=== block 1 ===
<file path="src/rtl/game_pkg.sv">
// game_pkg: VGA 800x600@72 timing, colours, platform record and hit helper for game_renderer
package game_pkg;
   localparam int H_ACTIVE = 800;
   localparam int H_FP = 56;
   localparam int H_SYNC = 120;
   localparam int H_TOTAL = 1040;
   localparam int V_ACTIVE = 600;
   localparam int V_FP = 37;
   localparam int V_SYNC = 6;
   localparam int V_TOTAL = 666;
   localparam int BALL_R = 20;
   localparam int PLAT_H = 8;
   localparam int HOR_SCALE_LOG2 = 3;
   localparam logic [7:0] COL_BG = 8'hDB;
   localparam logic [7:0] COL_BALL = 8'hE0;
   localparam logic [7:0] COL_PLAT = 8'h1C;
   localparam logic [7:0] COL_OVER = 8'hA0;

   typedef struct packed {
      logic [9:0] ver;
      logic [6:0] hor;
      logic [5:0] width;
   } plat_t;

   // a negative left bound (sign bit set) clips to column 0
   function automatic logic plat_hit(plat_t p, logic [10:0] h, logic [9:0] v);
      logic [11:0] l, r;
      l = ({5'b0, p.hor} - {6'b0, p.width}) << HOR_SCALE_LOG2;
      r = ({5'b0, p.hor} + {6'b0, p.width}) << HOR_SCALE_LOG2;
      return (l[11] || {1'b0, h} >= l) && {1'b0, h} <= r &&
             v >= p.ver && {1'b0, v} < {1'b0, p.ver} + 11'(PLAT_H);
   endfunction
endpackage

</file>
<file path="src/rtl/game_renderer_vga_timing.sv">
// vga_timing: hcnt/vcnt counters, active flag, raw syncs and snapshot strobe
module vga_timing
   import game_pkg::*;
(
   input  logic        clk,
   input  logic        rst,
   output logic [10:0] hcnt,
   output logic [9:0]  vcnt,
   output logic        active,
   output logic        hsync,
   output logic        vsync,
   output logic        snap
);
   always_ff @(posedge clk) begin
      if (rst) begin
         hcnt <= '0;
         vcnt <= '0;
      end else begin
         hcnt <= hcnt == 11'(H_TOTAL - 1) ? '0 : hcnt + 11'd1;
         if (hcnt == 11'(H_TOTAL - 1))
            vcnt <= vcnt == 10'(V_TOTAL - 1) ? '0 : vcnt + 10'd1;
      end
   end

   assign active = hcnt < 11'(H_ACTIVE) && vcnt < 10'(V_ACTIVE);
   assign hsync = hcnt >= 11'(H_ACTIVE + H_FP) && hcnt < 11'(H_ACTIVE + H_FP + H_SYNC);
   assign vsync = vcnt >= 10'(V_ACTIVE + V_FP) && vcnt < 10'(V_ACTIVE + V_FP + V_SYNC);
   assign snap = hcnt == '0 && vcnt == 10'(V_ACTIVE);
endmodule

</file>
<file path="src/rtl/game_renderer.sv">
// game_renderer: snapshot + 2-stage rasteriser of ball/platforms to VGA RGB332; GAME_OVER_OVERLAY_EN enables over
module game_renderer
   import game_pkg::*;
(
   input  logic       clk,
   input  logic       rst,
   input  logic [9:0] ball_ver,
   input  logic [6:0] ball_hor,
   input  logic [9:0] platform0_ver,
   input  logic [6:0] platform0_hor,
   input  logic [5:0] platform0_width,
   input  logic [9:0] platform1_ver,
   input  logic [6:0] platform1_hor,
   input  logic [5:0] platform1_width,
   input  logic [9:0] platform2_ver,
   input  logic [6:0] platform2_hor,
   input  logic [5:0] platform2_width,
   input  logic [6:0] platform3_ver,
   input  logic [6:0] platform3_hor,
   input  logic [5:0] platform3_width,
   input  logic [9:0] out_platform_ver,
   input  logic [6:0] out_platform_hor,
   input  logic [5:0] out_platform_width,
   input  logic       over,
   output logic       hsync,
   output logic       vsync,
   output logic [7:0] rgb,
   output logic       frame_start
);
   logic [10:0] hcnt;
   logic [9:0] vcnt;
   logic active, hs_raw, vs_raw, snap;

   vga_timing u_timing (
      .clk(clk),
      .rst(rst),
      .hcnt(hcnt),
      .vcnt(vcnt),
      .active(active),
      .hsync(hs_raw),
      .vsync(vs_raw),
      .snap(snap)
   );

   logic [9:0] ball_ver_s;
   logic [6:0] ball_hor_s;
   plat_t [4:0] plat_s;

   always_ff @(posedge clk) begin
      if (rst) begin
         ball_ver_s <= '0;
         ball_hor_s <= '0;
         plat_s <= '0;
      end else if (snap) begin
         ball_ver_s <= ball_ver;
         ball_hor_s <= ball_hor;
         plat_s <= {plat_t'{out_platform_ver, out_platform_hor, out_platform_width},
                    plat_t'{{3'b0, platform3_ver}, platform3_hor, platform3_width},
                    plat_t'{platform2_ver, platform2_hor, platform2_width},
                    plat_t'{platform1_ver, platform1_hor, platform1_width},
                    plat_t'{platform0_ver, platform0_hor, platform0_width}};
      end
   end

   logic over_s;
   logic [7:0] bg;
`ifdef GAME_OVER_OVERLAY_EN
   always_ff @(posedge clk) begin
      if (rst)
         over_s <= 1'b0;
      else if (snap)
         over_s <= over;
   end
   assign bg = over_s ? COL_OVER : COL_BG;
`else
   logic unused_over;
   assign unused_over = over;
   assign over_s = 1'b0;
   assign bg = COL_BG;
`endif

   logic signed [11:0] dx, dy;
   logic signed [23:0] d2;
   logic ball_hit, plat_any;

   assign dx = $signed({1'b0, hcnt} - (12'(ball_hor_s) << HOR_SCALE_LOG2));
   assign dy = $signed({2'b0, vcnt} - {2'b0, ball_ver_s});
   assign d2 = dx * dx + dy * dy;
   assign ball_hit = d2 <= $signed(24'(BALL_R * BALL_R)) && !over_s;

   always_comb begin
      plat_any = 1'b0;
      for (int i = 0; i < 5; i++)
         plat_any = plat_any | plat_hit(plat_s[i], hcnt, vcnt);
   end

   logic s1_active, s1_hs, s1_vs, s1_ball, s1_plat;

   always_ff @(posedge clk) begin
      if (rst) begin
         {s1_active, s1_hs, s1_vs, s1_ball, s1_plat} <= '0;
         {hsync, vsync, rgb} <= '0;
      end else begin
         {s1_active, s1_hs, s1_vs, s1_ball, s1_plat} <= {active, hs_raw, vs_raw, ball_hit, plat_any};
         hsync <= s1_hs;
         vsync <= s1_vs;
         rgb <= !s1_active ? 8'h00 : s1_ball ? COL_BALL : s1_plat ? COL_PLAT : bg;
      end
   end

   assign frame_start = snap;
endmodule

</file>
<file path="config.mk">
export PLATFORM = sky130hd
export DESIGN_NAME = game_renderer
export DESIGN_NICKNAME = d
export VERILOG_FILES = /design/src/rtl/game_pkg.sv /design/src/rtl/game_renderer_vga_timing.sv /design/src/rtl/game_renderer.sv
export SDC_FILE = /design/constraint.sdc
export NUM_CORES = 1
export LEC_CHECK = 0
export ABC_AREA = 1
export CORE_MARGIN = 3
export CORE_UTILIZATION = 67
export DETAILED_ROUTE_END_ITERATION = 8
export PLACE_DENSITY = 0.89
export RECOVER_POWER = 50
export SETUP_SLACK_MARGIN = 0.05
export SYNTH_ARGS = -nofsm -noshare
export SYNTH_HDL_FRONTEND = slang
export SYNTH_HIERARCHICAL = 1
export SYNTH_SLANG_ARGS = --single-unit
</file>
<file path="constraint.sdc">
create_clock -name clk -period 17.4 [get_ports clk]
set_clock_uncertainty 0.1 [all_clocks]
set_input_delay 4.35 -clock clk [delete_from_list [all_inputs] [get_ports clk]]
set_output_delay 4.35 -clock clk [all_outputs]
set_load 0.1 [all_outputs]
</file>
### Routing congestion, block 1

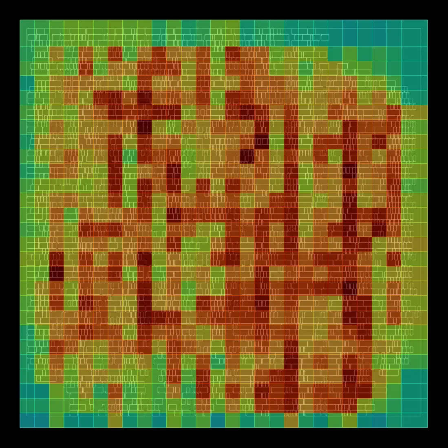
Wirelength per Cell: 17.19 µm
GRT met3 Usage: 5.475%
GR met2 Demand/Resource: 59.52%

==> results_slide.txt <==
Implementation Results

Outcome
  • Status: finished, violations left
  • Failing checks: capacitance limit, slew limit

GRT
  • Grt met1 use: ~40%

Floorplan
  • Rows: about 67
  • Core ar.: roughly 34,000 µm²
  • Top-level port count: ~140

Final timing
  • Final Max Tran Viols: between 100 and 150
  • Final setup violation count: 0
  • Fin crit period: 9.808 ns
  • Max-slew headroom: -186.1%

Power and ir drop
  • Net Sw Frac: a little under a quarter
  • Logic pwr share: 8.1%

Synth
  • Dominant kind of combinational cell: adder cells
  • Mapped Nets: roughly 3,700
  • Adder Area Share: between 40 and 50%
  • Synthesized area per cell: 7.811 µm²

Cells and area
  • Fraction of layout cells with a size suffix above 1: around 2.8%
  • Largest Register: plat_s

Place
  • Cell Area, Placed: about 25,000 µm²

Route
  • Via Count: approximately 20,000

Run
  • Maximum capacitance violations: 1

Setup path
  • R2R Path Start: u_timing/hcnt[3]
[critical path: cells and delay by family, from the launching register on]
family,cells,cell delay (ns)
xor gates and xnor gates,1,0.16
AOI/OAI and AO/OA,3,0.75
DFF,1,0.37
buffers and inverters,9,1.16
adders and majority gates,10,5.01
and+or+nand+nor,11,2.08
[final cells by class]
class	instances	area, µm²	area share (%)
Clock inverter	12	156.4	0.6124
Multi-Input combinational cell	2063	17080	66.88
Clock buffer	19	432.9	1.695
Tap cell	448	560.5	2.195
Inverter	675	2542	9.955
Timing Repair Buffer	157	1524	5.967
Sequential cell	162	3243	12.70

=== block 2 ===
### Where the registers sit, block 2

The bar under the picture is 100 µm long. Other sequential cells in the stronger grey, the rest of the logic in the fainter grey.
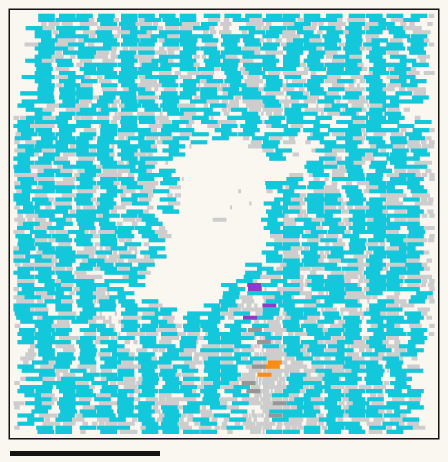
### Signal wires by layer, block 2

The bar under the picture is 100 µm long.
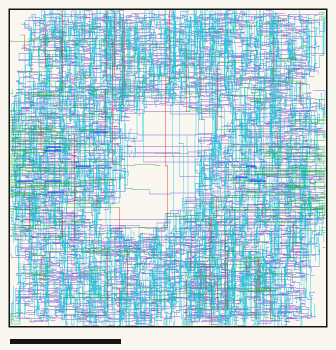
[config.mk]
export PLATFORM = sky130hd
export DESIGN_NAME = vec_inst_queue
export DESIGN_NICKNAME = d
export VERILOG_FILES = /design/src/rtl/vec_pkg.sv /design/src/rtl/vec_fifo.sv /design/src/rtl/vec_inst_queue.sv
export SDC_FILE = /design/constraint.sdc
export NUM_CORES = 1
export LEC_CHECK = 0
export CAP_MARGIN = 20
export CORE_MARGIN = 2
export CORE_UTILIZATION = 63
export CTS_BUF_LIST = sky130_fd_sc_hd__clkbuf_16
export CTS_CLUSTER_DIAMETER = 200
export CTS_CLUSTER_SIZE = 28
export DETAILED_ROUTE_END_ITERATION = 8
export GPL_TIMING_DRIVEN = 0
export PLACE_DENSITY = 0.85
export SYNTH_ARGS = -nofsm -noshare
export SYNTH_HDL_FRONTEND = slang
export SYNTH_SLANG_ARGS = --single-unit
[constraint.sdc]
create_clock -name clk -period 37.9 [get_ports clk]
set_clock_uncertainty 0.05 [all_clocks]
set_input_delay 3.79 -clock clk [delete_from_list [all_inputs] [get_ports clk]]
set_output_delay 3.79 -clock clk [all_outputs]
set_load 0.03 [all_outputs]
[src/rtl/vec_pkg.sv]
// Shared vector-unit types: operand widths and the instruction-queue entry
// format consumed by vec_dec.
package vec_pkg;
   localparam int XLEN  = 64;
   localparam int ILEN  = 32;
   localparam int SEQ_W = 4;

   typedef struct packed {
      logic [ILEN-1:0]  inst;
      logic [XLEN-1:0]  rs1;
      logic [XLEN-1:0]  rs2;
      logic [SEQ_W-1:0] seq;
   } vec_iq_entry_t;
endpackage

[src/rtl/vec_fifo.sv]
// Generic synchronous FIFO with a type parameter for the entry. clr has
// priority over push/pop and empties the queue without touching storage.
module vec_fifo #(
   parameter int  DEPTH = 8,
   parameter type T     = logic [7:0]
) (
   input  logic                       clk,
   input  logic                       rst,
   input  logic                       push,
   input  logic                       pop,
   input  logic                       clr,
   input  T                           wdata,
   output T                           rdata,
   output logic [$clog2(DEPTH+1)-1:0] count,
   output logic                       full,
   output logic                       empty
);
   localparam int PW = $clog2(DEPTH);
   localparam int CW = $clog2(DEPTH+1);

   T                mem_q [DEPTH];
   logic [PW-1:0]   wr_ptr_q, wr_ptr_d, rd_ptr_q, rd_ptr_d;
   logic [CW-1:0]   count_q, count_d;
   logic            do_push, do_pop;

   assign full    = (count_q == CW'(DEPTH));
   assign empty   = (count_q == '0);
   assign count   = count_q;
   assign rdata   = mem_q[rd_ptr_q];
   assign do_push = push & ~full & ~clr;
   assign do_pop  = pop & ~empty & ~clr;

   always_comb begin
      wr_ptr_d = wr_ptr_q;
      rd_ptr_d = rd_ptr_q;
      count_d  = count_q;
      if (clr) begin
         wr_ptr_d = '0;
         rd_ptr_d = '0;
         count_d  = '0;
      end else begin
         if (do_push) wr_ptr_d = wr_ptr_q + 1'b1;
         if (do_pop)  rd_ptr_d = rd_ptr_q + 1'b1;
         case ({do_push, do_pop})
            2'b10:   count_d = count_q + 1'b1;
            2'b01:   count_d = count_q - 1'b1;
            default: count_d = count_q;
         endcase
      end
   end

   always_ff @(posedge clk or posedge rst) begin
      if (rst) begin
         wr_ptr_q <= '0;
         rd_ptr_q <= '0;
         count_q  <= '0;
      end else begin
         wr_ptr_q <= wr_ptr_d;
         rd_ptr_q <= rd_ptr_d;
         count_q  <= count_d;
      end
   end

   // Storage is intentionally left out of reset.
   always_ff @(posedge clk) begin
      if (do_push) mem_q[wr_ptr_q] <= wdata;
   end

   always @(posedge clk) begin
      if (!rst) begin
         assert (!(push && full))  else $error("vec_fifo: push while full");
         assert (!(pop && empty))  else $error("vec_fifo: pop while empty");
         assert (count_q <= CW'(DEPTH)) else $error("vec_fifo: count overflow");
         assert (count_q[PW-1:0] == PW'(wr_ptr_q - rd_ptr_q))
            else $error("vec_fifo: count disagrees with pointers");
      end
   end
endmodule

[src/rtl/vec_inst_queue.sv]
// In-order instruction buffer between the scalar core and vec_dec. Tags each
// accepted entry with a wrapping sequence number that survives flush.
module vec_inst_queue
   import vec_pkg::*;
#(
   parameter int DEPTH = 8,
   parameter int XLEN  = vec_pkg::XLEN,
   parameter int ILEN  = vec_pkg::ILEN,
   parameter int SEQ_W = vec_pkg::SEQ_W
) (
   input  logic                       clk,
   input  logic                       rst,
   input  logic                       clk_en,
   input  logic                       flush,
   input  logic                       in_valid,
   output logic                       in_ready,
   input  logic [ILEN-1:0]            in_inst,
   input  logic [XLEN-1:0]            in_rs1,
   input  logic [XLEN-1:0]            in_rs2,
   output logic                       out_valid,
   input  logic                       out_ready,
   output logic [ILEN-1:0]            out_inst,
   output logic [XLEN-1:0]            out_rs1,
   output logic [XLEN-1:0]            out_rs2,
   output logic [SEQ_W-1:0]           out_seq,
   output logic [$clog2(DEPTH+1)-1:0] count,
   output logic                       full,
   output logic                       empty
);
   typedef struct packed {
      logic [ILEN-1:0]  inst;
      logic [XLEN-1:0]  rs1;
      logic [XLEN-1:0]  rs2;
      logic [SEQ_W-1:0] seq;
   } entry_t;

   entry_t            wdata, rdata;
   logic              push, pop, clr;
   logic [SEQ_W-1:0]  seq_q, seq_d;

   // Handshakes only fire on enabled cycles; flush outranks both.
   assign in_ready  = clk_en & ~full;
   assign out_valid = clk_en & ~empty;
   assign clr       = clk_en & flush;
   assign push      = in_valid & in_ready;
   assign pop       = out_valid & out_ready;
   assign wdata     = '{inst: in_inst, rs1: in_rs1, rs2: in_rs2, seq: seq_q};

   assign out_inst = rdata.inst;
   assign out_rs1  = rdata.rs1;
   assign out_rs2  = rdata.rs2;
   assign out_seq  = rdata.seq;

   always_comb begin
      seq_d = seq_q;
      if (push && !clr) seq_d = seq_q + 1'b1;
   end

   always_ff @(posedge clk or posedge rst) begin
      if (rst) seq_q <= '0;
      else     seq_q <= seq_d;
   end

   vec_fifo #(.DEPTH(DEPTH), .T(entry_t)) u_fifo (
      .clk   (clk),
      .rst   (rst),
      .push  (push),
      .pop   (pop),
      .clr   (clr),
      .wdata (wdata),
      .rdata (rdata),
      .count (count),
      .full  (full),
      .empty (empty)
   );
endmodule
==> results_slide.txt <==
Implementation Results

Outcome
  • Status: complete, no violations

Setup path
  • Worst EP arrival: ~5.5 ns
  • Critical path's top delay family: buffers and inverters
  • Critical Path Slowest Stage Cell: clkdlybuf4s50_1

Cells and area
  • MI comb cells: 567
  • Top Layout Cells: edfxtp_1 (1,312), clkdlybuf4s50_1 (337), mux4_2 (328)
  • Logic area: between 9000 and 10,000 µm²
  • Layout area overhead: 15.71%
  • Fillers: around 4,100
  • Largest Register: u_fifo.mem_q

Synth
  • Synthesized area per cell: between 20 and 30 µm²
  • Synth mux share: a little under a fifth
  • Most frequent cell after synthesis: edfxtp_1
  • Mapped Nets: 2,163

Floorplan
  • Top-level port count: 338
  • Die area: 81,480 µm²

GRT
  • Grt total ovfl: 0
  • Largest net degree at the start of global routing: 30

Power and ir drop
  • Power per cell area: 52.02 nW/µm²
  • Total power: 3.004 mW

Clock network
  • Hold_buf cts: 0
  • Insertion Delay late pin: 0.64 ns
  • Root buf cell: clkbuf_16

Final timing
  • Fin crit period: approximately 9.3 ns
  • Max-slew headroom: a little over 30%
## Picture notes: 'Where the registers sit' of block 2
| colour | netlist name | placed flops |
|---|---|---|
| cyan | u_fifo.mem_q | 1,312 |
| orange | u_fifo.wr_ptr_q | 3 |
| purple | seq_q | 4 |
not coloured: 7
P_seq: 1.66 mW
fin util: 73.34%
Reg area: 39,750 µm²
Seq area share: 68.83%

## Picture notes: 'Signal wires by layer' of block 2
| colour | layer | wire length |
|---|---|---|
| cyan | metal 2 | 56.7 mm |
| blue | metal 5 | 121 µm |
| green | metal 3 | 7,930 µm |
| purple | metal 1 | 40.2 mm |
| red | metal 4 | 1,960 µm |
total wire length: 107.0 mm
gr usage total: 26.44%
Wirelength per Cell: 29.72 µm
Via Count: 23,080

-- path summary, 6_finish.rpt --
path / from / end / slack [ns]
min in group asynchronous: rst / u_fifo.count[1] / 3.47
max: clk_en / out_valid / 28.56
max reg2reg: u_fifo.count[0] / u_fifo.mem_q[1][110] / 34.44
min: seq_q[3] / seq_q[3] / 0.61
min reg2reg: seq_q[3] / seq_q[3] / 0.61
max in group asynchronous: rst / seq_q[2] / 33.92
-- power by group --
group | switching [mW] | internal, mW | total (mW)
combinational | 0.364 | 0.327 | 0.690
sequential | 0.0164 | 1.64 | 1.66
clock | 0.399 | 0.254 | 0.653
total | 0.779 | 2.23 | 3.00

=== block 3 ===
### Where the registers sit, block 3

The bar under the picture is 20 µm long. Other sequential cells in the stronger grey, the rest of the logic in the fainter grey.
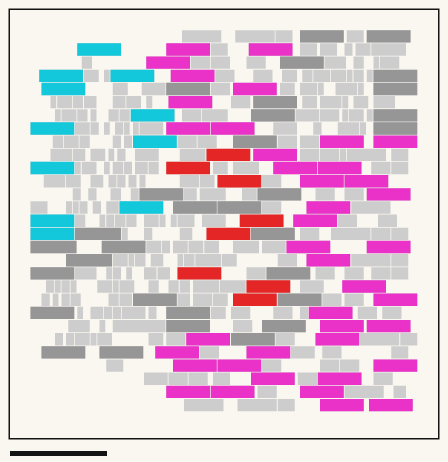
### Gate families picked out, block 3

The bar under the picture is 20 µm long.
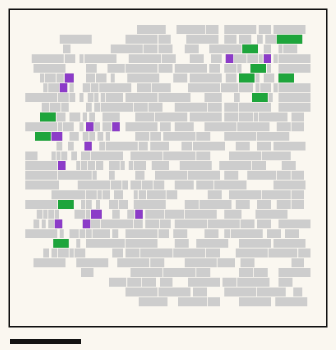
<file path="config.mk">
export PLATFORM = sky130hd
export DESIGN_NAME = uart_rx_cfg
export DESIGN_NICKNAME = d
export VERILOG_FILES = /design/src/rtl/uart_rx_cfg.sv
export SDC_FILE = /design/constraint.sdc
export NUM_CORES = 1
export LEC_CHECK = 0
export CORE_MARGIN = 4
export CORE_UTILIZATION = 65
export CTS_CLUSTER_SIZE = 28
export DETAILED_ROUTE_END_ITERATION = 8
export GPL_ROUTABILITY_DRIVEN = 0
export PLACE_DENSITY = 0.85
export SYNTH_ARGS = -nofsm -noshare
export SYNTH_HDL_FRONTEND = slang
export SYNTH_SLANG_ARGS = --single-unit
</file>
<file path="constraint.sdc">
create_clock -name clk -period 5.75 [get_ports clk]
set_input_delay 1.4375 -clock clk [delete_from_list [all_inputs] [get_ports clk]]
set_output_delay 1.4375 -clock clk [all_outputs]
set_load 0.05 [all_outputs]
</file>
<file path="src/rtl/uart_rx_cfg.sv">
// Configurable UART receiver (5..9 data bits, none/odd/even parity, 1-2 stop bits) with a FWFT frame FIFO.
// Frame visible 2+1+HALF+(bits)*BIT_TIME+1 cycles after start edge; consumer stalls via rx_ready, a full FIFO drops new frames and pulses overrun.
module uart_rx_cfg #(
  parameter int CLK_FREQ   = 125000000,
  parameter int BAUD_RATE  = 230400,
  parameter int DATA_BITS  = 8,
  parameter int PARITY     = 0,
  parameter int STOP_BITS  = 1,
  parameter int FIFO_DEPTH = 4
) (
  input  logic                         clk,
  input  logic                         rst_n,
  input  logic                         rx,
  output logic [DATA_BITS-1:0]         rx_data,
  output logic                         rx_perr,
  output logic                         rx_ferr,
  output logic                         rx_valid,
  input  logic                         rx_ready,
  output logic                         overrun,
  output logic [$clog2(FIFO_DEPTH):0]  fifo_count
);
  localparam int BIT_TIME = CLK_FREQ / BAUD_RATE;
  localparam int HALF     = BIT_TIME / 2;
  localparam int CW       = $clog2(BIT_TIME) + 1;
  localparam int AW       = $clog2(FIFO_DEPTH);
  localparam logic [CW-1:0] C_BIT   = CW'(BIT_TIME - 1);
  localparam logic [CW-1:0] C_HALF  = CW'(HALF - 1);
  localparam logic [3:0]    C_DBITS = 4'(DATA_BITS - 1);
  localparam logic [3:0]    C_SBITS = 4'(STOP_BITS - 1);
  localparam logic [AW:0]   C_DEPTH = (AW+1)'(FIFO_DEPTH);

  typedef enum logic [2:0] {S_IDLE, S_START, S_DATA, S_PAR, S_STOP, S_WAIT_IDLE} state_t;

  state_t                 r_state;
  logic                   r_sync1, r_rxs, r_rxs_d;
  logic [CW-1:0]          r_cnt;
  logic [3:0]             r_nbit;
  logic [DATA_BITS-1:0]   r_shift;
  logic                   r_perr, r_ferr;
  logic                   r_push, r_push_perr, r_push_ferr;
  logic [DATA_BITS-1:0]   r_push_dat;

  logic w_tick, w_xor, w_par_err, w_stop_err;
  assign w_tick     = (r_cnt == '0);
  assign w_xor      = (^r_shift) ^ r_rxs;
  assign w_par_err  = (PARITY == 1) ? ~w_xor : w_xor;
  assign w_stop_err = r_ferr | ~r_rxs;

  always_ff @(posedge clk or negedge rst_n) begin
    if (!rst_n) begin
      r_state     <= S_IDLE;
      r_sync1     <= 1'b1;
      r_rxs       <= 1'b1;
      r_rxs_d     <= 1'b1;
      r_cnt       <= '0;
      r_nbit      <= '0;
      r_shift     <= '0;
      r_perr      <= 1'b0;
      r_ferr      <= 1'b0;
      r_push      <= 1'b0;
      r_push_dat  <= '0;
      r_push_perr <= 1'b0;
      r_push_ferr <= 1'b0;
    end else begin
      r_sync1 <= rx;
      r_rxs   <= r_sync1;
      r_rxs_d <= r_rxs;
      r_push  <= 1'b0;
      case (r_state)
        S_IDLE: begin
          if (!r_rxs && r_rxs_d) begin
            r_cnt   <= C_HALF;
            r_state <= S_START;
          end
        end
        S_START: begin
          if (w_tick) begin
            r_cnt   <= C_BIT;
            r_nbit  <= C_DBITS;
            r_perr  <= 1'b0;
            r_ferr  <= 1'b0;
            r_state <= r_rxs ? S_IDLE : S_DATA;
          end else begin
            r_cnt <= r_cnt - 1'b1;
          end
        end
        S_DATA: begin
          if (w_tick) begin
            r_cnt   <= C_BIT;
            r_shift <= {r_rxs, r_shift[DATA_BITS-1:1]};
            if (r_nbit == '0) begin
              r_nbit  <= C_SBITS;
              r_state <= (PARITY != 0) ? S_PAR : S_STOP;
            end else begin
              r_nbit <= r_nbit - 1'b1;
            end
          end else begin
            r_cnt <= r_cnt - 1'b1;
          end
        end
        S_PAR: begin
          if (w_tick) begin
            r_cnt   <= C_BIT;
            r_perr  <= w_par_err;
            r_state <= S_STOP;
          end else begin
            r_cnt <= r_cnt - 1'b1;
          end
        end
        S_STOP: begin
          if (w_tick) begin
            r_cnt <= C_BIT;
            if (r_nbit == '0) begin
              r_push      <= 1'b1;
              r_push_dat  <= r_shift;
              r_push_perr <= r_perr;
              r_push_ferr <= w_stop_err;
              // a low line after a bad stop is a break; wait for idle before rearming
              r_state     <= w_stop_err ? S_WAIT_IDLE : S_IDLE;
            end else begin
              r_ferr <= w_stop_err;
              r_nbit <= r_nbit - 1'b1;
            end
          end else begin
            r_cnt <= r_cnt - 1'b1;
          end
        end
        S_WAIT_IDLE: begin
          if (r_rxs) r_state <= S_IDLE;
        end
        default: r_state <= S_IDLE;
      endcase
    end
  end

  logic [DATA_BITS+1:0] r_mem [FIFO_DEPTH];
  logic [AW-1:0]        r_wr, r_rd;
  logic [AW:0]          r_count;
  logic                 r_ovr;
  logic                 w_pop, w_full, w_wr_en;

  assign w_pop   = rx_valid && rx_ready;
  assign w_full  = (r_count == C_DEPTH);
  assign w_wr_en = r_push && (!w_full || w_pop);

  always_ff @(posedge clk or negedge rst_n) begin
    if (!rst_n) begin
      for (int i = 0; i < FIFO_DEPTH; i++) r_mem[i] <= '0;
      r_wr    <= '0;
      r_rd    <= '0;
      r_count <= '0;
      r_ovr   <= 1'b0;
    end else begin
      r_ovr <= r_push && w_full && !w_pop;
      if (w_wr_en) begin
        r_mem[r_wr] <= {r_push_perr, r_push_ferr, r_push_dat};
        r_wr        <= r_wr + 1'b1;
      end
      if (w_pop) r_rd <= r_rd + 1'b1;
      if (w_wr_en && !w_pop)      r_count <= r_count + 1'b1;
      else if (!w_wr_en && w_pop) r_count <= r_count - 1'b1;
    end
  end

  assign {rx_perr, rx_ferr, rx_data} = r_mem[r_rd];
  assign rx_valid   = (r_count != '0);
  assign overrun    = r_ovr;
  assign fifo_count = r_count;
endmodule

</file>
==> results_slide.txt <==
Implementation Results

Final timing
  • Tcrit/Tclk final: between 60 and 70%
  • Final hold vios: 0
  • Final Max Tran Viols: 0
  • Max-slew headroom: 27.23%
  • Fmax: between 200 and 300 MHz

Route
  • Total wire length: between 7 and 8 mm
  • Wirelength per Cell: about 17 µm

Floorplan
  • Pre-placement core utilization: 66.55%
  • Top-level port count: 19

Setup path
  • Setup crit start kind: flop
  • Critical path's top delay family: flip-flops
  • Critical Path Slowest Stage Cell: dfrtp_1

Synth
  • Synth Register Bits: around 90
  • Post-synth area hogs: dfrtp_1 (52%), mux2_2 (14%), mux4_2 (5.4%)
  • Yosys simple share: 9.172%
  • Dominant kind of combinational cell: multiplexers
  • Synthesized area per cell: 13.17 µm²

Cells and area
  • Largest register FFs: ~40
  • MI comb cells: roughly 210
  • Fillers: 417
  • Layout area overhead: 10.13%

Run
  • Maximum capacitance violations: 0
  • Tool warning count: 31

Place
  • Final HPWL DP: slightly below 5 mm

GRT
  • GR met2 Demand/Resource: roughly a third
  • GRT met3 Usage: under 10%
  • GRT Max-Usage Layer: met2

Power and ir drop
  • Net Sw Frac: between 30% and 40%
  • Worst vdd ir: 0.2528 mV
  • Sequential power share: approximately half

Outcome
  • Status: complete, no violations
## Picture notes: 'Where the registers sit' of block 3
| colour | netlist name | placed flops |
|---|---|---|
| magenta | r_mem | 40 |
| cyan | r_cnt | 11 |
| red | r_shift | 8 |
not coloured: 31
fin util: 73.29%
Reg area: 2256 µm²

## Picture notes: 'Gate families picked out' of block 3
| colour | family | cells | most used |
|---|---|---|---|
| purple | AND and OR gates | 13 | or3_1 |
| green | adder and majority cells | 10 | ha_1 |

==> final timing paths <==
kind / depth (start not counted) / to / start / slack [ns]
max in group asynchronous: 1 / r_mem[18] / rst_n / 3.77
min in group asynchronous: 1 / r_mem[32] / rst_n / 1.27
max reg2reg: 6 / r_shift[6] / r_cnt[0] / 3.00
min: 0 / r_rxs / r_sync1 / 0.36
min reg2reg: 0 / r_rxs / r_sync1 / 0.36
max: 2 / rx_perr / r_rd[0] / 1.84
==> routing by layer <==
layer  routed length (µm)  up-vias
li1                     -     1180
met1                 3235     1263
met2                 3575       36
met3                  168       13
met4                  133        0
met5                    0        -

=== block 4 ===
`src/rtl/rename_map_ckpt_pkg.sv`:
```
// Shared sizing, checkpoint record type and helpers for the rename unit.
package rename_map_ckpt_pkg;

  localparam int unsigned NUM_LOG   = 32;
  localparam int unsigned NUM_PHY   = 64;
  // NUM_CKPT must be a power of two, at least 2, so the pointers wrap naturally.
  localparam int unsigned NUM_CKPT  = 4;
  localparam int unsigned ROB_TAG_W = 6;

  localparam int unsigned LW = $clog2(NUM_LOG);
  localparam int unsigned PW = $clog2(NUM_PHY);
  localparam int unsigned CW = $clog2(NUM_CKPT);

  typedef logic [NUM_LOG-1:0][PW-1:0] map_t;

  // A snapshot of the map plus every register allocated since it was taken.
  typedef struct packed {
    map_t               map;
    logic [NUM_PHY-1:0] alloc_mask;
  } ckpt_t;

  function automatic logic [PW:0] popcount(input logic [NUM_PHY-1:0] v);
    logic [PW:0] n;
    n = '0;
    for (int unsigned i = 0; i < NUM_PHY; i++) n += (PW+1)'(v[i]);
    return n;
  endfunction

endpackage

```
`src/rtl/rename_map_ckpt_if.sv`:
```
// Decode/rename/writeback/commit/branch signal bundle for the rename unit.
interface rename_map_ckpt_if;
  import rename_map_ckpt_pkg::*;

  logic                 ren_valid;
  logic                 ren_uses_rw;
  logic [LW-1:0]        ren_rs;
  logic [LW-1:0]        ren_rt;
  logic [LW-1:0]        ren_rw;
  logic [ROB_TAG_W-1:0] ren_rob_tag;
  logic                 ren_ckpt;
  logic                 ren_stall;
  logic [PW-1:0]        rs_phy;
  logic [PW-1:0]        rt_phy;
  logic                 rs_ready;
  logic                 rt_ready;
  logic [ROB_TAG_W-1:0] rs_tag;
  logic [ROB_TAG_W-1:0] rt_tag;
  logic [PW-1:0]        rw_phy;
  logic [PW-1:0]        rw_old_phy;
  logic                 wb_en;
  logic [PW-1:0]        wb_phy;
  logic                 commit_en;
  logic [PW-1:0]        commit_old_phy;
  logic                 br_ok;
  logic                 br_mispredict;
  logic [CW:0]          ckpt_count;
  logic [PW:0]          free_count;

  modport master (
    output ren_valid, ren_uses_rw, ren_rs, ren_rt, ren_rw, ren_rob_tag, ren_ckpt,
    output wb_en, wb_phy, commit_en, commit_old_phy, br_ok, br_mispredict,
    input  ren_stall, rs_phy, rt_phy, rs_ready, rt_ready, rs_tag, rt_tag,
    input  rw_phy, rw_old_phy, ckpt_count, free_count
  );

  modport slave (
    input  ren_valid, ren_uses_rw, ren_rs, ren_rt, ren_rw, ren_rob_tag, ren_ckpt,
    input  wb_en, wb_phy, commit_en, commit_old_phy, br_ok, br_mispredict,
    output ren_stall, rs_phy, rt_phy, rs_ready, rt_ready, rs_tag, rt_tag,
    output rw_phy, rw_old_phy, ckpt_count, free_count
  );

endinterface

```
`src/rtl/rename_map_ckpt_free_pick.sv`:
```
// Lowest-set-bit priority encoder used to choose the next free physical register.
module rename_map_ckpt_free_pick #(
  parameter int unsigned N = 64
) (
  input  logic [N-1:0]         req,
  output logic [$clog2(N)-1:0] idx,
  output logic                 avail
);

  localparam int unsigned W = $clog2(N);

  // Scan high to low so the last hit written is the lowest index.
  always_comb begin
    idx   = '0;
    avail = 1'b0;
    for (int i = int'(N) - 1; i >= 0; i--) begin
      if (req[i]) begin
        idx   = W'(i);
        avail = 1'b1;
      end
    end
  end

endmodule

```
`src/rtl/rename_map_ckpt.sv`:
```
// Register rename unit: map table, free/ready/tag tracking and a branch checkpoint FIFO.
module rename_map_ckpt
  import rename_map_ckpt_pkg::*;
(
  input logic              clk,
  input logic              rst_n,
  rename_map_ckpt_if.slave bus
);

  map_t                 map_q, map_d, map_ren;
  logic [NUM_PHY-1:0]   free_q, free_d, ready_q, ready_d;
  logic [ROB_TAG_W-1:0] tag_q [NUM_PHY];
  ckpt_t                ckpt_q [NUM_CKPT];
  ckpt_t                ckpt_d [NUM_CKPT];
  logic [CW-1:0]        head_q, head_d, tail_q, tail_d;
  logic [CW:0]          count_q, count_d;
  logic [PW:0]          free_cnt_q;
  logic [NUM_CKPT-1:0]  live;

  logic          need_rw, fire, alloc, push, pop, mis_live, pick_avail;
  logic [PW-1:0] pick_idx, rw_phy, rs_phy, rt_phy;

  rename_map_ckpt_free_pick #(
    .N (NUM_PHY)
  ) u_free_pick (
    .req   (free_q),
    .idx   (pick_idx),
    .avail (pick_avail)
  );

  // Handshake decode and combinational lookups.
  always_comb begin
    need_rw       = bus.ren_uses_rw && (bus.ren_rw != '0);
    bus.ren_stall = bus.ren_valid &&
                    ((need_rw && (free_cnt_q == '0)) ||
                     (bus.ren_ckpt && (count_q == (CW+1)'(NUM_CKPT))));
    fire          = bus.ren_valid && !bus.ren_stall && !bus.br_mispredict;
    alloc         = fire && need_rw;
    push          = fire && bus.ren_ckpt;
    mis_live      = bus.br_mispredict && (count_q != '0);
    pop           = bus.br_ok && (count_q != '0);
    rw_phy        = (need_rw && pick_avail) ? pick_idx : '0;
    rs_phy        = map_q[bus.ren_rs];
    rt_phy        = map_q[bus.ren_rt];
    bus.rw_phy     = rw_phy;
    bus.rw_old_phy = map_q[bus.ren_rw];
    bus.rs_phy     = rs_phy;
    bus.rt_phy     = rt_phy;
    // Same-cycle writeback bypass so a just-completed producer reads as ready.
    bus.rs_ready   = ready_q[rs_phy] || (bus.wb_en && (bus.wb_phy == rs_phy));
    bus.rt_ready   = ready_q[rt_phy] || (bus.wb_en && (bus.wb_phy == rt_phy));
    bus.rs_tag     = tag_q[rs_phy];
    bus.rt_tag     = tag_q[rt_phy];
    bus.ckpt_count = count_q;
    bus.free_count = free_cnt_q;
  end

  // Mark which FIFO slots hold live checkpoints, walking forward from head.
  always_comb begin
    live = '0;
    for (int unsigned i = 0; i < NUM_CKPT; i++) begin
      if ((CW+1)'(i) < count_q) live[head_q + CW'(i)] = 1'b1;
    end
  end

  // Next map, free and ready state; mispredict restore wins over the rename.
  always_comb begin
    map_ren = map_q;
    if (alloc) map_ren[bus.ren_rw] = rw_phy;
    map_d   = mis_live ? ckpt_q[head_q].map : map_ren;
    free_d  = free_q;
    ready_d = ready_q;
    if (alloc) begin
      free_d[rw_phy]  = 1'b0;
      ready_d[rw_phy] = 1'b0;
    end
    if (mis_live) begin
      free_d  = free_d | ckpt_q[head_q].alloc_mask;
      ready_d = ready_d | ckpt_q[head_q].alloc_mask;
    end
    if (bus.wb_en) ready_d[bus.wb_phy] = 1'b1;
    if (bus.commit_en) free_d[bus.commit_old_phy] = 1'b1;
    // p0 is the permanent home of r0.
    free_d[0]  = 1'b0;
    ready_d[0] = 1'b1;
  end

  // Checkpoint FIFO: mask accumulation, push at tail, pop at head, flush on mispredict.
  always_comb begin
    ckpt_d = ckpt_q;
    for (int unsigned c = 0; c < NUM_CKPT; c++) begin
      if (alloc && live[c]) ckpt_d[c].alloc_mask[rw_phy] = 1'b1;
    end
    head_d  = head_q;
    tail_d  = tail_q;
    count_d = count_q;
    if (mis_live) begin
      head_d  = tail_q;
      count_d = '0;
    end else begin
      if (push) begin
        ckpt_d[tail_q].map        = map_ren;
        ckpt_d[tail_q].alloc_mask = '0;
        tail_d                    = tail_q + CW'(1);
      end
      if (pop) head_d = head_q + CW'(1);
      count_d = count_q + (CW+1)'(push) - (CW+1)'(pop);
    end
  end

  // Architectural state with synchronous reset.
  always_ff @(posedge clk) begin
    if (!rst_n) begin
      for (int unsigned i = 0; i < NUM_LOG; i++) map_q[i] <= PW'(i);
      free_q     <= {{(NUM_PHY-NUM_LOG){1'b1}}, {NUM_LOG{1'b0}}};
      ready_q    <= '1;
      head_q     <= '0;
      tail_q     <= '0;
      count_q    <= '0;
      free_cnt_q <= (PW+1)'(NUM_PHY - NUM_LOG);
    end else begin
      map_q      <= map_d;
      free_q     <= free_d;
      ready_q    <= ready_d;
      head_q     <= head_d;
      tail_q     <= tail_d;
      count_q    <= count_d;
      free_cnt_q <= popcount(free_d);
    end
  end

  // Producer ROB tag per physical register.
  always_ff @(posedge clk) begin
    if (!rst_n) begin
      for (int unsigned i = 0; i < NUM_PHY; i++) tag_q[i] <= '0;
    end else if (alloc) begin
      tag_q[rw_phy] <= bus.ren_rob_tag;
    end
  end

  // Checkpoint payload needs no reset: slots are only read while live.
  always_ff @(posedge clk) begin
    ckpt_q <= ckpt_d;
  end

endmodule

```
`src/flat_wrapper.sv`:
```
// flat-port wrapper written by rule: the top's interface ports become plain ports
module rename_map_ckpt_flat import rename_map_ckpt_pkg::*;
  (clk, rst_n, bus_ren_valid, bus_ren_uses_rw, bus_ren_rs, bus_ren_rt, bus_ren_rw, bus_ren_rob_tag, bus_ren_ckpt, bus_wb_en, bus_wb_phy, bus_commit_en, bus_commit_old_phy, bus_br_ok, bus_br_mispredict, bus_ren_stall, bus_rs_phy, bus_rt_phy, bus_rs_ready, bus_rt_ready, bus_rs_tag, bus_rt_tag, bus_rw_phy, bus_rw_old_phy, bus_ckpt_count, bus_free_count);
  rename_map_ckpt_if bus_i ();
  input logic clk;
  input logic rst_n;
  input wire logic [$bits(bus_i.ren_valid)-1:0] bus_ren_valid;
  input wire logic [$bits(bus_i.ren_uses_rw)-1:0] bus_ren_uses_rw;
  input wire logic [$bits(bus_i.ren_rs)-1:0] bus_ren_rs;
  input wire logic [$bits(bus_i.ren_rt)-1:0] bus_ren_rt;
  input wire logic [$bits(bus_i.ren_rw)-1:0] bus_ren_rw;
  input wire logic [$bits(bus_i.ren_rob_tag)-1:0] bus_ren_rob_tag;
  input wire logic [$bits(bus_i.ren_ckpt)-1:0] bus_ren_ckpt;
  input wire logic [$bits(bus_i.wb_en)-1:0] bus_wb_en;
  input wire logic [$bits(bus_i.wb_phy)-1:0] bus_wb_phy;
  input wire logic [$bits(bus_i.commit_en)-1:0] bus_commit_en;
  input wire logic [$bits(bus_i.commit_old_phy)-1:0] bus_commit_old_phy;
  input wire logic [$bits(bus_i.br_ok)-1:0] bus_br_ok;
  input wire logic [$bits(bus_i.br_mispredict)-1:0] bus_br_mispredict;
  output wire logic [$bits(bus_i.ren_stall)-1:0] bus_ren_stall;
  output wire logic [$bits(bus_i.rs_phy)-1:0] bus_rs_phy;
  output wire logic [$bits(bus_i.rt_phy)-1:0] bus_rt_phy;
  output wire logic [$bits(bus_i.rs_ready)-1:0] bus_rs_ready;
  output wire logic [$bits(bus_i.rt_ready)-1:0] bus_rt_ready;
  output wire logic [$bits(bus_i.rs_tag)-1:0] bus_rs_tag;
  output wire logic [$bits(bus_i.rt_tag)-1:0] bus_rt_tag;
  output wire logic [$bits(bus_i.rw_phy)-1:0] bus_rw_phy;
  output wire logic [$bits(bus_i.rw_old_phy)-1:0] bus_rw_old_phy;
  output wire logic [$bits(bus_i.ckpt_count)-1:0] bus_ckpt_count;
  output wire logic [$bits(bus_i.free_count)-1:0] bus_free_count;
  assign bus_i.ren_valid = bus_ren_valid;
  assign bus_i.ren_uses_rw = bus_ren_uses_rw;
  assign bus_i.ren_rs = bus_ren_rs;
  assign bus_i.ren_rt = bus_ren_rt;
  assign bus_i.ren_rw = bus_ren_rw;
  assign bus_i.ren_rob_tag = bus_ren_rob_tag;
  assign bus_i.ren_ckpt = bus_ren_ckpt;
  assign bus_i.wb_en = bus_wb_en;
  assign bus_i.wb_phy = bus_wb_phy;
  assign bus_i.commit_en = bus_commit_en;
  assign bus_i.commit_old_phy = bus_commit_old_phy;
  assign bus_i.br_ok = bus_br_ok;
  assign bus_i.br_mispredict = bus_br_mispredict;
  assign bus_ren_stall = bus_i.ren_stall;
  assign bus_rs_phy = bus_i.rs_phy;
  assign bus_rt_phy = bus_i.rt_phy;
  assign bus_rs_ready = bus_i.rs_ready;
  assign bus_rt_ready = bus_i.rt_ready;
  assign bus_rs_tag = bus_i.rs_tag;
  assign bus_rt_tag = bus_i.rt_tag;
  assign bus_rw_phy = bus_i.rw_phy;
  assign bus_rw_old_phy = bus_i.rw_old_phy;
  assign bus_ckpt_count = bus_i.ckpt_count;
  assign bus_free_count = bus_i.free_count;
  rename_map_ckpt u_core (.clk(clk), .rst_n(rst_n), .bus(bus_i));
endmodule
```
`config.mk`:
```
export PLATFORM = sky130hd
export DESIGN_NAME = rename_map_ckpt_flat
export DESIGN_NICKNAME = d
export VERILOG_FILES = /design/src/rtl/rename_map_ckpt_pkg.sv /design/src/rtl/rename_map_ckpt_if.sv /design/src/rtl/rename_map_ckpt_free_pick.sv /design/src/rtl/rename_map_ckpt.sv /design/src/flat_wrapper.sv
export SDC_FILE = /design/constraint.sdc
export NUM_CORES = 2
export LEC_CHECK = 0
export CAP_MARGIN = 25
export CORE_MARGIN = 3
export CORE_UTILIZATION = 45
export CTS_CLUSTER_SIZE = 20
export DETAILED_ROUTE_END_ITERATION = 12
export RECOVER_POWER = 100
export SETUP_SLACK_MARGIN = 0.4
export SLEW_MARGIN = 0
export SYNTH_ARGS = -nofsm -noshare
export SYNTH_HDL_FRONTEND = slang
export SYNTH_SLANG_ARGS = --single-unit
```
`constraint.sdc`:
```
create_clock -name clk -period 9 [get_ports clk]
set_input_delay 1.35 -clock clk [delete_from_list [all_inputs] [get_ports clk]]
set_output_delay 1.35 -clock clk [all_outputs]
set_load 0.005 [all_outputs]
```
### Where the registers sit, block 4

The bar under the picture is 100 µm long. Other sequential cells in the stronger grey, the rest of the logic in the fainter grey.
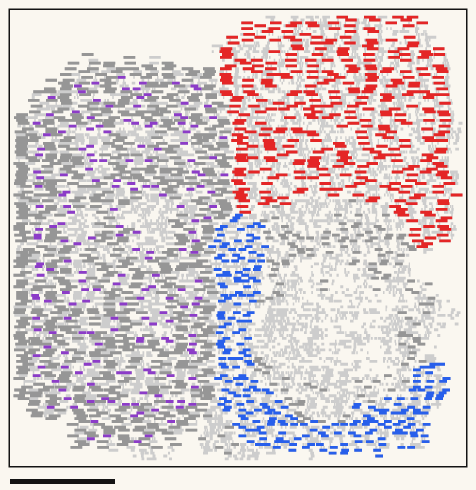
| colour | netlist name | placed flops |
|---|---|---|
| blue | u_core.ckpt_q | 252 |
| red | u_core.tag_q | 384 |
| purple | u_core.map_q | 192 |
not coloured: 908

### Routing congestion, block 4

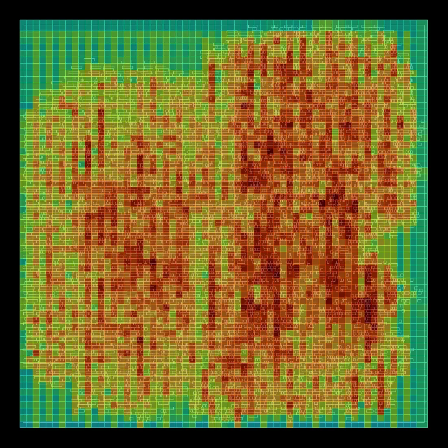
fin util: 52.35%
GRT met3 Usage: 5.834%
grt met1 use: 41.29%

### Layout detail, block 4

The bar under the picture is 5 µm long. Region (206, 293) to (226, 313) µm. Cells in grey, sequential cells in the stronger grey; small squares are vias.
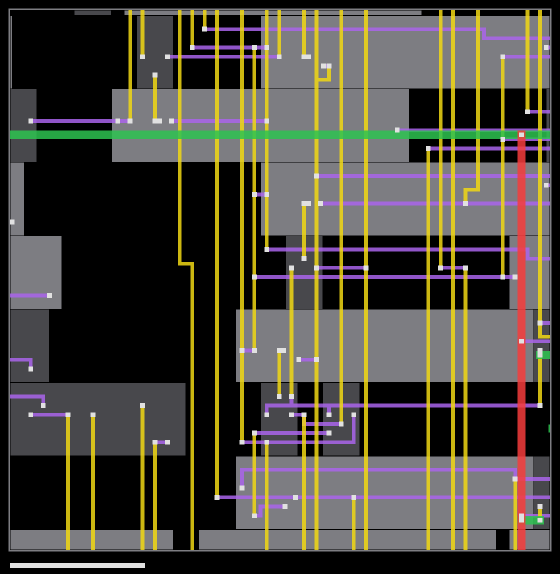
| colour | layer |
|---|---|
| red | metal 4 |
| green | metal 3 |
| purple | metal 1 |
| yellow | metal 2 |
cells with their middle in the window: 10
sequential cells in the window: 5
netlist names of flops here include: u_core.tag_q (5)
most frequent: edfxtp_1 (5), nor2_1 (4), mux4_2 (1)

-- metal layers --
layer | track usage, % | vias up
li1 | - | 26880
met1 | 41.29 | 31110
met2 | 49.36 | 3335
met3 | 5.834 | 782
met4 | 19.37 | 2
met5 | 0 | -
-- report_power, final --
group | switching [mW] | total [mW] | internal [mW] | leakage (nW)
logic | 4.58 | 7.54 | 2.96 | 14.5
clock network | 3.37 | 8.15 | 4.78 | 3.17
registers | 0.499 | 9.81 | 9.31 | 15.6
total | 8.45 | 25.5 | 17.1 | 33.3
==> results_slide.txt <==
Implementation Results

Outcome
  • Status: finished, violations left
  • Failing checks: capacitance limit, slew limit

Place
  • Post-place setup slack: -0.7470 ns
  • Cell Area, Placed: between 80,000 and 90,000 µm²

Synth
  • Mapped Nets: roughly 7,400
  • Synth Register Bits: between 1,500 and 2,000
  • Synthesized area per cell: 11.25 µm²
  • Adder Area Share: about 1.8%
  • Largest area contributor in the netlist: edfxtp_1
  • Mapped Cells: 7,274
  • Synth mux share: between 10% and 20%
  • Dominant cell area share: a little over two fifths

Cells and area
  • Top Layout Cells: nand2_1 (1,776), edfxtp_1 (1,152), dfxtp_1 (575)
  • Fillers: approximately 15,000
  • Layout Nets: about 7,500
  • MI comb cells: slightly below 5,000

Setup path
  • CP endpoint: u_core.bus.free_count[6]
  • CP startpoint: u_core.free_q[32]
  • Crit path DRT: roughly 9.7 ns
  • Setup Crit Path Kind: flop to flop

Route
  • Met2 wire len: between 100 and 150 mm
  • Uppermost layer routed: met5

Clock network
  • Num CTS Buffers: between 150 and 200
  • Clk slew on worst S/H paths: approximately 0.060 ns
  • Root buf cell: clkbuf_16
  • Hold_buf cts: 0

Final timing
  • Final Max Tran Viols: just over 90
  • Final hold vios: 0

Power and ir drop
  • Power per cell area: roughly 270 nW/µm²

Worst hold path
  • Hold path depth: 2

Run
  • Maximum capacitance violations: 2

Floorplan
  • Die area: ~190,000 µm²

GRT
  • First-pass GRT wire length: 430.2 mm

=== block 5 ===
### Routing congestion, block 5

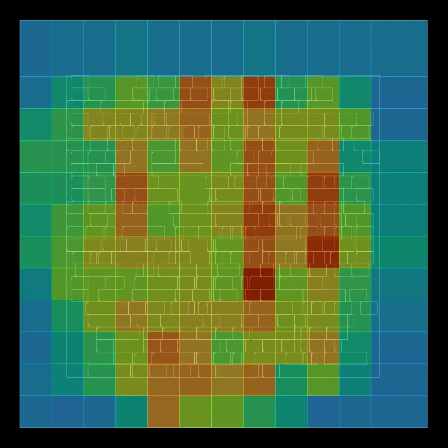
### Signal wires by layer, block 5

The bar under the picture is 20 µm long.
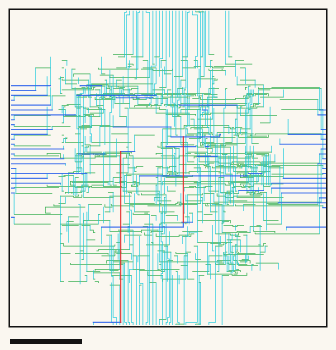
--- config.mk ---
export PLATFORM = sky130hd
export DESIGN_NAME = zlave_bus_arbiter
export DESIGN_NICKNAME = d
export VERILOG_FILES = /design/src/rtl/zlave_bus_arbiter.sv
export SDC_FILE = /design/constraint.sdc
export NUM_CORES = 1
export LEC_CHECK = 0
export CAP_MARGIN = 25
export CORE_MARGIN = 10
export CORE_UTILIZATION = 44
export DETAILED_ROUTE_END_ITERATION = 6
export PLACE_DENSITY = 0.86
export SLEW_MARGIN = 0
export SYNTH_ARGS = -nofsm -noshare
export SYNTH_HDL_FRONTEND = slang
export SYNTH_SLANG_ARGS = --single-unit
--- constraint.sdc ---
create_clock -name clk -period 4.3 [get_ports clk]
set_clock_uncertainty 0.1 [all_clocks]
set_input_delay 0.86 -clock clk [delete_from_list [all_inputs] [get_ports clk]]
set_output_delay 0.86 -clock clk [all_outputs]
set_load 0.02 [all_outputs]
--- src/rtl/zlave_bus_arbiter.sv ---
// rtl/zlave_bus_arbiter.sv - round-robin arbiter sharing one 8-bit register-slave port
module zlave_bus_arbiter #(
    parameter int NUM_REQ      = 4,
    parameter int READ_LATENCY = 3
) (
    input  logic                 clk,
    input  logic                 reset_n,
    input  logic [NUM_REQ-1:0]   req_valid,
    input  logic [NUM_REQ-1:0]   req_write,
    input  logic [4*NUM_REQ-1:0] req_address,
    input  logic [8*NUM_REQ-1:0] req_writedata,
    output logic [NUM_REQ-1:0]   req_ack,
    output logic [NUM_REQ-1:0]   resp_valid,
    output logic [7:0]           resp_readdata,
    output logic [3:0]           slave_address,
    output logic                 slave_read,
    output logic                 slave_write,
    output logic [7:0]           slave_writedata,
    output logic                 slave_byteenable,
    input  logic [7:0]           slave_readdata,
    output logic                 busy
);
    localparam int IDX_W = (NUM_REQ > 1) ? $clog2(NUM_REQ) : 1;
    // Counter only has to hold READ_LATENCY-1; READ_LATENCY >= 2 keeps this >= 1 bit.
    localparam int CNT_W = $clog2(READ_LATENCY);

    typedef enum logic [1:0] {IDLE, ISSUE, RD_WAIT, RD_RESP} state_t;

    state_t             state, state_n;
    logic [IDX_W-1:0]   ptr, ptr_n;
    logic [IDX_W-1:0]   win, win_n;
    logic [CNT_W-1:0]   cnt, cnt_n;
    logic [3:0]         addr_n;
    logic [7:0]         wdata_n;
    logic               rd_n, wr_n;
    logic [NUM_REQ-1:0] ack_n, rv_n;
    logic [7:0]         rdata_n;

    logic               found;
    logic [IDX_W-1:0]   sel_idx;
    logic [IDX_W:0]     sum;
    logic [IDX_W-1:0]   cand;
    logic               sel_write;
    logic [3:0]         sel_addr;
    logic [7:0]         sel_wdata;

    assign slave_byteenable = 1'b1;
    assign busy             = (state != IDLE);

    // Round-robin pick: first requester at or after the pointer, wrapping, then mux its fields.
    always_comb begin
        found     = 1'b0;
        sel_idx   = '0;
        sum       = '0;
        cand      = '0;
        sel_write = 1'b0;
        sel_addr  = '0;
        sel_wdata = '0;
        for (int i = 0; i < NUM_REQ; i++) begin
            sum = {1'b0, ptr} + (IDX_W+1)'(i);
            if (sum >= (IDX_W+1)'(NUM_REQ))
                sum = sum - (IDX_W+1)'(NUM_REQ);
            cand = sum[IDX_W-1:0];
            if (!found && req_valid[cand]) begin
                found   = 1'b1;
                sel_idx = cand;
            end
        end
        for (int k = 0; k < NUM_REQ; k++) begin
            if (IDX_W'(k) == sel_idx) begin
                sel_write = req_write[k];
                sel_addr  = req_address[4*k +: 4];
                sel_wdata = req_writedata[8*k +: 8];
            end
        end
    end

    // Next-state and next registered-output values; strobes default low outside ISSUE.
    always_comb begin
        state_n = state;
        ptr_n   = ptr;
        win_n   = win;
        cnt_n   = cnt;
        addr_n  = slave_address;
        wdata_n = slave_writedata;
        rd_n    = 1'b0;
        wr_n    = 1'b0;
        ack_n   = '0;
        rv_n    = '0;
        rdata_n = resp_readdata;
        case (state)
            IDLE: begin
                if (found) begin
                    state_n = ISSUE;
                    win_n   = sel_idx;
                    addr_n  = sel_addr;
                    wdata_n = sel_wdata;
                    wr_n    = sel_write;
                    rd_n    = !sel_write;
                    ack_n   = NUM_REQ'(1) << sel_idx;
                end
            end
            ISSUE: begin
                ptr_n = (win == IDX_W'(NUM_REQ-1)) ? '0 : win + 1'b1;
                if (slave_write) begin
                    state_n = IDLE;
                end else begin
                    state_n = RD_WAIT;
                    cnt_n   = CNT_W'(READ_LATENCY-1);
                end
            end
            RD_WAIT: begin
                if (cnt == '0) begin
                    rdata_n = slave_readdata;
                    rv_n    = NUM_REQ'(1) << win;
                    state_n = RD_RESP;
                end else begin
                    cnt_n = cnt - 1'b1;
                end
            end
            RD_RESP: state_n = IDLE;
            default: state_n = IDLE;
        endcase
    end

    // State and registered outputs; reset drops any in-flight transaction.
    always_ff @(posedge clk or negedge reset_n) begin
        if (!reset_n) begin
            state           <= IDLE;
            ptr             <= '0;
            win             <= '0;
            cnt             <= '0;
            slave_address   <= '0;
            slave_writedata <= '0;
            slave_read      <= 1'b0;
            slave_write     <= 1'b0;
            req_ack         <= '0;
            resp_valid      <= '0;
            resp_readdata   <= '0;
        end else begin
            state           <= state_n;
            ptr             <= ptr_n;
            win             <= win_n;
            cnt             <= cnt_n;
            slave_address   <= addr_n;
            slave_writedata <= wdata_n;
            slave_read      <= rd_n;
            slave_write     <= wr_n;
            req_ack         <= ack_n;
            resp_valid      <= rv_n;
            resp_readdata   <= rdata_n;
        end
    end
endmodule
==> results_slide.txt <==
Implementation Results

Cells and area
  • Flop Count: 38
  • Most numerous logic cell after layout: clkdlybuf4s50_1
  • MI comb cells: about 130
  • Top Layout Cells: clkdlybuf4s50_1 (95), dfrtp_1 (38), mux2i_1 (13)

Setup path
  • CP endpoint kind: flop
  • Critical Path Slowest Stage Cell: clkdlybuf4s50_1
  • Crit. path cell count: 5

Power and ir drop
  • Power per cell area: ~660 nW/µm²
  • P_leak: roughly 1.3 nW

Floorplan
  • Core ar.: roughly 4400 µm²
  • Die Ht: around 90 µm

GRT
  • Initial antenna violation count: 0
  • GRT Max-Usage Layer: met2
  • Vias in the first global route: 1,833
  • GR met2 Demand/Resource: approximately 25%

Worst hold path
  • Hold WC Path Type: flop to flop

Route
  • Wirelength per Cell: 17.97 µm
  • Wl on met1: 2.440 mm
  • Drt drc: 0

Synth
  • Synth mux share: between 10% and 20%
  • Mapped Cells: between 150 and 200
  • Synth Warn #: 0

Final timing
  • Final hold vios: 0

Clock network
  • Post-CTS setup buffers: 0
  • Insertion Delay late pin: roughly 0.29 ns

Outcome
  • Status: complete, no violations
Notes on 'Routing congestion' of block 5 above:
grt met1 use: 18.14%
gr usage total: 15.23%

Notes on 'Signal wires by layer' of block 5 above:
| colour | layer | wire length |
|---|---|---|
| green | metal 1 | 2,440 µm |
| cyan | metal 2 | 3,000 µm |
| blue | metal 3 | 487 µm |
| red | metal 4 | 71.4 µm |

## where the power goes
group	total (mW)	switching [mW]	internal, mW	leakage, nW
sequential	0.621	0.105	0.516	0.474
combinational	1.13	0.603	0.528	0.762
clock	0.306	0.121	0.186	0.0573
total	2.06	0.829	1.23	1.29
## state kept, by name, indices dropped and copies added, names as in the netlist, named ones only
name / cells
resp_readdata: 8
slave_writedata: 8
req_ack: 4
resp_valid: 4
slave_address: 4
cnt: 2
ptr: 2
win: 2
slave_read: 1
slave_write: 1
state: 1

=== block 6 ===
==> config.mk <==
export PLATFORM = sky130hd
export DESIGN_NAME = mul_sequencer
export DESIGN_NICKNAME = d
export VERILOG_FILES = /design/src/rtl/mul_sequencer.sv
export SDC_FILE = /design/constraint.sdc
export NUM_CORES = 1
export LEC_CHECK = 0
export ABC_AREA = 0
export ABC_CLOCK_PERIOD_IN_PS = 2900
export CORE_MARGIN = 2
export CORE_UTILIZATION = 51
export CTS_BUF_LIST = sky130_fd_sc_hd__clkbuf_8 sky130_fd_sc_hd__clkbuf_16
export DETAILED_ROUTE_END_ITERATION = 6
export GPL_TIMING_DRIVEN = 0
export PLACE_DENSITY_LB_ADDON = 0.2
export SETUP_SLACK_MARGIN = 0.15
export SYNTH_ARGS = -nofsm -noshare
export SYNTH_HDL_FRONTEND = slang
export SYNTH_SLANG_ARGS = --single-unit
==> constraint.sdc <==
create_clock -name clk -period 2.9 [get_ports clk]
set_clock_uncertainty 0.15 [all_clocks]
set_input_delay 0.435 -clock clk [delete_from_list [all_inputs] [get_ports clk]]
set_output_delay 0.435 -clock clk [all_outputs]
set_load 0.02 [all_outputs]
==> src/rtl/mul_sequencer.sv <==
// Iterative shift-add multiplier sequencer for the LEGv8 MUL instruction (execute stage).
// Optional macro MUL_SEQ_EARLY_TERM_EN: finish as soon as the remaining multiplier bits are zero.
module mul_sequencer #(
    parameter int N = 64
) (
    input  logic         clk,
    input  logic         reset,
    input  logic         start_E,
    input  logic [N-1:0] opA_E,
    input  logic [N-1:0] opB_E,
    output logic         stall_E,
    output logic         busy_E,
    output logic         done_E,
    output logic [N-1:0] result_E
);

    localparam int CW = $clog2(N) + 1;

    typedef enum logic [1:0] {
        IDLE = 2'd0,
        RUN  = 2'd1,
        DONE = 2'd2
    } state_t;

    state_t         state_r;
    state_t         state_s;
    logic [N-1:0]   acc_r;
    logic [N-1:0]   mcand_r;
    logic [N-1:0]   mplier_r;
    logic [CW-1:0]  count_r;
    logic [N-1:0]   acc_next_s;
    logic [N-1:0]   mplier_shift_s;
    logic           last_iter_s;

    // One shift-add iteration and the decision whether it is the final one.
    always_comb begin
        acc_next_s     = acc_r;
        mplier_shift_s = mplier_r >> 1;
        if (mplier_r[0]) begin
            acc_next_s = acc_r + mcand_r;
        end else begin
            acc_next_s = acc_r;
        end
`ifdef MUL_SEQ_EARLY_TERM_EN
        last_iter_s = (count_r == CW'(N - 1)) || (mplier_shift_s == {N{1'b0}});
`else
        last_iter_s = (count_r == CW'(N - 1));
`endif
    end

    // Next-state logic and the combinational pipeline stall.
    always_comb begin
        state_s = state_r;
        case (state_r)
            IDLE: begin
                if (start_E) begin
                    state_s = RUN;
                end else begin
                    state_s = IDLE;
                end
            end
            RUN: begin
                if (last_iter_s) begin
                    state_s = DONE;
                end else begin
                    state_s = RUN;
                end
            end
            DONE:    state_s = IDLE;
            default: state_s = IDLE;
        endcase
        // In DONE the stall drops so the instruction advances together with its result.
        stall_E = (state_r == RUN) || ((state_r == IDLE) && start_E)
                  || ((state_r == DONE) && !done_E);
    end

    // State register.
    always_ff @(posedge clk) begin
        if (reset) begin
            state_r <= IDLE;
        end else begin
            state_r <= state_s;
        end
    end

    // Datapath registers and registered status outputs.
    always_ff @(posedge clk) begin
        if (reset) begin
            acc_r    <= {N{1'b0}};
            mcand_r  <= {N{1'b0}};
            mplier_r <= {N{1'b0}};
            count_r  <= {CW{1'b0}};
            result_E <= {N{1'b0}};
            busy_E   <= 1'b0;
            done_E   <= 1'b0;
        end else begin
            busy_E <= (state_s == RUN);
            done_E <= (state_s == DONE);
            case (state_r)
                IDLE: begin
                    if (start_E) begin
                        acc_r    <= {N{1'b0}};
                        mcand_r  <= opA_E;
                        mplier_r <= opB_E;
                        count_r  <= {CW{1'b0}};
                    end
                end
                RUN: begin
                    acc_r    <= acc_next_s;
                    mcand_r  <= mcand_r << 1;
                    mplier_r <= mplier_shift_s;
                    count_r  <= count_r + CW'(1);
                    if (last_iter_s) begin
                        result_E <= acc_next_s;
                    end
                end
                DONE: begin
                    acc_r <= acc_r;
                end
                default: begin
                    acc_r <= {N{1'b0}};
                end
            endcase
        end
    end

endmodule

### Routing congestion, block 6

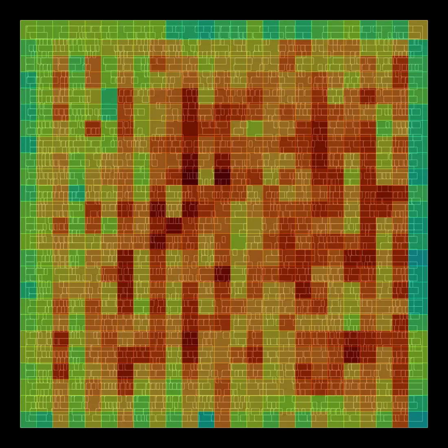
GR met2 Demand/Resource: 56.97%
grt met1 use: 48.66%
fin util: 72.72%
gr usage total: 36.08%

flip-flops by register name, indices dropped and copies added, names as in the netlist:
name,count
mcand_r,64
busy_E,1
state_r,2
result_E,64
mplier_r,64
done_E,1
count_r,7
acc_r,64
cells by family after synthesis:
kind of cell / count (synthesis) / share of synthesized area (%)
compound gates: 613 / 26.29
xor+xnor: 42 / 2.503
fa+ha+maj: 65 / 5.586
buf+inv: 172 / 4.683
flops: 267 / 36.38
mux: 20 / 1.379
simple gates: 767 / 23.19
what timing repair did:
action                     4_1_cts  5_1_grt
buffers inserted                75       20
setup endpoints to repair      152      123
pin swaps                      114      115
resized                        248      170
==> results_slide.txt <==
Implementation Results

Power and ir drop
  • Power per cell area: 470.3 nW/µm²
  • Sequential power share: 41.0%
  • Total power: approximately 10 mW
  • P_leak: 7.863 nW

Cells and area
  • Top Layout Cells: nor2_1 (382), dfxtp_1 (229), clkdlybuf4s50_1 (196)
  • Seq area share: a little over a quarter
  • Flop Count: 267
  • Final non-clock buffer share: between 10% and 20%

Setup path
  • CP startpoint: mcand_r[24]

Synth
  • Synth Register Bits: about 270
  • Netlist cell types: between 80 and 90

Final timing
  • Fin crit period: around 3.2 ns
  • Final setup violation count: about 72
  • Fin worst setup slack: -0.3334 ns

Outcome
  • Status: finished, violations left
  • Failing checks: setup timing

Floorplan
  • Top-level port count: ~200
  • N_taps: around 380

=== block 7 ===
**src/rtl/seg_scan_decoder.sv**
```systemverilog
// seg_scan_decoder: recovers digit codes from a scanned, active-low 7-segment display bus.
// Ports: clk, rst_n (async, active-low); seg_in = {a..g, dp} active-low; an_in active-low digit select;
// digits = 4-bit code per position; dp = lit decimal points; frame_done = one-cycle update strobe;
// err_pos = per-position flag for an unrecognized segment pattern.
module seg_scan_decoder #(
  parameter int NDIG = 4,
  parameter int STABLE_CYC = 4
) (
  input  logic                 clk,
  input  logic                 rst_n,
  input  logic [7:0]           seg_in,
  input  logic [NDIG-1:0]      an_in,
  output logic [4*NDIG-1:0]    digits,
  output logic [NDIG-1:0]      dp,
  output logic                 frame_done,
  output logic [NDIG-1:0]      err_pos
);
  localparam int CW = $clog2(STABLE_CYC + 1);
  typedef enum logic {SETTLE, HOLD} state_t;
  state_t               state;
  logic [7:0]           s_seg, p_seg;
  logic [NDIG-1:0]      s_an, p_an, sel, seen, sh_dp, sh_err;
  logic [4*NDIG-1:0]    sh_code;
  logic [CW-1:0]        cnt;
  logic [3:0]           code;
  logic                 same, valid, cap, bad;
  assign sel   = ~s_an;
  assign valid = (sel != '0) && ((sel & (sel - NDIG'(1))) == '0);
  assign same  = (s_seg == p_seg) && (s_an == p_an);
  // cnt becomes STABLE_CYC-1 on the capture edge, which is the STABLE_CYC-th identical sample
  assign cap   = (state == SETTLE) && same && valid && (cnt == CW'(STABLE_CYC - 2));
  assign bad   = (code == 4'hE);
  always_comb begin
    code = 4'hE;
    case (s_seg[7:1])
      7'b0000001: code = 4'd0;
      7'b1001111: code = 4'd1;
      7'b0010010: code = 4'd2;
      7'b0000110: code = 4'd3;
      7'b1001100: code = 4'd4;
      7'b0100100: code = 4'd5;
      7'b0100000: code = 4'd6;
      7'b0001111: code = 4'd7;
      7'b0000000: code = 4'd8;
      7'b0000100: code = 4'd9;
      7'b1111111: code = 4'hF;
      default:    code = 4'hE;
    endcase
  end
  always_ff @(posedge clk or negedge rst_n) begin
    if (!rst_n) begin
      s_seg      <= '1;
      s_an       <= '1;
      p_seg      <= '1;
      p_an       <= '1;
      cnt        <= '0;
      state      <= SETTLE;
      seen       <= '0;
      sh_code    <= '1;
      sh_dp      <= '0;
      sh_err     <= '0;
      digits     <= '1;
      dp         <= '0;
      err_pos    <= '0;
      frame_done <= 1'b0;
    end else begin
      s_seg      <= seg_in;
      s_an       <= an_in;
      p_seg      <= s_seg;
      p_an       <= s_an;
      cnt        <= !(same && valid) ? '0 : (cnt == CW'(STABLE_CYC)) ? cnt : cnt + CW'(1);
      state      <= cap ? HOLD : !same ? SETTLE : state;
      frame_done <= &seen;
      // a capture landing on the completion edge survives the clear and starts the next frame
      seen       <= (&seen ? '0 : seen) | (cap ? sel : '0);
      if (&seen) begin
        digits  <= sh_code;
        dp      <= sh_dp;
        err_pos <= sh_err;
      end
      for (int i = 0; i < NDIG; i++)
        if (cap && sel[i]) begin
          sh_code[4*i+:4] <= code;
          sh_dp[i]        <= ~s_seg[0];
          sh_err[i]       <= bad;
        end
    end
  end
endmodule

```
**config.mk**
```make
export PLATFORM = sky130hd
export DESIGN_NAME = seg_scan_decoder
export DESIGN_NICKNAME = d
export VERILOG_FILES = /design/src/rtl/seg_scan_decoder.sv
export SDC_FILE = /design/constraint.sdc
export NUM_CORES = 1
export LEC_CHECK = 0
export CAP_MARGIN = 5
export CORE_UTILIZATION = 55
export CTS_CLUSTER_SIZE = 28
export DETAILED_ROUTE_END_ITERATION = 10
export PLACE_DENSITY = 0.9
export SETUP_SLACK_MARGIN = 0.3
export SYNTH_ARGS = -nofsm -noshare
export SYNTH_HDL_FRONTEND = slang
export SYNTH_SLANG_ARGS = --single-unit
export TNS_END_PERCENT = 50
```
**constraint.sdc**
```tcl
create_clock -name clk -period 2.6 [get_ports clk]
set_clock_uncertainty 0.2 [all_clocks]
set_input_delay 0.26 -clock clk [delete_from_list [all_inputs] [get_ports clk]]
set_output_delay 0.26 -clock clk [all_outputs]
set_load 0.02 [all_outputs]
```
### Where the registers sit, block 7

The bar under the picture is 20 µm long. Other sequential cells in the stronger grey, the rest of the logic in the fainter grey.
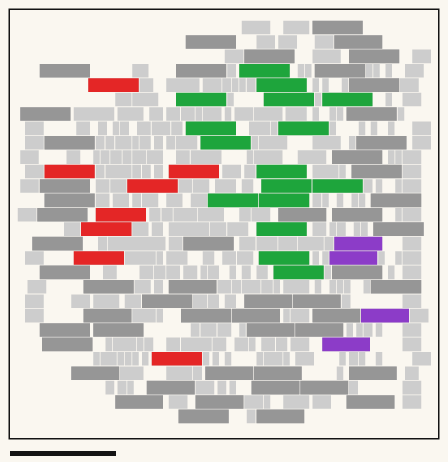
| colour | netlist name | placed flops |
|---|---|---|
| purple | err_pos | 4 |
| green | sh_code | 16 |
| red | p_seg | 8 |
not coloured: 53

### Routing congestion, block 7

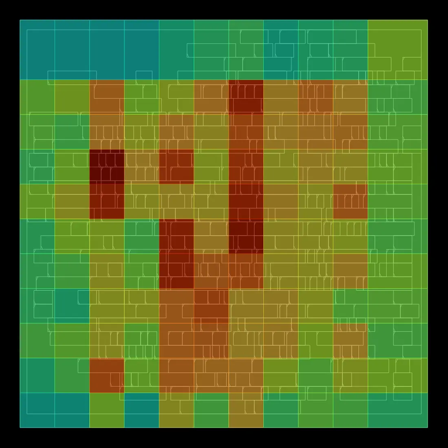
fin util: 70.38%
GRT Max-Usage Layer: met2
Wirelength per Cell: 15.10 µm
grt met1 use: 27.10%
gr usage total: 21.00%

==> results_slide.txt <==
Implementation Results

Floorplan
  • Chip width: 80.84 µm
  • Die area: 6534 µm²
  • Top-level port count: 39

Final timing
  • Final setup violation count: 0
  • RSZ-0062 raised after global routing: yes

Cells and area
  • Clock buffers: 11
  • Most numerous logic cell after layout: nand2_1
  • Layout Nets: ~360
  • Seq area share: 50.03%
  • Comb area share: between 20% and 30%
  • Plain + repair buffers: 59
  • Largest regs: digits: 16 flops, sh_code: 16 flops

Clock network
  • Insertion Delay late pin: ~0.35 ns
  • CTS tree: built
  • Clock Path Buffers: 2

Synth
  • Yosys simple share: roughly 16%
  • Adder Area Share: between 1 and 1.5%
  • Post-synth area hogs: dfstp_2 (43%), dfrtp_1 (18%), nand2_1 (6.6%)
  • YS chip area: ~3400 µm²
  • Synth Warn #: 0
  • Synth Cell Area: approximately 3400 µm²
  • Most frequent cell after synthesis: nand2_1

Outcome
  • Status: complete, no violations

Power and ir drop
  • Total power: between 2 and 2.5 mW
  • P_seq: about 1.3 mW
  • Net Sw Frac: between 20% and 30%
  • Sequential power share: approximately 56%
  • P_clk: about 0.9 mW
  • Max power group: sequential cells
  • Logic pwr share: between 5 and 6%
  • Clock power frac: 38.4%
  • Worst vdd ir: 0.3837 mV

Worst hold path
  • Hold path depth: 1

Place
  • Final HPWL DP: 4.029 mm

GRT
  • Initial antenna violation count: 0
  • Largest net degree at the start of global routing: 82

Setup path
  • CP endpoint kind: flop
  • Critical path's largest stage delay: 0.64 ns
  • Reg2Reg Setup Slack: between 0.3 and 0.4 ns
  • CP endpoint: sh_code[3]
  • Worst Path Buf+Inv: 2

Route
  • Drt first pass iters: 4
  • Total wire length: around 6.4 mm

Run
  • Tool warning count: 30
### Layout detail, block 7

The bar under the picture is 5 µm long. Region (30, 47) to (50, 67) µm. Cells in grey, sequential cells in the stronger grey; small squares are vias.
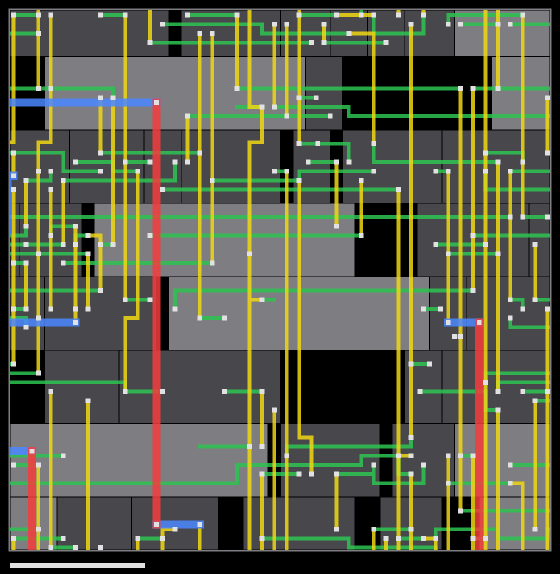
| colour | layer |
|---|---|
| red | metal 4 |
| yellow | metal 2 |
| blue | metal 3 |
| green | metal 1 |
cells with their middle in the window: 35
sequential cells in the window: 4
netlist names of flops here include: sh_code (3), p_seg (1)

-- metal layers --
metal,global-route usage (%),vias to the layer above,routed length (µm)
met3,5.056,10,255
met2,33.11,65,3312
li1,-,1089,-
met5,0,-,0
met4,10.54,0,89
met1,27.10,1122,2760
-- per-stage QoR --
stage	instance area [µm²]	hold WS, ns	utilization [%]	cells
6_report	4192	0.1177	70.38	425
5_1_grt	4192	0.1044	70.38	425
4_1_cts	4068	0.09554	68.30	414
3_5_place_dp	3824	0.2060	64.20	394
3_3_place_gp	3824	0.2011	64.20	394
2_1_floorplan	3418	-0.2356	-	293

=== block 8 ===
### Signal wires by layer, block 8

The bar under the picture is 20 µm long.
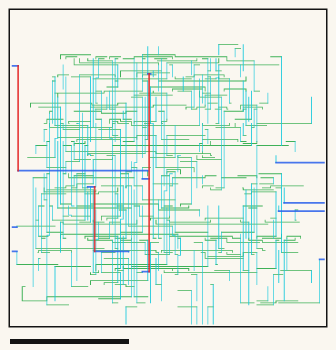
### Gate families picked out, block 8

The bar under the picture is 20 µm long.
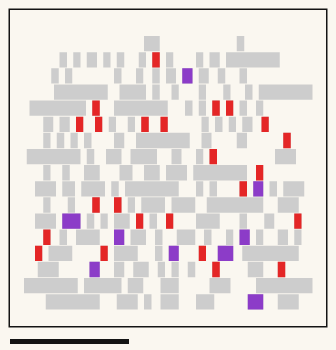
### Layout detail, block 8

The bar under the picture is 5 µm long. Region (17, 27) to (37, 47) µm. Cells in grey, sequential cells in the stronger grey; small squares are vias.
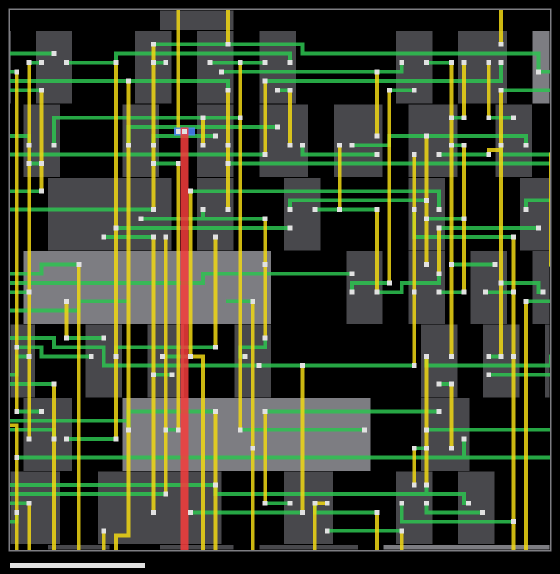
[config.mk]
export PLATFORM = sky130hd
export DESIGN_NAME = occupancy_gate_ctrl
export DESIGN_NICKNAME = d
export VERILOG_FILES = /design/src/rtl/occupancy_gate_ctrl.sv
export SDC_FILE = /design/constraint.sdc
export NUM_CORES = 1
export LEC_CHECK = 0
export ABC_AREA = 1
export CAP_MARGIN = 20
export CELL_PAD_IN_SITES_DETAIL_PLACEMENT = 1
export CELL_PAD_IN_SITES_GLOBAL_PLACEMENT = 1
export CORE_MARGIN = 2
export CORE_UTILIZATION = 37
export DETAILED_ROUTE_END_ITERATION = 10
export GPL_TIMING_DRIVEN = 0
export PLACE_DENSITY_LB_ADDON = 0.12
export SYNTH_ARGS = -nofsm -noshare
export SYNTH_HDL_FRONTEND = slang
export SYNTH_SLANG_ARGS = --single-unit
[constraint.sdc]
create_clock -name clk -period 1.6 [get_ports clk]
set_clock_uncertainty 0.05 [all_clocks]
set_input_delay 0.16 -clock clk [delete_from_list [all_inputs] [get_ports clk]]
set_output_delay 0.16 -clock clk [all_outputs]
set_load 0.005 [all_outputs]
[src/rtl/occupancy_gate_ctrl.sv]
`default_nettype none
// ============================================================================
// occupancy_gate_ctrl - arbitrates entry/exit gates onto a 3-bit occupancy counter
// Revision: 1.0
// ============================================================================
module occupancy_gate_ctrl #(
  parameter int GATE_CYCLES = 4
) (
  input  logic clk,
  input  logic reset,
  input  logic entry_req,
  input  logic exit_req,
  input  logic full,
  input  logic empty,
  output logic up,
  output logic down,
  output logic entry_open,
  output logic exit_open,
  output logic entry_deny,
  output logic exit_deny,
  output logic busy
);

  localparam logic [7:0] c_gate_load = 8'(GATE_CYCLES);

  typedef enum logic [2:0] {
    IDLE     = 3'd0,
    OPEN_IN  = 3'd1,
    OPEN_OUT = 3'd2,
    COMMIT   = 3'd3,
    SETTLE   = 3'd4,
    DENY     = 3'd5
  } state_t;

  state_t     state_q, state_d;
  logic [7:0] timer_q, timer_d;
  logic       entry_armed_q, entry_armed_d;
  logic       exit_armed_q, exit_armed_d;
  logic       last_dir_q, last_dir_d;
  logic       entry_pend, exit_pend, sel_exit;

  always_ff @(posedge clk or posedge reset) begin
    if (reset) begin
      state_q       <= IDLE;
      timer_q       <= 8'd0;
      entry_armed_q <= 1'b1;
      exit_armed_q  <= 1'b1;
      last_dir_q    <= 1'b1;
    end else begin
      state_q       <= state_d;
      timer_q       <= timer_d;
      entry_armed_q <= entry_armed_d;
      exit_armed_q  <= exit_armed_d;
      last_dir_q    <= last_dir_d;
    end
  end

  always_comb begin
    state_d       = state_q;
    timer_d       = timer_q;
    last_dir_d    = last_dir_q;
    // A low sample re-arms a requester; servicing below disarms it again.
    entry_armed_d = entry_armed_q | ~entry_req;
    exit_armed_d  = exit_armed_q | ~exit_req;
    entry_pend    = entry_req & entry_armed_q;
    exit_pend     = exit_req & exit_armed_q;
    sel_exit      = (entry_pend & exit_pend) ? ~last_dir_q : exit_pend;

    case (state_q)
      IDLE: begin
        if (entry_pend | exit_pend) begin
          last_dir_d = sel_exit;
          if (sel_exit) begin
            exit_armed_d = 1'b0;
            if (empty) begin
              state_d = DENY;
            end else begin
              state_d = OPEN_OUT;
              timer_d = c_gate_load;
            end
          end else begin
            entry_armed_d = 1'b0;
            if (full) begin
              state_d = DENY;
            end else begin
              state_d = OPEN_IN;
              timer_d = c_gate_load;
            end
          end
        end
      end
      OPEN_IN, OPEN_OUT: begin
        timer_d = timer_q - 8'd1;
        if (timer_q == 8'd1) begin
          state_d = COMMIT;
        end
      end
      COMMIT:  state_d = SETTLE;
      SETTLE:  state_d = IDLE;
      DENY:    state_d = IDLE;
      default: state_d = IDLE;
    endcase
  end

  // last_dir_q holds the direction of the transaction in flight.
  assign busy       = (state_q != IDLE);
  assign entry_open = (state_q == OPEN_IN);
  assign exit_open  = (state_q == OPEN_OUT);
  assign up         = (state_q == COMMIT) & ~last_dir_q;
  assign down       = (state_q == COMMIT) & last_dir_q;
  assign entry_deny = (state_q == DENY) & ~last_dir_q;
  assign exit_deny  = (state_q == DENY) & last_dir_q;

endmodule
`default_nettype wire

==> results_slide.txt <==
Implementation Results

Clock network
  • Clk slew on worst S/H paths: about 0.10 ns
  • Num CTS Buffers: 3

Cells and area
  • Layout area overhead: 29.39%
  • Largest regs: timer_q: 8 flops, state_q: 3 flops
  • Top Layout Cells: nand2_1 (47), inv_1 (19), nand3_1 (14)
  • Largest register FFs: 8

Setup path
  • Critical Path Slowest Stage Cell: dfrtp_2
  • Crit. path cell count: 5
  • CP endpoint kind: primary output

Synth
  • Adder Area Share: between 2 and 3%
  • XOR/XNOR Area Share: 0%
  • Ys cells: roughly 130
  • Dominant cell area share: just over 30%

Final timing
  • Max-slew headroom: a little over three fifths
  • Fin worst setup slack: 0.03436 ns
  • Final hold vios: 0
  • Final setup violation count: 0

GRT
  • First-pass GRT wire length: approximately 4.5 mm

Floorplan
  • Top-level port count: 13

Outcome
  • Status: complete, no violations
## Picture notes: 'Signal wires by layer' of block 8
| colour | layer | wire length |
|---|---|---|
| red | metal 4 | 61.9 µm |
| blue | metal 3 | 56.6 µm |
| green | metal 1 | 1,240 µm |
| cyan | metal 2 | 1,320 µm |
gr usage total: 22.57%
Wirelength per Cell: 14.63 µm
Via Count: 906
total wire length: 2.677 mm

## Picture notes: 'Gate families picked out' of block 8
| colour | family | cells | most used |
|---|---|---|---|
| red | inverters | 24 | inv_1 |
| purple | inverting AOI/OAI gates | 9 | a21oi_1 |

## Picture notes: 'Layout detail' of block 8
| colour | layer |
|---|---|
| blue | metal 3 |
| yellow | metal 2 |
| red | metal 4 |
| green | metal 1 |
netlist names of flops here include: timer_q (2)
most frequent: nand2_1 (13), nand3_1 (6)
sequential cells in the window: 2
cells with their middle in the window: 36

layout make-up:
| class | instances | area, µm² | share of cell area (%) |
|---|---|---|---|
| multi-input cells | 94 | 484.2 | 41.66 |
| well taps | 28 | 35.03 | 3.014 |
| inverters | 24 | 90.09 | 7.750 |
| flip-flops and latches | 14 | 355.3 | 30.57 |
| repair buffers | 19 | 171.4 | 14.75 |
| clock buffers | 4 | 26.28 | 2.261 |
where the power goes:
part	internal, mW	switching, mW	total (mW)
sequential	0.354	0	0.354
clock	0.0975	0.151	0.248
combinational	0.0136	0.0174	0.0310
total	0.465	0.168	0.633

=== block 9 ===
### Signal wires by layer, block 9

The bar under the picture is 20 µm long.
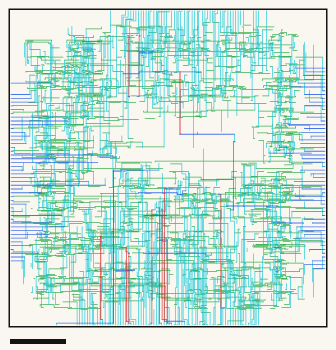
### Routing congestion, block 9

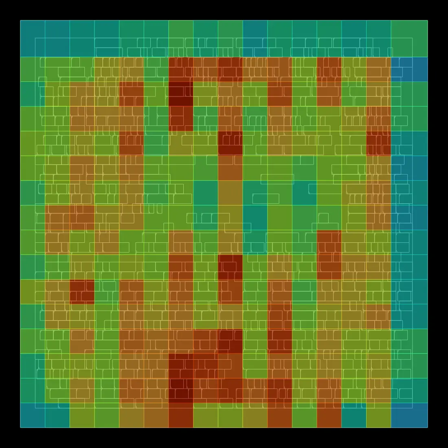
<file path="config.mk">
export PLATFORM = sky130hd
export DESIGN_NAME = fpu_add_sequencer
export DESIGN_NICKNAME = d
export VERILOG_FILES = /design/src/rtl/fpu_add_sequencer.sv
export SDC_FILE = /design/constraint.sdc
export NUM_CORES = 1
export LEC_CHECK = 0
export CORE_MARGIN = 4
export CORE_UTILIZATION = 46
export CTS_CLUSTER_DIAMETER = 120
export DETAILED_ROUTE_END_ITERATION = 16
export PLACE_DENSITY = 0.87
export SKIP_CTS_REPAIR_TIMING = 1
export SLEW_MARGIN = 20
export SYNTH_ARGS = -nofsm -noshare
export SYNTH_HDL_FRONTEND = slang
export SYNTH_SLANG_ARGS = --single-unit
</file>
<file path="constraint.sdc">
create_clock -name clk -period 4.4 [get_ports clk]
set_input_delay 1.32 -clock clk [delete_from_list [all_inputs] [get_ports clk]]
set_output_delay 1.32 -clock clk [all_outputs]
set_load 0.05 [all_outputs]
</file>
<file path="src/rtl/fpu_add_sequencer.sv">
// fpu_add_sequencer: registers operands for an external combinational FP adder, captures its result and tracks sticky flags and completed operations.
module fpu_add_sequencer #(
  parameter int CNT_W = 16
) (
  input  logic             clk,
  input  logic             rst_n,
  input  logic             in_valid,
  output logic             in_ready,
  input  logic [31:0]      in_a,
  input  logic [31:0]      in_b,
  input  logic [1:0]       in_round,
  output logic [31:0]      add_a,
  output logic [31:0]      add_b,
  output logic [1:0]       add_round,
  input  logic [31:0]      add_result,
  input  logic             add_error,
  input  logic             add_overflow,
  output logic             out_valid,
  input  logic             out_ready,
  output logic [31:0]      out_result,
  output logic             out_error,
  output logic             out_overflow,
  input  logic             clear_sticky,
  output logic             sticky_error,
  output logic             sticky_overflow,
  output logic [CNT_W-1:0] op_count
);
  typedef enum logic [1:0] {IDLE, EXEC, DONE} state_t;
  state_t state, state_nxt;
  logic accept, capture, handshake;
  always_comb begin
    out_valid = state == DONE;
    handshake = out_valid & out_ready;
    in_ready = (state == IDLE) | handshake;
    accept = in_valid & in_ready;
    capture = state == EXEC;
    state_nxt = accept ? EXEC : capture ? DONE : handshake ? IDLE : state;
  end
  always_ff @(posedge clk) begin
    if (!rst_n) begin
      state <= IDLE;
      add_a <= '0;
      add_b <= '0;
      add_round <= '0;
      out_result <= '0;
      out_error <= 1'b0;
      out_overflow <= 1'b0;
      sticky_error <= 1'b0;
      sticky_overflow <= 1'b0;
      op_count <= '0;
    end else begin
      state <= state_nxt;
      if (accept) begin
        add_a <= in_a;
        add_b <= in_b;
        add_round <= in_round;
      end
      if (capture) begin
        out_result <= add_result;
        out_error <= add_error;
        out_overflow <= add_overflow;
      end
      // a flag raised on the capture edge beats a simultaneous clear
      sticky_error <= (capture & add_error) | (sticky_error & ~clear_sticky);
      sticky_overflow <= (capture & add_overflow) | (sticky_overflow & ~clear_sticky);
      op_count <= op_count + CNT_W'(handshake & ~&op_count);
    end
  end
endmodule
</file>
==> results_slide.txt <==
Implementation Results

Final timing
  • RSZ-0062 raised after global routing: no
  • Fin crit period: 3.636 ns

Route
  • Drt first pass iters: 7

Cells and area
  • Comb area share: 30.44%
  • Layout Nets: approximately 860
  • Layout area overhead: 53.88%
  • Most numerous logic cell after layout: clkdlybuf4s50_1
  • MI comb cells: roughly 380

Power and ir drop
  • P_clk: approximately 1.4 mW
  • P_seq: around 1.2 mW
  • Net Sw Frac: about a quarter

Floorplan
  • Core ar.: ~11,000 µm²
  • Die Ht: 113.7 µm

Synth
  • Largest area contributor in the netlist: dfxtp_1
  • Async SR Flop Fraction: 0%
  • Dominant cell area share: a little under half

Setup path
  • CP startpoint: out_ready
  • Reg2Reg Setup Slack: roughly 2 ns

GRT
  • GRT met3 Usage: under 10%

Outcome
  • Status: complete, no violations

Run
  • Maximum capacitance violations: 0
Notes on 'Signal wires by layer' of block 9 above:
| colour | layer | wire length |
|---|---|---|
| green | metal 1 | 5,860 µm |
| red | metal 4 | 467 µm |
| blue | metal 3 | 1,060 µm |
| cyan | metal 2 | 7,560 µm |

Notes on 'Routing congestion' of block 9 above:
GR met2 Demand/Resource: 38.12%
GRT Max-Usage Layer: met2
Wirelength per Cell: 16.53 µm
grt met1 use: 25.11%
fin util: 72.66%

## through the flow
stage	utilization [%]	std cells	hold slack (ns)	power, mW	worst slack (ns)
3_5_place_dp	67.12	873	0.4463	1.781	0.7607
4_1_cts	72.63	904	0.4552	3.194	0.7618
3_3_place_gp	66.97	872	0.4415	1.765	0.7893
5_1_grt	72.66	904	0.4682	3.283	0.7291
6_report	72.66	904	0.4499	3.166	0.7640
2_1_floorplan	-	569	0.4753	1.550	0.5994
## layer usage
layer,wire length [µm],share of wire (%)
met5,0,0
met4,467,3.1
met1,5863,39
met3,1055,7.1
met2,7562,51

=== block 10 ===
### src/rtl/uart_tx_ctrl.sv
// UART transmit sequencer: one-entry holding register feeding a start/data/[parity]/stop serialiser.
// Latency: frame starts on the first baud_tick after a byte is held (plus 1 clk); bits advance on baud_tick only.
// Backpressure: in_ready = !hold_full; a second byte may queue during a frame and is sent back-to-back.
// Optional parity bit is compiled in with `define UART_TX_PARITY_EN (PARITY_ODD selects odd/even).
module uart_tx_ctrl #(
   parameter int DATA_BITS  = 8,
   parameter int STOP_BITS  = 1,
   parameter int PARITY_ODD = 0
) (
   input  logic                 clk,
   input  logic                 reset,
   input  logic                 baud_tick,
   input  logic                 tx_enable,
   input  logic [DATA_BITS-1:0] in_data,
   input  logic                 in_valid,
   output logic                 in_ready,
   output logic                 tx,
   output logic                 busy,
   output logic                 tx_done
);

   localparam int CW = (DATA_BITS > 1) ? $clog2(DATA_BITS) : 1;
   localparam logic [CW-1:0] LAST_BIT  = CW'(DATA_BITS - 1);
   localparam logic          LAST_STOP = 1'(STOP_BITS - 1);

   // Reject configurations outside the supported frame formats at elaboration.
   if (DATA_BITS < 5 || DATA_BITS > 8 || (STOP_BITS != 1 && STOP_BITS != 2) ||
       PARITY_ODD < 0 || PARITY_ODD > 1) begin : g_bad_params
      $error("uart_tx_ctrl: parameter out of legal range");
   end

`ifdef UART_TX_PARITY_EN
   typedef enum logic [2:0] {S_IDLE, S_START, S_DATA, S_PARITY, S_STOP} state_t;
   logic parity_q, parity_d;
`else
   typedef enum logic [2:0] {S_IDLE, S_START, S_DATA, S_STOP} state_t;
`endif

   state_t                 state_q, state_d;
   logic [DATA_BITS-1:0]   shifter_q, shifter_d;
   logic [DATA_BITS-1:0]   hold_data_q, hold_data_d;
   logic                   hold_full_q, hold_full_d;
   logic [CW-1:0]          bit_cnt_q, bit_cnt_d;
   logic                   stop_cnt_q, stop_cnt_d;
   logic                   tx_q, tx_d;
   logic                   tx_done_q, tx_done_d;
   logic                   start_frame;

   // Outputs come straight from registered state; no input reaches an output combinationally.
   assign in_ready = !hold_full_q;
   assign tx       = tx_q;
   assign busy     = (state_q != S_IDLE);
   assign tx_done  = tx_done_q;

   // A frame launches from IDLE, or directly from the final stop tick when another byte waits.
   assign start_frame = baud_tick && hold_full_q && tx_enable &&
                        ((state_q == S_IDLE) ||
                         ((state_q == S_STOP) && (stop_cnt_q == LAST_STOP)));

   // Next-state: holding-register handshake, bit sequencing, and frame launch.
   always_comb begin
      state_d     = state_q;
      shifter_d   = shifter_q;
      hold_data_d = hold_data_q;
      hold_full_d = hold_full_q;
      bit_cnt_d   = bit_cnt_q;
      stop_cnt_d  = stop_cnt_q;
      tx_d        = tx_q;
      tx_done_d   = 1'b0;
`ifdef UART_TX_PARITY_EN
      parity_d    = parity_q;
`endif

      // Accept only into an empty hold; a frame launch needs a full hold, so the two never collide.
      if (in_valid && !hold_full_q) begin
         hold_data_d = in_data;
         hold_full_d = 1'b1;
      end

      case (state_q)
         S_IDLE: ;
         S_START: begin
            if (baud_tick) begin
               tx_d      = shifter_q[0];
               bit_cnt_d = '0;
               state_d   = S_DATA;
            end
         end
         S_DATA: begin
            if (baud_tick) begin
               shifter_d = shifter_q >> 1;
               bit_cnt_d = bit_cnt_q + 1'b1;
               if (bit_cnt_q != LAST_BIT) begin
                  tx_d = shifter_q[1];
               end else begin
`ifdef UART_TX_PARITY_EN
                  tx_d    = parity_q;
                  state_d = S_PARITY;
`else
                  tx_d       = 1'b1;
                  stop_cnt_d = 1'b0;
                  state_d    = S_STOP;
`endif
               end
            end
         end
`ifdef UART_TX_PARITY_EN
         S_PARITY: begin
            if (baud_tick) begin
               tx_d       = 1'b1;
               stop_cnt_d = 1'b0;
               state_d    = S_STOP;
            end
         end
`endif
         S_STOP: begin
            if (baud_tick) begin
               if (stop_cnt_q == LAST_STOP) begin
                  tx_done_d = 1'b1;
                  state_d   = S_IDLE;
               end else begin
                  stop_cnt_d = stop_cnt_q + 1'b1;
               end
            end
         end
         default: state_d = S_IDLE;
      endcase

      // Launch: move the held byte into the shifter, free the hold, drive the start bit.
      if (start_frame) begin
         state_d     = S_START;
         shifter_d   = hold_data_q;
         hold_full_d = 1'b0;
         tx_d        = 1'b0;
`ifdef UART_TX_PARITY_EN
         parity_d    = (^hold_data_q) ^ 1'(PARITY_ODD);
`endif
      end
   end

   // State register; reset forces the line idle and discards any held byte.
   always_ff @(posedge clk or posedge reset) begin
      if (reset) begin
         state_q     <= S_IDLE;
         shifter_q   <= '0;
         hold_data_q <= '0;
         hold_full_q <= 1'b0;
         bit_cnt_q   <= '0;
         stop_cnt_q  <= 1'b0;
         tx_q        <= 1'b1;
         tx_done_q   <= 1'b0;
`ifdef UART_TX_PARITY_EN
         parity_q    <= 1'b0;
`endif
      end else begin
         state_q     <= state_d;
         shifter_q   <= shifter_d;
         hold_data_q <= hold_data_d;
         hold_full_q <= hold_full_d;
         bit_cnt_q   <= bit_cnt_d;
         stop_cnt_q  <= stop_cnt_d;
         tx_q        <= tx_d;
         tx_done_q   <= tx_done_d;
`ifdef UART_TX_PARITY_EN
         parity_q    <= parity_d;
`endif
      end
   end

endmodule

### config.mk
export PLATFORM = sky130hd
export DESIGN_NAME = uart_tx_ctrl
export DESIGN_NICKNAME = d
export VERILOG_FILES = /design/src/rtl/uart_tx_ctrl.sv
export SDC_FILE = /design/constraint.sdc
export NUM_CORES = 1
export LEC_CHECK = 0
export ABC_AREA = 1
export CELL_PAD_IN_SITES_DETAIL_PLACEMENT = 1
export CELL_PAD_IN_SITES_GLOBAL_PLACEMENT = 1
export CORE_ASPECT_RATIO = 0.5
export CORE_UTILIZATION = 25
export DETAILED_ROUTE_END_ITERATION = 16
export PLACE_DENSITY = 0.54
export SLEW_MARGIN = 40
export SYNTH_ARGS = -nofsm -noshare
export SYNTH_HDL_FRONTEND = slang
export SYNTH_SLANG_ARGS = --single-unit
### constraint.sdc
create_clock -name clk -period 1.6 [get_ports clk]
set_clock_uncertainty 0.05 [all_clocks]
set_input_delay 0.16 -clock clk [delete_from_list [all_inputs] [get_ports clk]]
set_output_delay 0.16 -clock clk [all_outputs]
set_load 0.005 [all_outputs]
### Gate families picked out, block 10

The bar under the picture is 20 µm long.
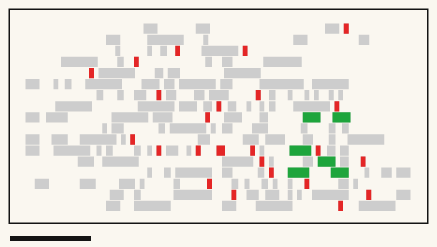
| colour | family | cells | most used |
|---|---|---|---|
| red | inverters | 24 | inv_1 |
| green | adder and majority cells | 6 | ha_1 |
post-route insts no fill: 225
Comb area share: 33.03%
most numerous logic cell after layout: nand2_1

### Routing congestion, block 10

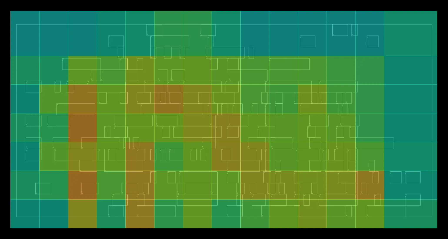
Wirelength per Cell: 10.97 µm
GRT Max-Usage Layer: met2
GR met2 Demand/Resource: 16.78%
gr usage total: 10.91%
grt met1 use: 14.21%

==> results_slide.txt <==
Implementation Results

Place
  • Final HPWL DP: approximately 1.8 mm

Clock network
  • Clock Path Buffers: 2
  • Clk slew on worst S/H paths: 0.09 ns
  • CTS H-tree lvls: 1
  • CTS tree: built

Cells and area
  • Clock buffers: 3
  • Flop Count: 24
  • Layout area overhead: 29.29%

Setup path
  • R2R Path Start: state_q[0]
  • Critical path's largest stage delay: roughly 0.54 ns

Power and ir drop
  • Net Sw Frac: between 30% and 40%
  • Total net switching power: 1.081 mW

Final timing
  • Tcrit/Tclk final: 94.43%
  • Final setup violation count: 0

Synth
  • Dominant kind of combinational cell: simple AND/OR/NAND/NOR gates
  • Adder Area Share: under 10%

GRT
  • Initial antenna violation count: 0
  • Largest net degree at the start of global routing: 25
  • Vias in the first global route: 889
  • GRT met3 Usage: about 3.6%

Worst hold path
  • Hold WC Path Type: input pin to asynchronous set/reset pin

Floorplan
  • N_taps: approximately 66
  • Die Ht: approximately 52 µm

Route
  • Total wire length: around 2.5 mm

Outcome
  • Status: complete, no violations
### Where the registers sit, block 10

The bar under the picture is 20 µm long. Other sequential cells in the stronger grey, the rest of the logic in the fainter grey.
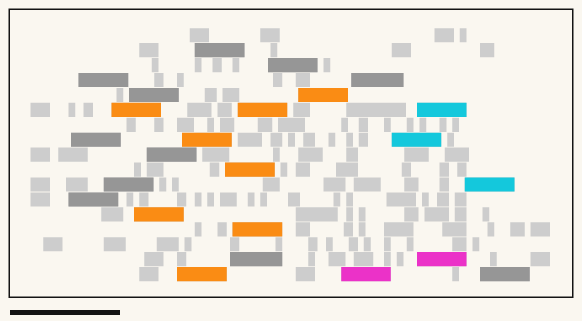
| colour | netlist name | placed flops |
|---|---|---|
| orange | shifter_q | 8 |
| cyan | bit_cnt_q | 3 |
| magenta | state_q | 2 |

==> synth_stat cells (all sizes together) <==
cell type   n  area (µm²)
nand4       1       21.27
nand2      31       141.4
mux2        4       48.79
ha          6       75.07
nand3       8       45.04
nor2        7       31.28
dfrtp      23       575.6
inv        24       90.08
o211ai      3       37.54
buf         4       45.04
dfstp       1       26.28
o21ai      13       87.58
a21oi       7       35.03
==> flip-flops by register name, summed over array words and instances (netlist names) <==
signal and count:
hold_full_q 1, bit_cnt_q 3, tx 1, shifter_q 8, state_q 2, hold_data_q 8, tx_done 1

=== block 11 ===
### Layout detail, block 11

The bar under the picture is 5 µm long. Region (21, 33) to (41, 53) µm. Cells in grey, sequential cells in the stronger grey; small squares are vias.
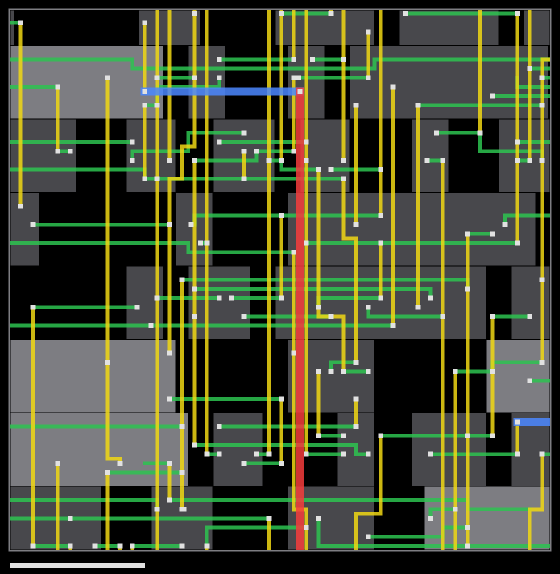
### Gate families picked out, block 11

The bar under the picture is 20 µm long.
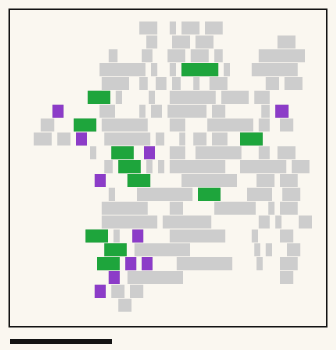
### Signal wires by layer, block 11

The bar under the picture is 20 µm long.
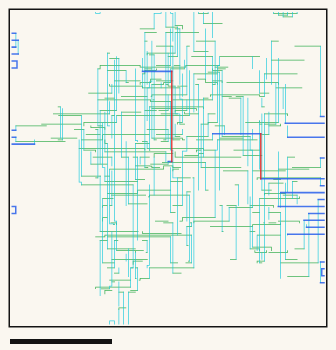
$ cat config.mk
export PLATFORM = sky130hd
export DESIGN_NAME = par_arbiter
export DESIGN_NICKNAME = d
export VERILOG_FILES = /design/src/rtl/par_arb_pkg.sv /design/src/rtl/par_tag_fifo.sv /design/src/rtl/par_arbiter.sv
export SDC_FILE = /design/constraint.sdc
export NUM_CORES = 1
export LEC_CHECK = 0
export CELL_PAD_IN_SITES_DETAIL_PLACEMENT = 1
export CELL_PAD_IN_SITES_GLOBAL_PLACEMENT = 1
export CORE_MARGIN = 2
export CORE_UTILIZATION = 34
export DETAILED_ROUTE_END_ITERATION = 8
export PLACE_DENSITY = 0.9
export SLEW_MARGIN = 20
export SYNTH_ARGS = -nofsm -noshare
export SYNTH_HDL_FRONTEND = slang
export SYNTH_SLANG_ARGS = --single-unit
$ cat constraint.sdc
create_clock -name clk -period 4.7 [get_ports clk]
set_input_delay 0.94 -clock clk [delete_from_list [all_inputs] [get_ports clk]]
set_output_delay 0.94 -clock clk [all_outputs]
set_load 0.1 [all_outputs]
$ cat src/rtl/par_arb_pkg.sv
// Shared constants for the free-list page-request arbiter: port-ID width,
// default outstanding depth, and the page-address width define.
`ifndef LL_PG_ASZ
`define LL_PG_ASZ 12
`endif

package par_arb_pkg;

    localparam int PORT_CNT = 4;
    localparam int MAX_OUT  = 4;
    localparam int PAR_ID_W = $clog2(PORT_CNT);

    // Keeps a usable 1-bit ID even if a single port is ever configured.
    function automatic int id_width(input int n);
        return (n > 1) ? $clog2(n) : 1;
    endfunction

endpackage

$ cat src/rtl/par_tag_fifo.sv
// In-order FIFO of requester IDs; one entry per issued, unanswered request.
module par_tag_fifo
    import par_arb_pkg::*;
#(
    parameter int W     = PAR_ID_W,
    parameter int DEPTH = MAX_OUT
) (
    input  logic                       clk,
    input  logic                       reset,
    input  logic                       push,
    input  logic [W-1:0]               push_tag,
    input  logic                       pop,
    output logic [W-1:0]               head,
    output logic                       full,
    output logic                       empty,
    output logic [$clog2(DEPTH):0]     count
);

    localparam int AW = $clog2(DEPTH);

    // Pointers carry one extra bit so full and empty differ when indices match.
    logic [AW:0]  wr_ptr;
    logic [AW:0]  rd_ptr;
    logic [W-1:0] mem [DEPTH];

    assign count = wr_ptr - rd_ptr;
    assign full  = (count == (AW+1)'(DEPTH));
    assign empty = (count == '0);
    assign head  = mem[rd_ptr[AW-1:0]];

    always_ff @(posedge clk or negedge reset) begin
        if (!reset) begin
            wr_ptr <= '0;
            rd_ptr <= '0;
        end else begin
            if (push && !full)
                wr_ptr <= wr_ptr + 1'b1;
            if (pop && !empty)
                rd_ptr <= rd_ptr + 1'b1;
        end
    end

    always_ff @(posedge clk) begin
        if (push && !full)
            mem[wr_ptr[AW-1:0]] <= push_tag;
    end

endmodule

$ cat src/rtl/par_arbiter.sv
// Round-robins per-port page requests onto one free-list channel and steers
// each page response back to the requester recorded at the tag FIFO head.
module par_arbiter
    import par_arb_pkg::*;
#(
    parameter int port_cnt = PORT_CNT,
    parameter int max_out  = MAX_OUT
) (
    input  logic                         clk,
    input  logic                         reset,
    input  logic [port_cnt-1:0]          par_srdy,
    output logic [port_cnt-1:0]          par_drdy,
    output logic [port_cnt-1:0]          parr_srdy,
    output logic [`LL_PG_ASZ-1:0]        parr_page,
    input  logic [port_cnt-1:0]          parr_drdy,
    output logic                         fl_par_srdy,
    input  logic                         fl_par_drdy,
    input  logic                         fl_parr_srdy,
    input  logic [`LL_PG_ASZ-1:0]        fl_parr_page,
    output logic                         fl_parr_drdy,
    output logic [$clog2(max_out):0]     outstanding,
    output logic                         err_unexp
);

    localparam int ID_W = id_width(port_cnt);

    logic [ID_W-1:0] rr_ptr;
    logic [ID_W-1:0] grant;
    logic [ID_W:0]   sum;
    logic            found;
    logic [ID_W-1:0] head;
    logic            tag_full;
    logic            tag_empty;
    logic            any_req;
    logic            push;
    logic            pop;

    // First requester at or after rr_ptr, wrapping modulo port_cnt.
    always_comb begin
        grant = '0;
        found = 1'b0;
        sum   = '0;
        for (int i = 0; i < port_cnt; i++) begin
            sum = {1'b0, rr_ptr} + (ID_W+1)'(i);
            if (sum >= (ID_W+1)'(port_cnt))
                sum = sum - (ID_W+1)'(port_cnt);
            if (!found && par_srdy[sum[ID_W-1:0]]) begin
                grant = sum[ID_W-1:0];
                found = 1'b1;
            end
        end
    end

    assign any_req     = |par_srdy;
    assign fl_par_srdy = any_req && !tag_full;
    assign push        = fl_par_srdy && fl_par_drdy;

    always_comb begin
        par_drdy = '0;
        if (any_req && fl_par_drdy && !tag_full)
            par_drdy[grant] = 1'b1;
    end

    // Response steering never looks at parr_drdy for the valid side.
    always_comb begin
        parr_srdy = '0;
        if (fl_parr_srdy && !tag_empty)
            parr_srdy[head] = 1'b1;
    end

    assign parr_page    = fl_parr_page;
    assign fl_parr_drdy = parr_drdy[head] && !tag_empty;
    assign pop          = fl_parr_srdy && fl_parr_drdy;

    always_ff @(posedge clk or negedge reset) begin
        if (!reset) begin
            rr_ptr    <= '0;
            err_unexp <= 1'b0;
        end else begin
            if (push)
                rr_ptr <= (grant == ID_W'(port_cnt - 1)) ? '0 : grant + 1'b1;
            if (fl_parr_srdy && tag_empty)
                err_unexp <= 1'b1;
        end
    end

    par_tag_fifo #(
        .W     (ID_W),
        .DEPTH (max_out)
    ) u_tag_fifo (
        .clk      (clk),
        .reset    (reset),
        .push     (push),
        .push_tag (grant),
        .pop      (pop),
        .head     (head),
        .full     (tag_full),
        .empty    (tag_empty),
        .count    (outstanding)
    );

endmodule
==> results_slide.txt <==
Implementation Results

Synth
  • Synth Register Bits: 17
  • Dominant kind of combinational cell: simple AND/OR/NAND/NOR gates
  • Post-synth area hogs: edfxtp_1 (21%), dfrtp_1 (20%), ha_1 (11%)
  • Synthesized area per cell: around 11 µm²

Final timing
  • Fin crit period: ~4.0 ns
  • Tightest Pin Transition: roughly 0.97 ns
  • Final Max Tran Viols: 0
  • Fin worst setup slack: slightly above 0.7 ns
  • Final setup violation count: 0
  • Tcrit/Tclk final: 84.84%
  • TNS Setup: 0 ns
  • RSZ-0062 raised after global routing: no

Floorplan
  • Pre-placement core utilization: 34.86%
  • Die Ht: a little over 60 µm

GRT
  • GRT Max-Usage Layer: met2
  • GRT met3 Usage: approximately 2.1%

Clock network
  • Post-CTS setup buffers: 0
  • Clock Path Buffers: 2
  • Clk slew on worst S/H paths: approximately 0.10 ns
  • CTS H-tree lvls: 1

Cells and area
  • Layout Nets: around 150
  • Layout area overhead: 18.25%
  • Fraction of layout cells with a size suffix above 1: approximately 20%
  • Top Layout Cells: clkdlybuf4s50_1 (15), ha_1 (10), buf_4 (10)
  • Final instance area: roughly 1400 µm²

Route
  • Via Count: 769

Outcome
  • Status: complete, no violations

Setup path
  • Critical Path Slowest Stage Cell: clkdlybuf4s50_1
  • Setup crit start kind: input pin

Place
  • Final HPWL DP: just under 2 mm
About 'Layout detail' of block 11:
| colour | layer |
|---|---|
| red | metal 4 |
| green | metal 1 |
| yellow | metal 2 |
| blue | metal 3 |
most frequent: inv_1 (4), dfrtp_1 (4), a21oi_1 (3)
sequential cells in the window: 4
netlist names of flops here include: rr_ptr (2), u_tag_fifo.wr_ptr (2)
cells with their middle in the window: 26

About 'Gate families picked out' of block 11:
| colour | family | cells | most used |
|---|---|---|---|
| green | adder and majority cells | 11 | ha_1 |
| purple | AND and OR gates | 10 | and3_1 |

About 'Signal wires by layer' of block 11:
| colour | layer | wire length |
|---|---|---|
| blue | metal 3 | 100 µm |
| green | metal 1 | 934 µm |
| red | metal 4 | 26.5 µm |
| cyan | metal 2 | 1,290 µm |

critical path: cells and delay by family:
| family | cells | cell delay, ns |
|---|---|---|
| AND-OR/OR-AND | 3 | 0.68 |
| adder cells (fa/ha/maj) | 1 | 0.23 |
| buffers and inverters | 3 | 0.85 |
| AND/OR/NAND/NOR | 2 | 0.34 |
cell type report:
type / count / area (µm²)
clock buffers: 3 / 22.52
fillers: 370 / 1931
well taps: 46 / 57.56
multi-input cells: 60 / 540.5
flip-flops and latches: 17 / 465.4
inverters: 10 / 37.54
clock inverters: 1 / 5.005
repair buffers: 25 / 225.2

=== block 12 ===
--- src/rtl/rvsteel_uart_pkg.sv ---
// Shared UART definitions: register map, status bit and TX arbiter FSM encoding.
package rvsteel_uart_pkg;

  localparam int unsigned GRANT_W = 2;
  localparam int unsigned TIMER_W = 16;

  localparam logic [31:0] UART_TX_OFFSET = 32'h0000_0000;
  localparam logic [31:0] UART_RX_OFFSET = 32'h0000_0004;

  localparam int unsigned UART_STATUS_TX_IDLE_BIT = 0;

  typedef enum logic [2:0] {
    ST_IDLE        = 3'd0,
    ST_POLL        = 3'd1,
    ST_WAIT_STATUS = 3'd2,
    ST_WRITE       = 3'd3,
    ST_WAIT_WRITE  = 3'd4
  } tx_state_t;

  // States in which the response timer runs.
  function automatic logic is_wait_state(input tx_state_t s);
    return (s == ST_WAIT_STATUS) || (s == ST_WAIT_WRITE);
  endfunction

endpackage

--- src/rtl/rvsteel_rr_arbiter.sv ---
// Combinational round-robin picker; the last-grant pointer is held by the parent.
module rvsteel_rr_arbiter
  import rvsteel_uart_pkg::*;
#(
  parameter int unsigned N = 2
) (
  input  logic [N-1:0]       request,
  input  logic [GRANT_W-1:0] last_grant,
  output logic [N-1:0]       grant,
  output logic [GRANT_W-1:0] grant_index
);

  localparam int unsigned IDX_W = (N > 1) ? $clog2(N) : 1;

  logic [2:0]       sum;
  logic [IDX_W-1:0] candidate;
  logic             found;

  // Search from last_grant+1 upward, wrapping modulo N; first hit wins.
  always_comb begin
    grant       = '0;
    grant_index = '0;
    found       = 1'b0;
    sum         = '0;
    candidate   = '0;
    for (int unsigned offset = 1; offset <= N; offset++) begin
      sum = 3'(last_grant) + 3'(offset);
      if (sum >= 3'(N)) sum = sum - 3'(N);
      candidate = IDX_W'(sum);
      if (!found && request[candidate]) begin
        found            = 1'b1;
        grant[candidate] = 1'b1;
        grant_index      = GRANT_W'(candidate);
      end
    end
  end

endmodule

--- src/rtl/rvsteel_uart_tx_arbiter.sv ---
// Shares the UART transmitter among several byte requesters: round-robin accept,
// poll TX status until idle, then write the byte, with a response timeout.
module rvsteel_uart_tx_arbiter
  import rvsteel_uart_pkg::*;
#(
  parameter int unsigned NUM_REQUESTERS    = 2,
  parameter logic [31:0] UART_BASE_ADDRESS = 32'h8000_0000,
  parameter int unsigned RESPONSE_TIMEOUT  = 255
) (
  input  logic                          clock,
  input  logic                          reset,
  input  logic [NUM_REQUESTERS-1:0]     req_valid,
  input  logic [8*NUM_REQUESTERS-1:0]   req_data,
  output logic [NUM_REQUESTERS-1:0]     req_ready,
  output logic [31:0]                   rw_address,
  output logic                          read_request,
  input  logic [31:0]                   read_data,
  input  logic                          read_response,
  output logic [7:0]                    write_data,
  output logic                          write_request,
  input  logic                          write_response,
  output logic                          busy,
  output logic [GRANT_W-1:0]            grant_id,
  output logic                          timeout_error
);

  localparam logic [31:0] TX_ADDRESS = UART_BASE_ADDRESS + UART_TX_OFFSET;

  if (NUM_REQUESTERS < 1 || NUM_REQUESTERS > 4) begin : g_bad_num_requesters
    $error("NUM_REQUESTERS must be 1 to 4");
  end
  if (RESPONSE_TIMEOUT < 1 || RESPONSE_TIMEOUT > 65535) begin : g_bad_timeout
    $error("RESPONSE_TIMEOUT must be 1 to 65535");
  end

  tx_state_t state, state_next;

  logic [GRANT_W-1:0]        last_grant, last_grant_next;
  logic [7:0]                tx_byte, tx_byte_next;
  logic [TIMER_W-1:0]        wait_count, wait_count_next;

  logic [NUM_REQUESTERS-1:0] req_ready_next;
  logic [31:0]               rw_address_next;
  logic                      read_request_next;
  logic [7:0]                write_data_next;
  logic                      write_request_next;
  logic                      busy_next;
  logic [GRANT_W-1:0]        grant_id_next;
  logic                      timeout_error_next;

  logic [NUM_REQUESTERS-1:0] arb_grant;
  logic [GRANT_W-1:0]        arb_index;
  logic                      transfer;
  logic                      timed_out;
  logic                      tx_idle;
  logic [7:0]                granted_byte;
  logic [8*(NUM_REQUESTERS+1)-1:0] byte_fold;
  logic                      unused_read_bits;

  rvsteel_rr_arbiter #(
    .N (NUM_REQUESTERS)
  ) u_rr_arbiter (
    .request     (req_valid),
    .last_grant  (last_grant),
    .grant       (arb_grant),
    .grant_index (arb_index)
  );

  // OR-fold of the byte offered by whichever requester currently holds req_ready.
  assign byte_fold[7:0] = '0;
  for (genvar g = 0; g < NUM_REQUESTERS; g++) begin : g_byte_fold
    assign byte_fold[8*(g+1) +: 8] = byte_fold[8*g +: 8] |
                                     (req_data[8*g +: 8] & {8{req_ready[g]}});
  end
  assign granted_byte = byte_fold[8*NUM_REQUESTERS +: 8];

  assign transfer         = |(req_valid & req_ready);
  assign timed_out        = (wait_count == TIMER_W'(RESPONSE_TIMEOUT - 1));
  assign tx_idle          = read_data[UART_STATUS_TX_IDLE_BIT];
  assign unused_read_bits = ^read_data[31:1];

  always_ff @(posedge clock) begin
    if (reset) begin
      state         <= ST_IDLE;
      last_grant    <= GRANT_W'(NUM_REQUESTERS - 1);
      tx_byte       <= '0;
      wait_count    <= '0;
      req_ready     <= '0;
      rw_address    <= '0;
      read_request  <= 1'b0;
      write_data    <= '0;
      write_request <= 1'b0;
      busy          <= 1'b0;
      grant_id      <= '0;
      timeout_error <= 1'b0;
    end else begin
      state         <= state_next;
      last_grant    <= last_grant_next;
      tx_byte       <= tx_byte_next;
      wait_count    <= wait_count_next;
      req_ready     <= req_ready_next;
      rw_address    <= rw_address_next;
      read_request  <= read_request_next;
      write_data    <= write_data_next;
      write_request <= write_request_next;
      busy          <= busy_next;
      grant_id      <= grant_id_next;
      timeout_error <= timeout_error_next;
    end
  end

  // Next state plus the values every output register takes on the next edge.
  always_comb begin
    state_next         = state;
    last_grant_next    = last_grant;
    tx_byte_next       = tx_byte;
    wait_count_next    = wait_count;
    req_ready_next     = '0;
    rw_address_next    = '0;
    read_request_next  = 1'b0;
    write_data_next    = '0;
    write_request_next = 1'b0;
    grant_id_next      = grant_id;
    timeout_error_next = timeout_error;

    case (state)
      ST_IDLE: begin
        if (transfer) begin
          tx_byte_next    = granted_byte;
          last_grant_next = grant_id;
          state_next      = ST_POLL;
        end
      end
      ST_POLL: state_next = ST_WAIT_STATUS;
      ST_WAIT_STATUS: begin
        if (read_response) begin
          state_next = tx_idle ? ST_WRITE : ST_POLL;
        end else if (timed_out) begin
          timeout_error_next = 1'b1;
          tx_byte_next       = '0;
          state_next         = ST_IDLE;
        end else begin
          wait_count_next = wait_count + TIMER_W'(1);
        end
      end
      ST_WRITE: state_next = ST_WAIT_WRITE;
      ST_WAIT_WRITE: begin
        if (write_response) begin
          state_next = ST_IDLE;
        end else if (timed_out) begin
          timeout_error_next = 1'b1;
          tx_byte_next       = '0;
          state_next         = ST_IDLE;
        end else begin
          wait_count_next = wait_count + TIMER_W'(1);
        end
      end
      default: state_next = ST_IDLE;
    endcase

    if (state_next != state && is_wait_state(state_next)) wait_count_next = '0;

    // POLL and WRITE last one cycle, so these strobes are single pulses.
    if (state_next == ST_POLL) begin
      read_request_next = 1'b1;
      rw_address_next   = TX_ADDRESS;
    end
    if (state_next == ST_WRITE) begin
      write_request_next = 1'b1;
      rw_address_next    = TX_ADDRESS;
      write_data_next    = tx_byte;
    end

    busy_next = (state_next != ST_IDLE);

    // Offer the next grant as IDLE is (re)entered, unless a pulse is already out.
    if (state_next == ST_IDLE && (|req_valid) && !(state == ST_IDLE && (|req_ready))) begin
      req_ready_next = arb_grant;
      grant_id_next  = arb_index;
    end
  end

endmodule

--- config.mk ---
export PLATFORM = sky130hd
export DESIGN_NAME = rvsteel_uart_tx_arbiter
export DESIGN_NICKNAME = d
export VERILOG_FILES = /design/src/rtl/rvsteel_uart_pkg.sv /design/src/rtl/rvsteel_rr_arbiter.sv /design/src/rtl/rvsteel_uart_tx_arbiter.sv
export SDC_FILE = /design/constraint.sdc
export NUM_CORES = 1
export LEC_CHECK = 0
export CORE_ASPECT_RATIO = 2
export CORE_UTILIZATION = 57
export CTS_CLUSTER_SIZE = 25
export DETAILED_ROUTE_END_ITERATION = 16
export DONT_BUFFER_PORTS = 1
export PLACE_DENSITY = 0.75
export SLEW_MARGIN = 40
export SYNTH_ARGS = -nofsm -noshare
export SYNTH_HDL_FRONTEND = slang
export SYNTH_SLANG_ARGS = --single-unit
--- constraint.sdc ---
create_clock -name clock -period 4.7 [get_ports clock]
set_input_delay 0.47 -clock clock [delete_from_list [all_inputs] [get_ports clock]]
set_output_delay 0.47 -clock clock [all_outputs]
set_load 0.03 [all_outputs]
### Where the registers sit, block 12

The bar under the picture is 10 µm long. Other sequential cells in the stronger grey, the rest of the logic in the fainter grey.
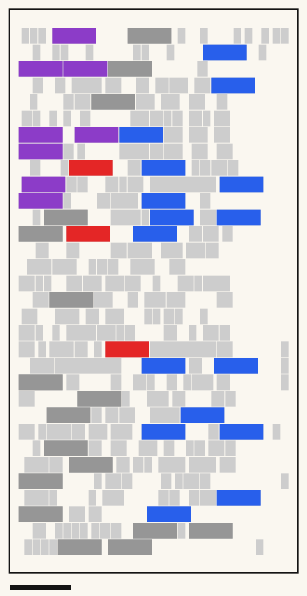
| colour | netlist name | placed flops |
|---|---|---|
| red | state | 3 |
| blue | wait_count | 16 |
| purple | write_data | 8 |

==> results_slide.txt <==
Implementation Results

Final timing
  • Max-slew headroom: between 40% and 50%
  • Clk_skew: roughly 0.0018 ns

Power and ir drop
  • P_leak: 0.8635 nW
  • Power per cell area: 387.2 nW/µm²
  • Worst vdd ir: about 0.27 mV

Setup path
  • Worst Path Buf+Inv: 0
  • Reg2Reg Setup Slack: around 2.1 ns
  • CP cell instances: or4_1 > or4_1 > a21oi_1 > nor3_1
  • Critical Path Slowest Stage Cell: or4_1
  • Critical path's top delay family: simple AND/OR/NAND/NOR gates
  • R2R cell count: 4
  • CP endpoint: write_data[0]

Synth
  • Top post-synthesis cells by count: dfxtp_1 (44), buf_4 (33), nand2_1 (22)
  • Post-synth EDFFs: 0
  • Synth mux share: around 5.6%
  • Netlist cell types: 48
  • Dominant flop cell: dfxtp_1
  • Largest area contributor in the netlist: dfxtp_1

Floorplan
  • Die area: approximately 4400 µm²
  • Pre-placement core utilization: between 60 and 70%
  • Top-level port count: around 100
  • Die Ht: approximately 90 µm

Worst hold path
  • Hold Path Origin: reset
  • Hold path depth: 1

Place
  • Placed cells: 306

Route
  • Starting DRT DRC Count: 31
  • Drt drc: 0
  • Drt first pass iters: 4
  • Uppermost layer routed: met4

Cells and area
  • Largest register FFs: 16
  • Layout area overhead: 1.282%
  • Final non-clock buffer share: less than 1%
  • Most numerous logic cell after layout: dfxtp_1
  • Layout Nets: around 320
  • Fin util: slightly above 60%

GRT
  • First-pass GRT wire length: between 7 and 8 mm
  • Gr usage total: 24.12%
  • GR met2 Demand/Resource: roughly 44%

Outcome
  • Status: complete, no violations

Clock network
  • Hold_buf cts: 0
### Signal wires by layer, block 12

The bar under the picture is 10 µm long.
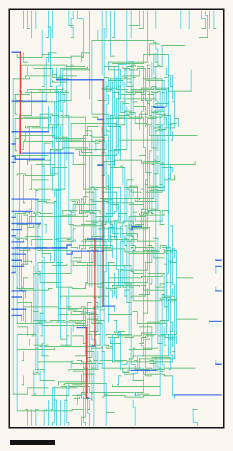
| colour | layer | wire length |
|---|---|---|
| green | metal 1 | 1,660 µm |
| cyan | metal 2 | 2,820 µm |
| red | metal 4 | 112 µm |
| blue | metal 3 | 151 µm |
Via Count: 1,818
Wirelength per Cell: 15.10 µm
total wire length: 4.742 mm

per-stage QoR:
| stage | hold slack (ns) | worst slack, ns | cell area [µm²] |
|---|---|---|---|
| final | 0.2442 | 2.106 | 2374 |
| after global routing | 0.2321 | 1.985 | 2374 |
| after CTS | 0.2323 | 2.099 | 2374 |
| after detailed placement | 0.4326 | 2.115 | 2215 |
| after global placement | 0.4253 | 2.105 | 2210 |
| after floorplan | 0.4096 | 2.628 | 2460 |
power breakdown:
part	total, mW	leakage (nW)	internal, mW	switching [mW]
clock network	0.395	0.0784	0.266	0.129
logic	0.111	0.430	0.0325	0.0782
registers	0.413	0.355	0.385	0.0290


==> notes/layouts.md <==
Pictures saved along the way, in no particular order.

Layout detail.
image #1
The bar under the picture is 5 µm long. Region (14, 55) to (34, 75) µm. Cells in grey, sequential cells in the stronger grey; small squares are vias.
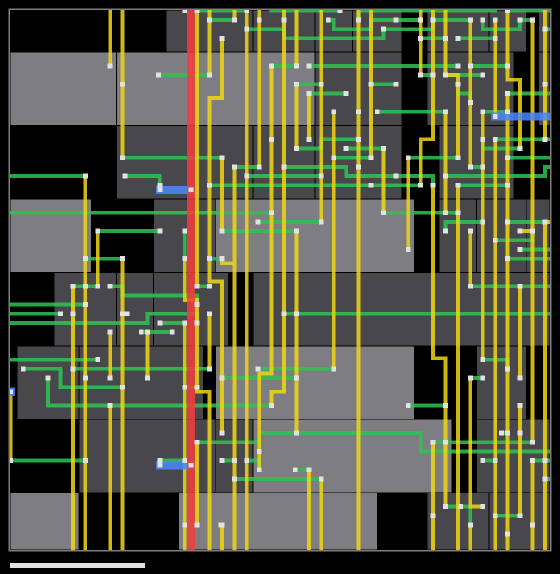
image #2
The bar under the picture is 5 µm long. Region (34, 52) to (54, 72) µm. Cells in grey, sequential cells in the stronger grey; small squares are vias.
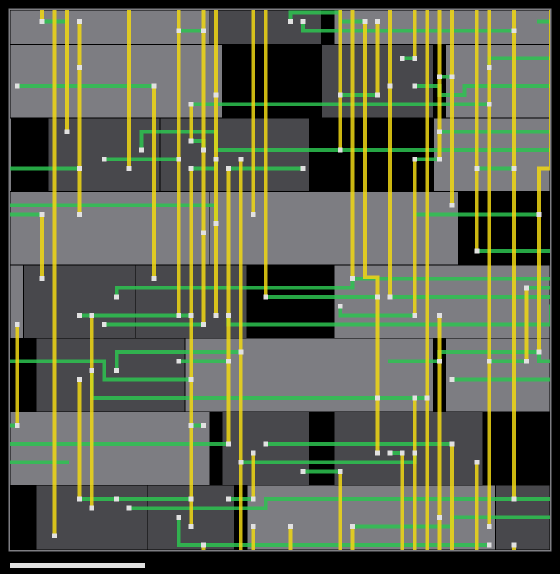
image #3
The bar under the picture is 5 µm long. Region (133, 190) to (153, 210) µm. Cells in grey, sequential cells in the stronger grey; small squares are vias.
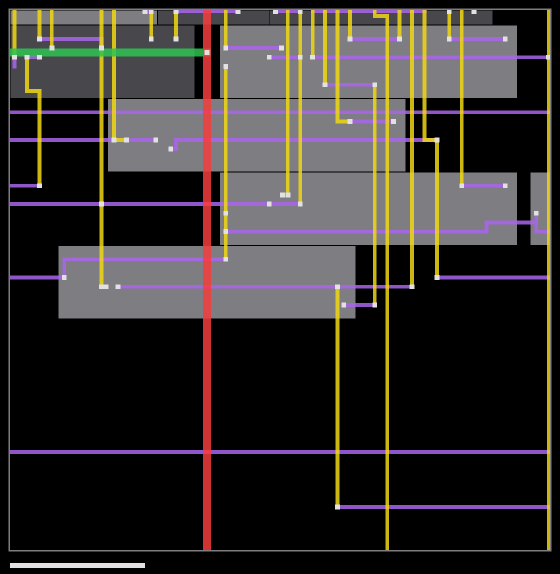
image #4
The bar under the picture is 5 µm long. Region (47, 70) to (67, 90) µm. Cells in grey, sequential cells in the stronger grey; small squares are vias.
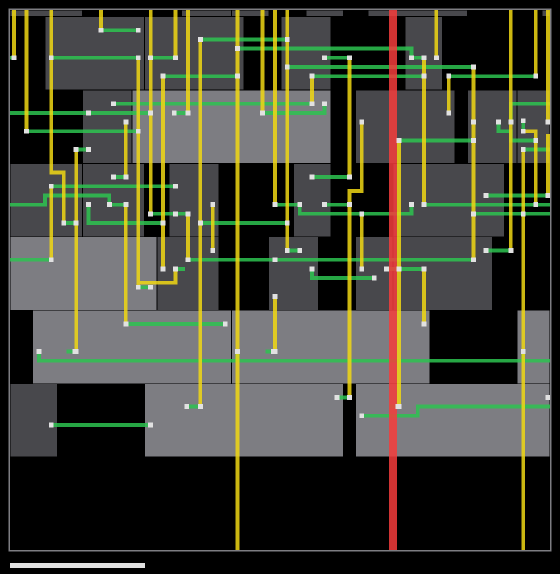
image #5
The bar under the picture is 5 µm long. Region (86, 124) to (106, 144) µm. Cells in grey, sequential cells in the stronger grey; small squares are vias.
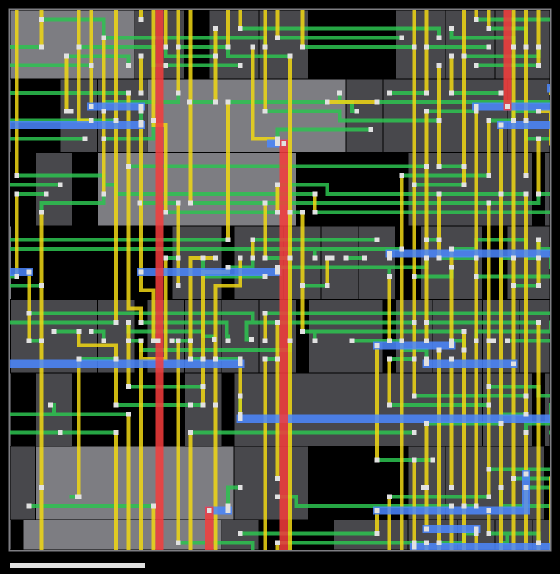
image #6
The bar under the picture is 5 µm long. Region (77, 112) to (97, 132) µm. Cells in grey, sequential cells in the stronger grey; small squares are vias.
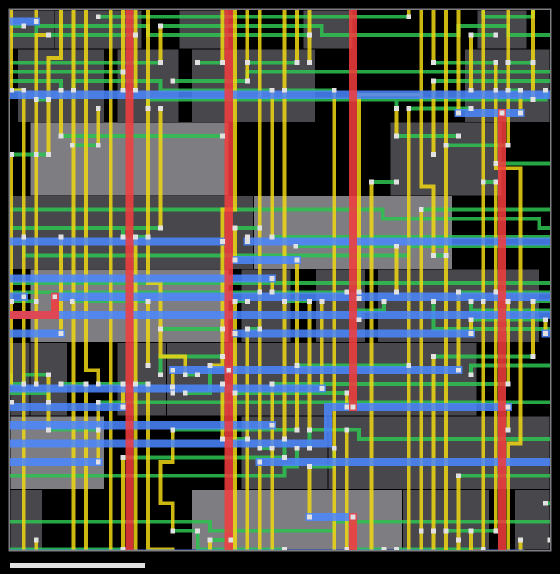
Image #5 comes from block 1.
Image #4 comes from block 9.
Image #1 comes from block 12.
Image #6 comes from block 6.
Image #3 comes from block 2.
Image #2 comes from block 3.
The one with the largest die is image #3.
The one with the smallest die is image #1.


==> screenshots <==
Gate families picked out.
Plate I
The bar under the picture is 50 µm long.
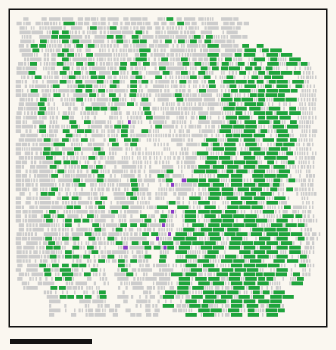
Plate II
The bar under the picture is 20 µm long.
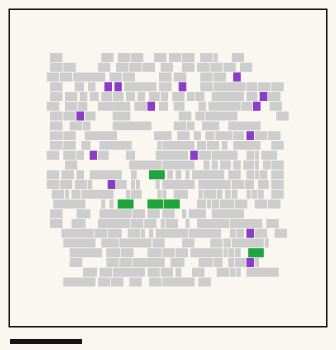
Plate III
The bar under the picture is 10 µm long.
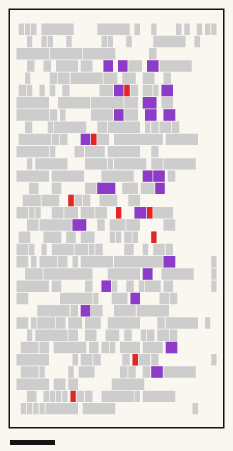
Plate IV
The bar under the picture is 20 µm long.
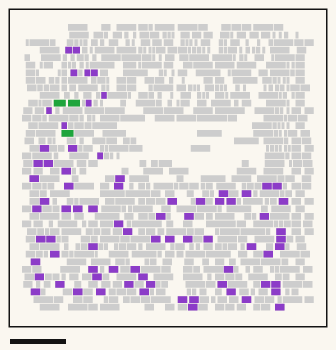
Plate V
The bar under the picture is 20 µm long.
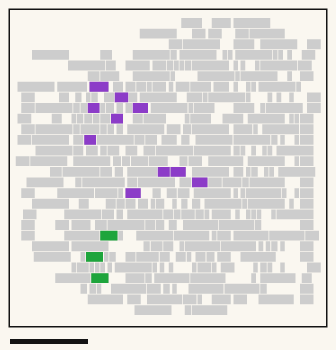
Plate VI
The bar under the picture is 50 µm long.
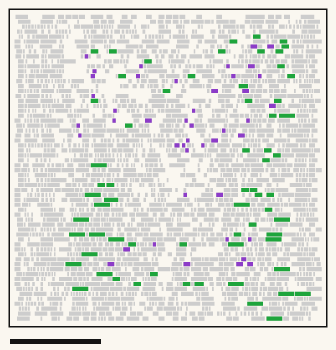
| from | picture |
|---|---|
| block 12 | Plate III |
| block 1 | Plate I |
| block 5 | Plate II |
| block 6 | Plate VI |
| block 9 | Plate IV |
| block 7 | Plate V |
Of these, smallest die: Plate III
Of these, largest die: Plate I

Key to Plate IV:
| colour | family | cells | most used |
|---|---|---|---|
| green | adder and majority cells | 3 | ha_1 |
| purple | AND and OR gates | 76 | or4b_1 |

Power and IR drop assume default switching activity.
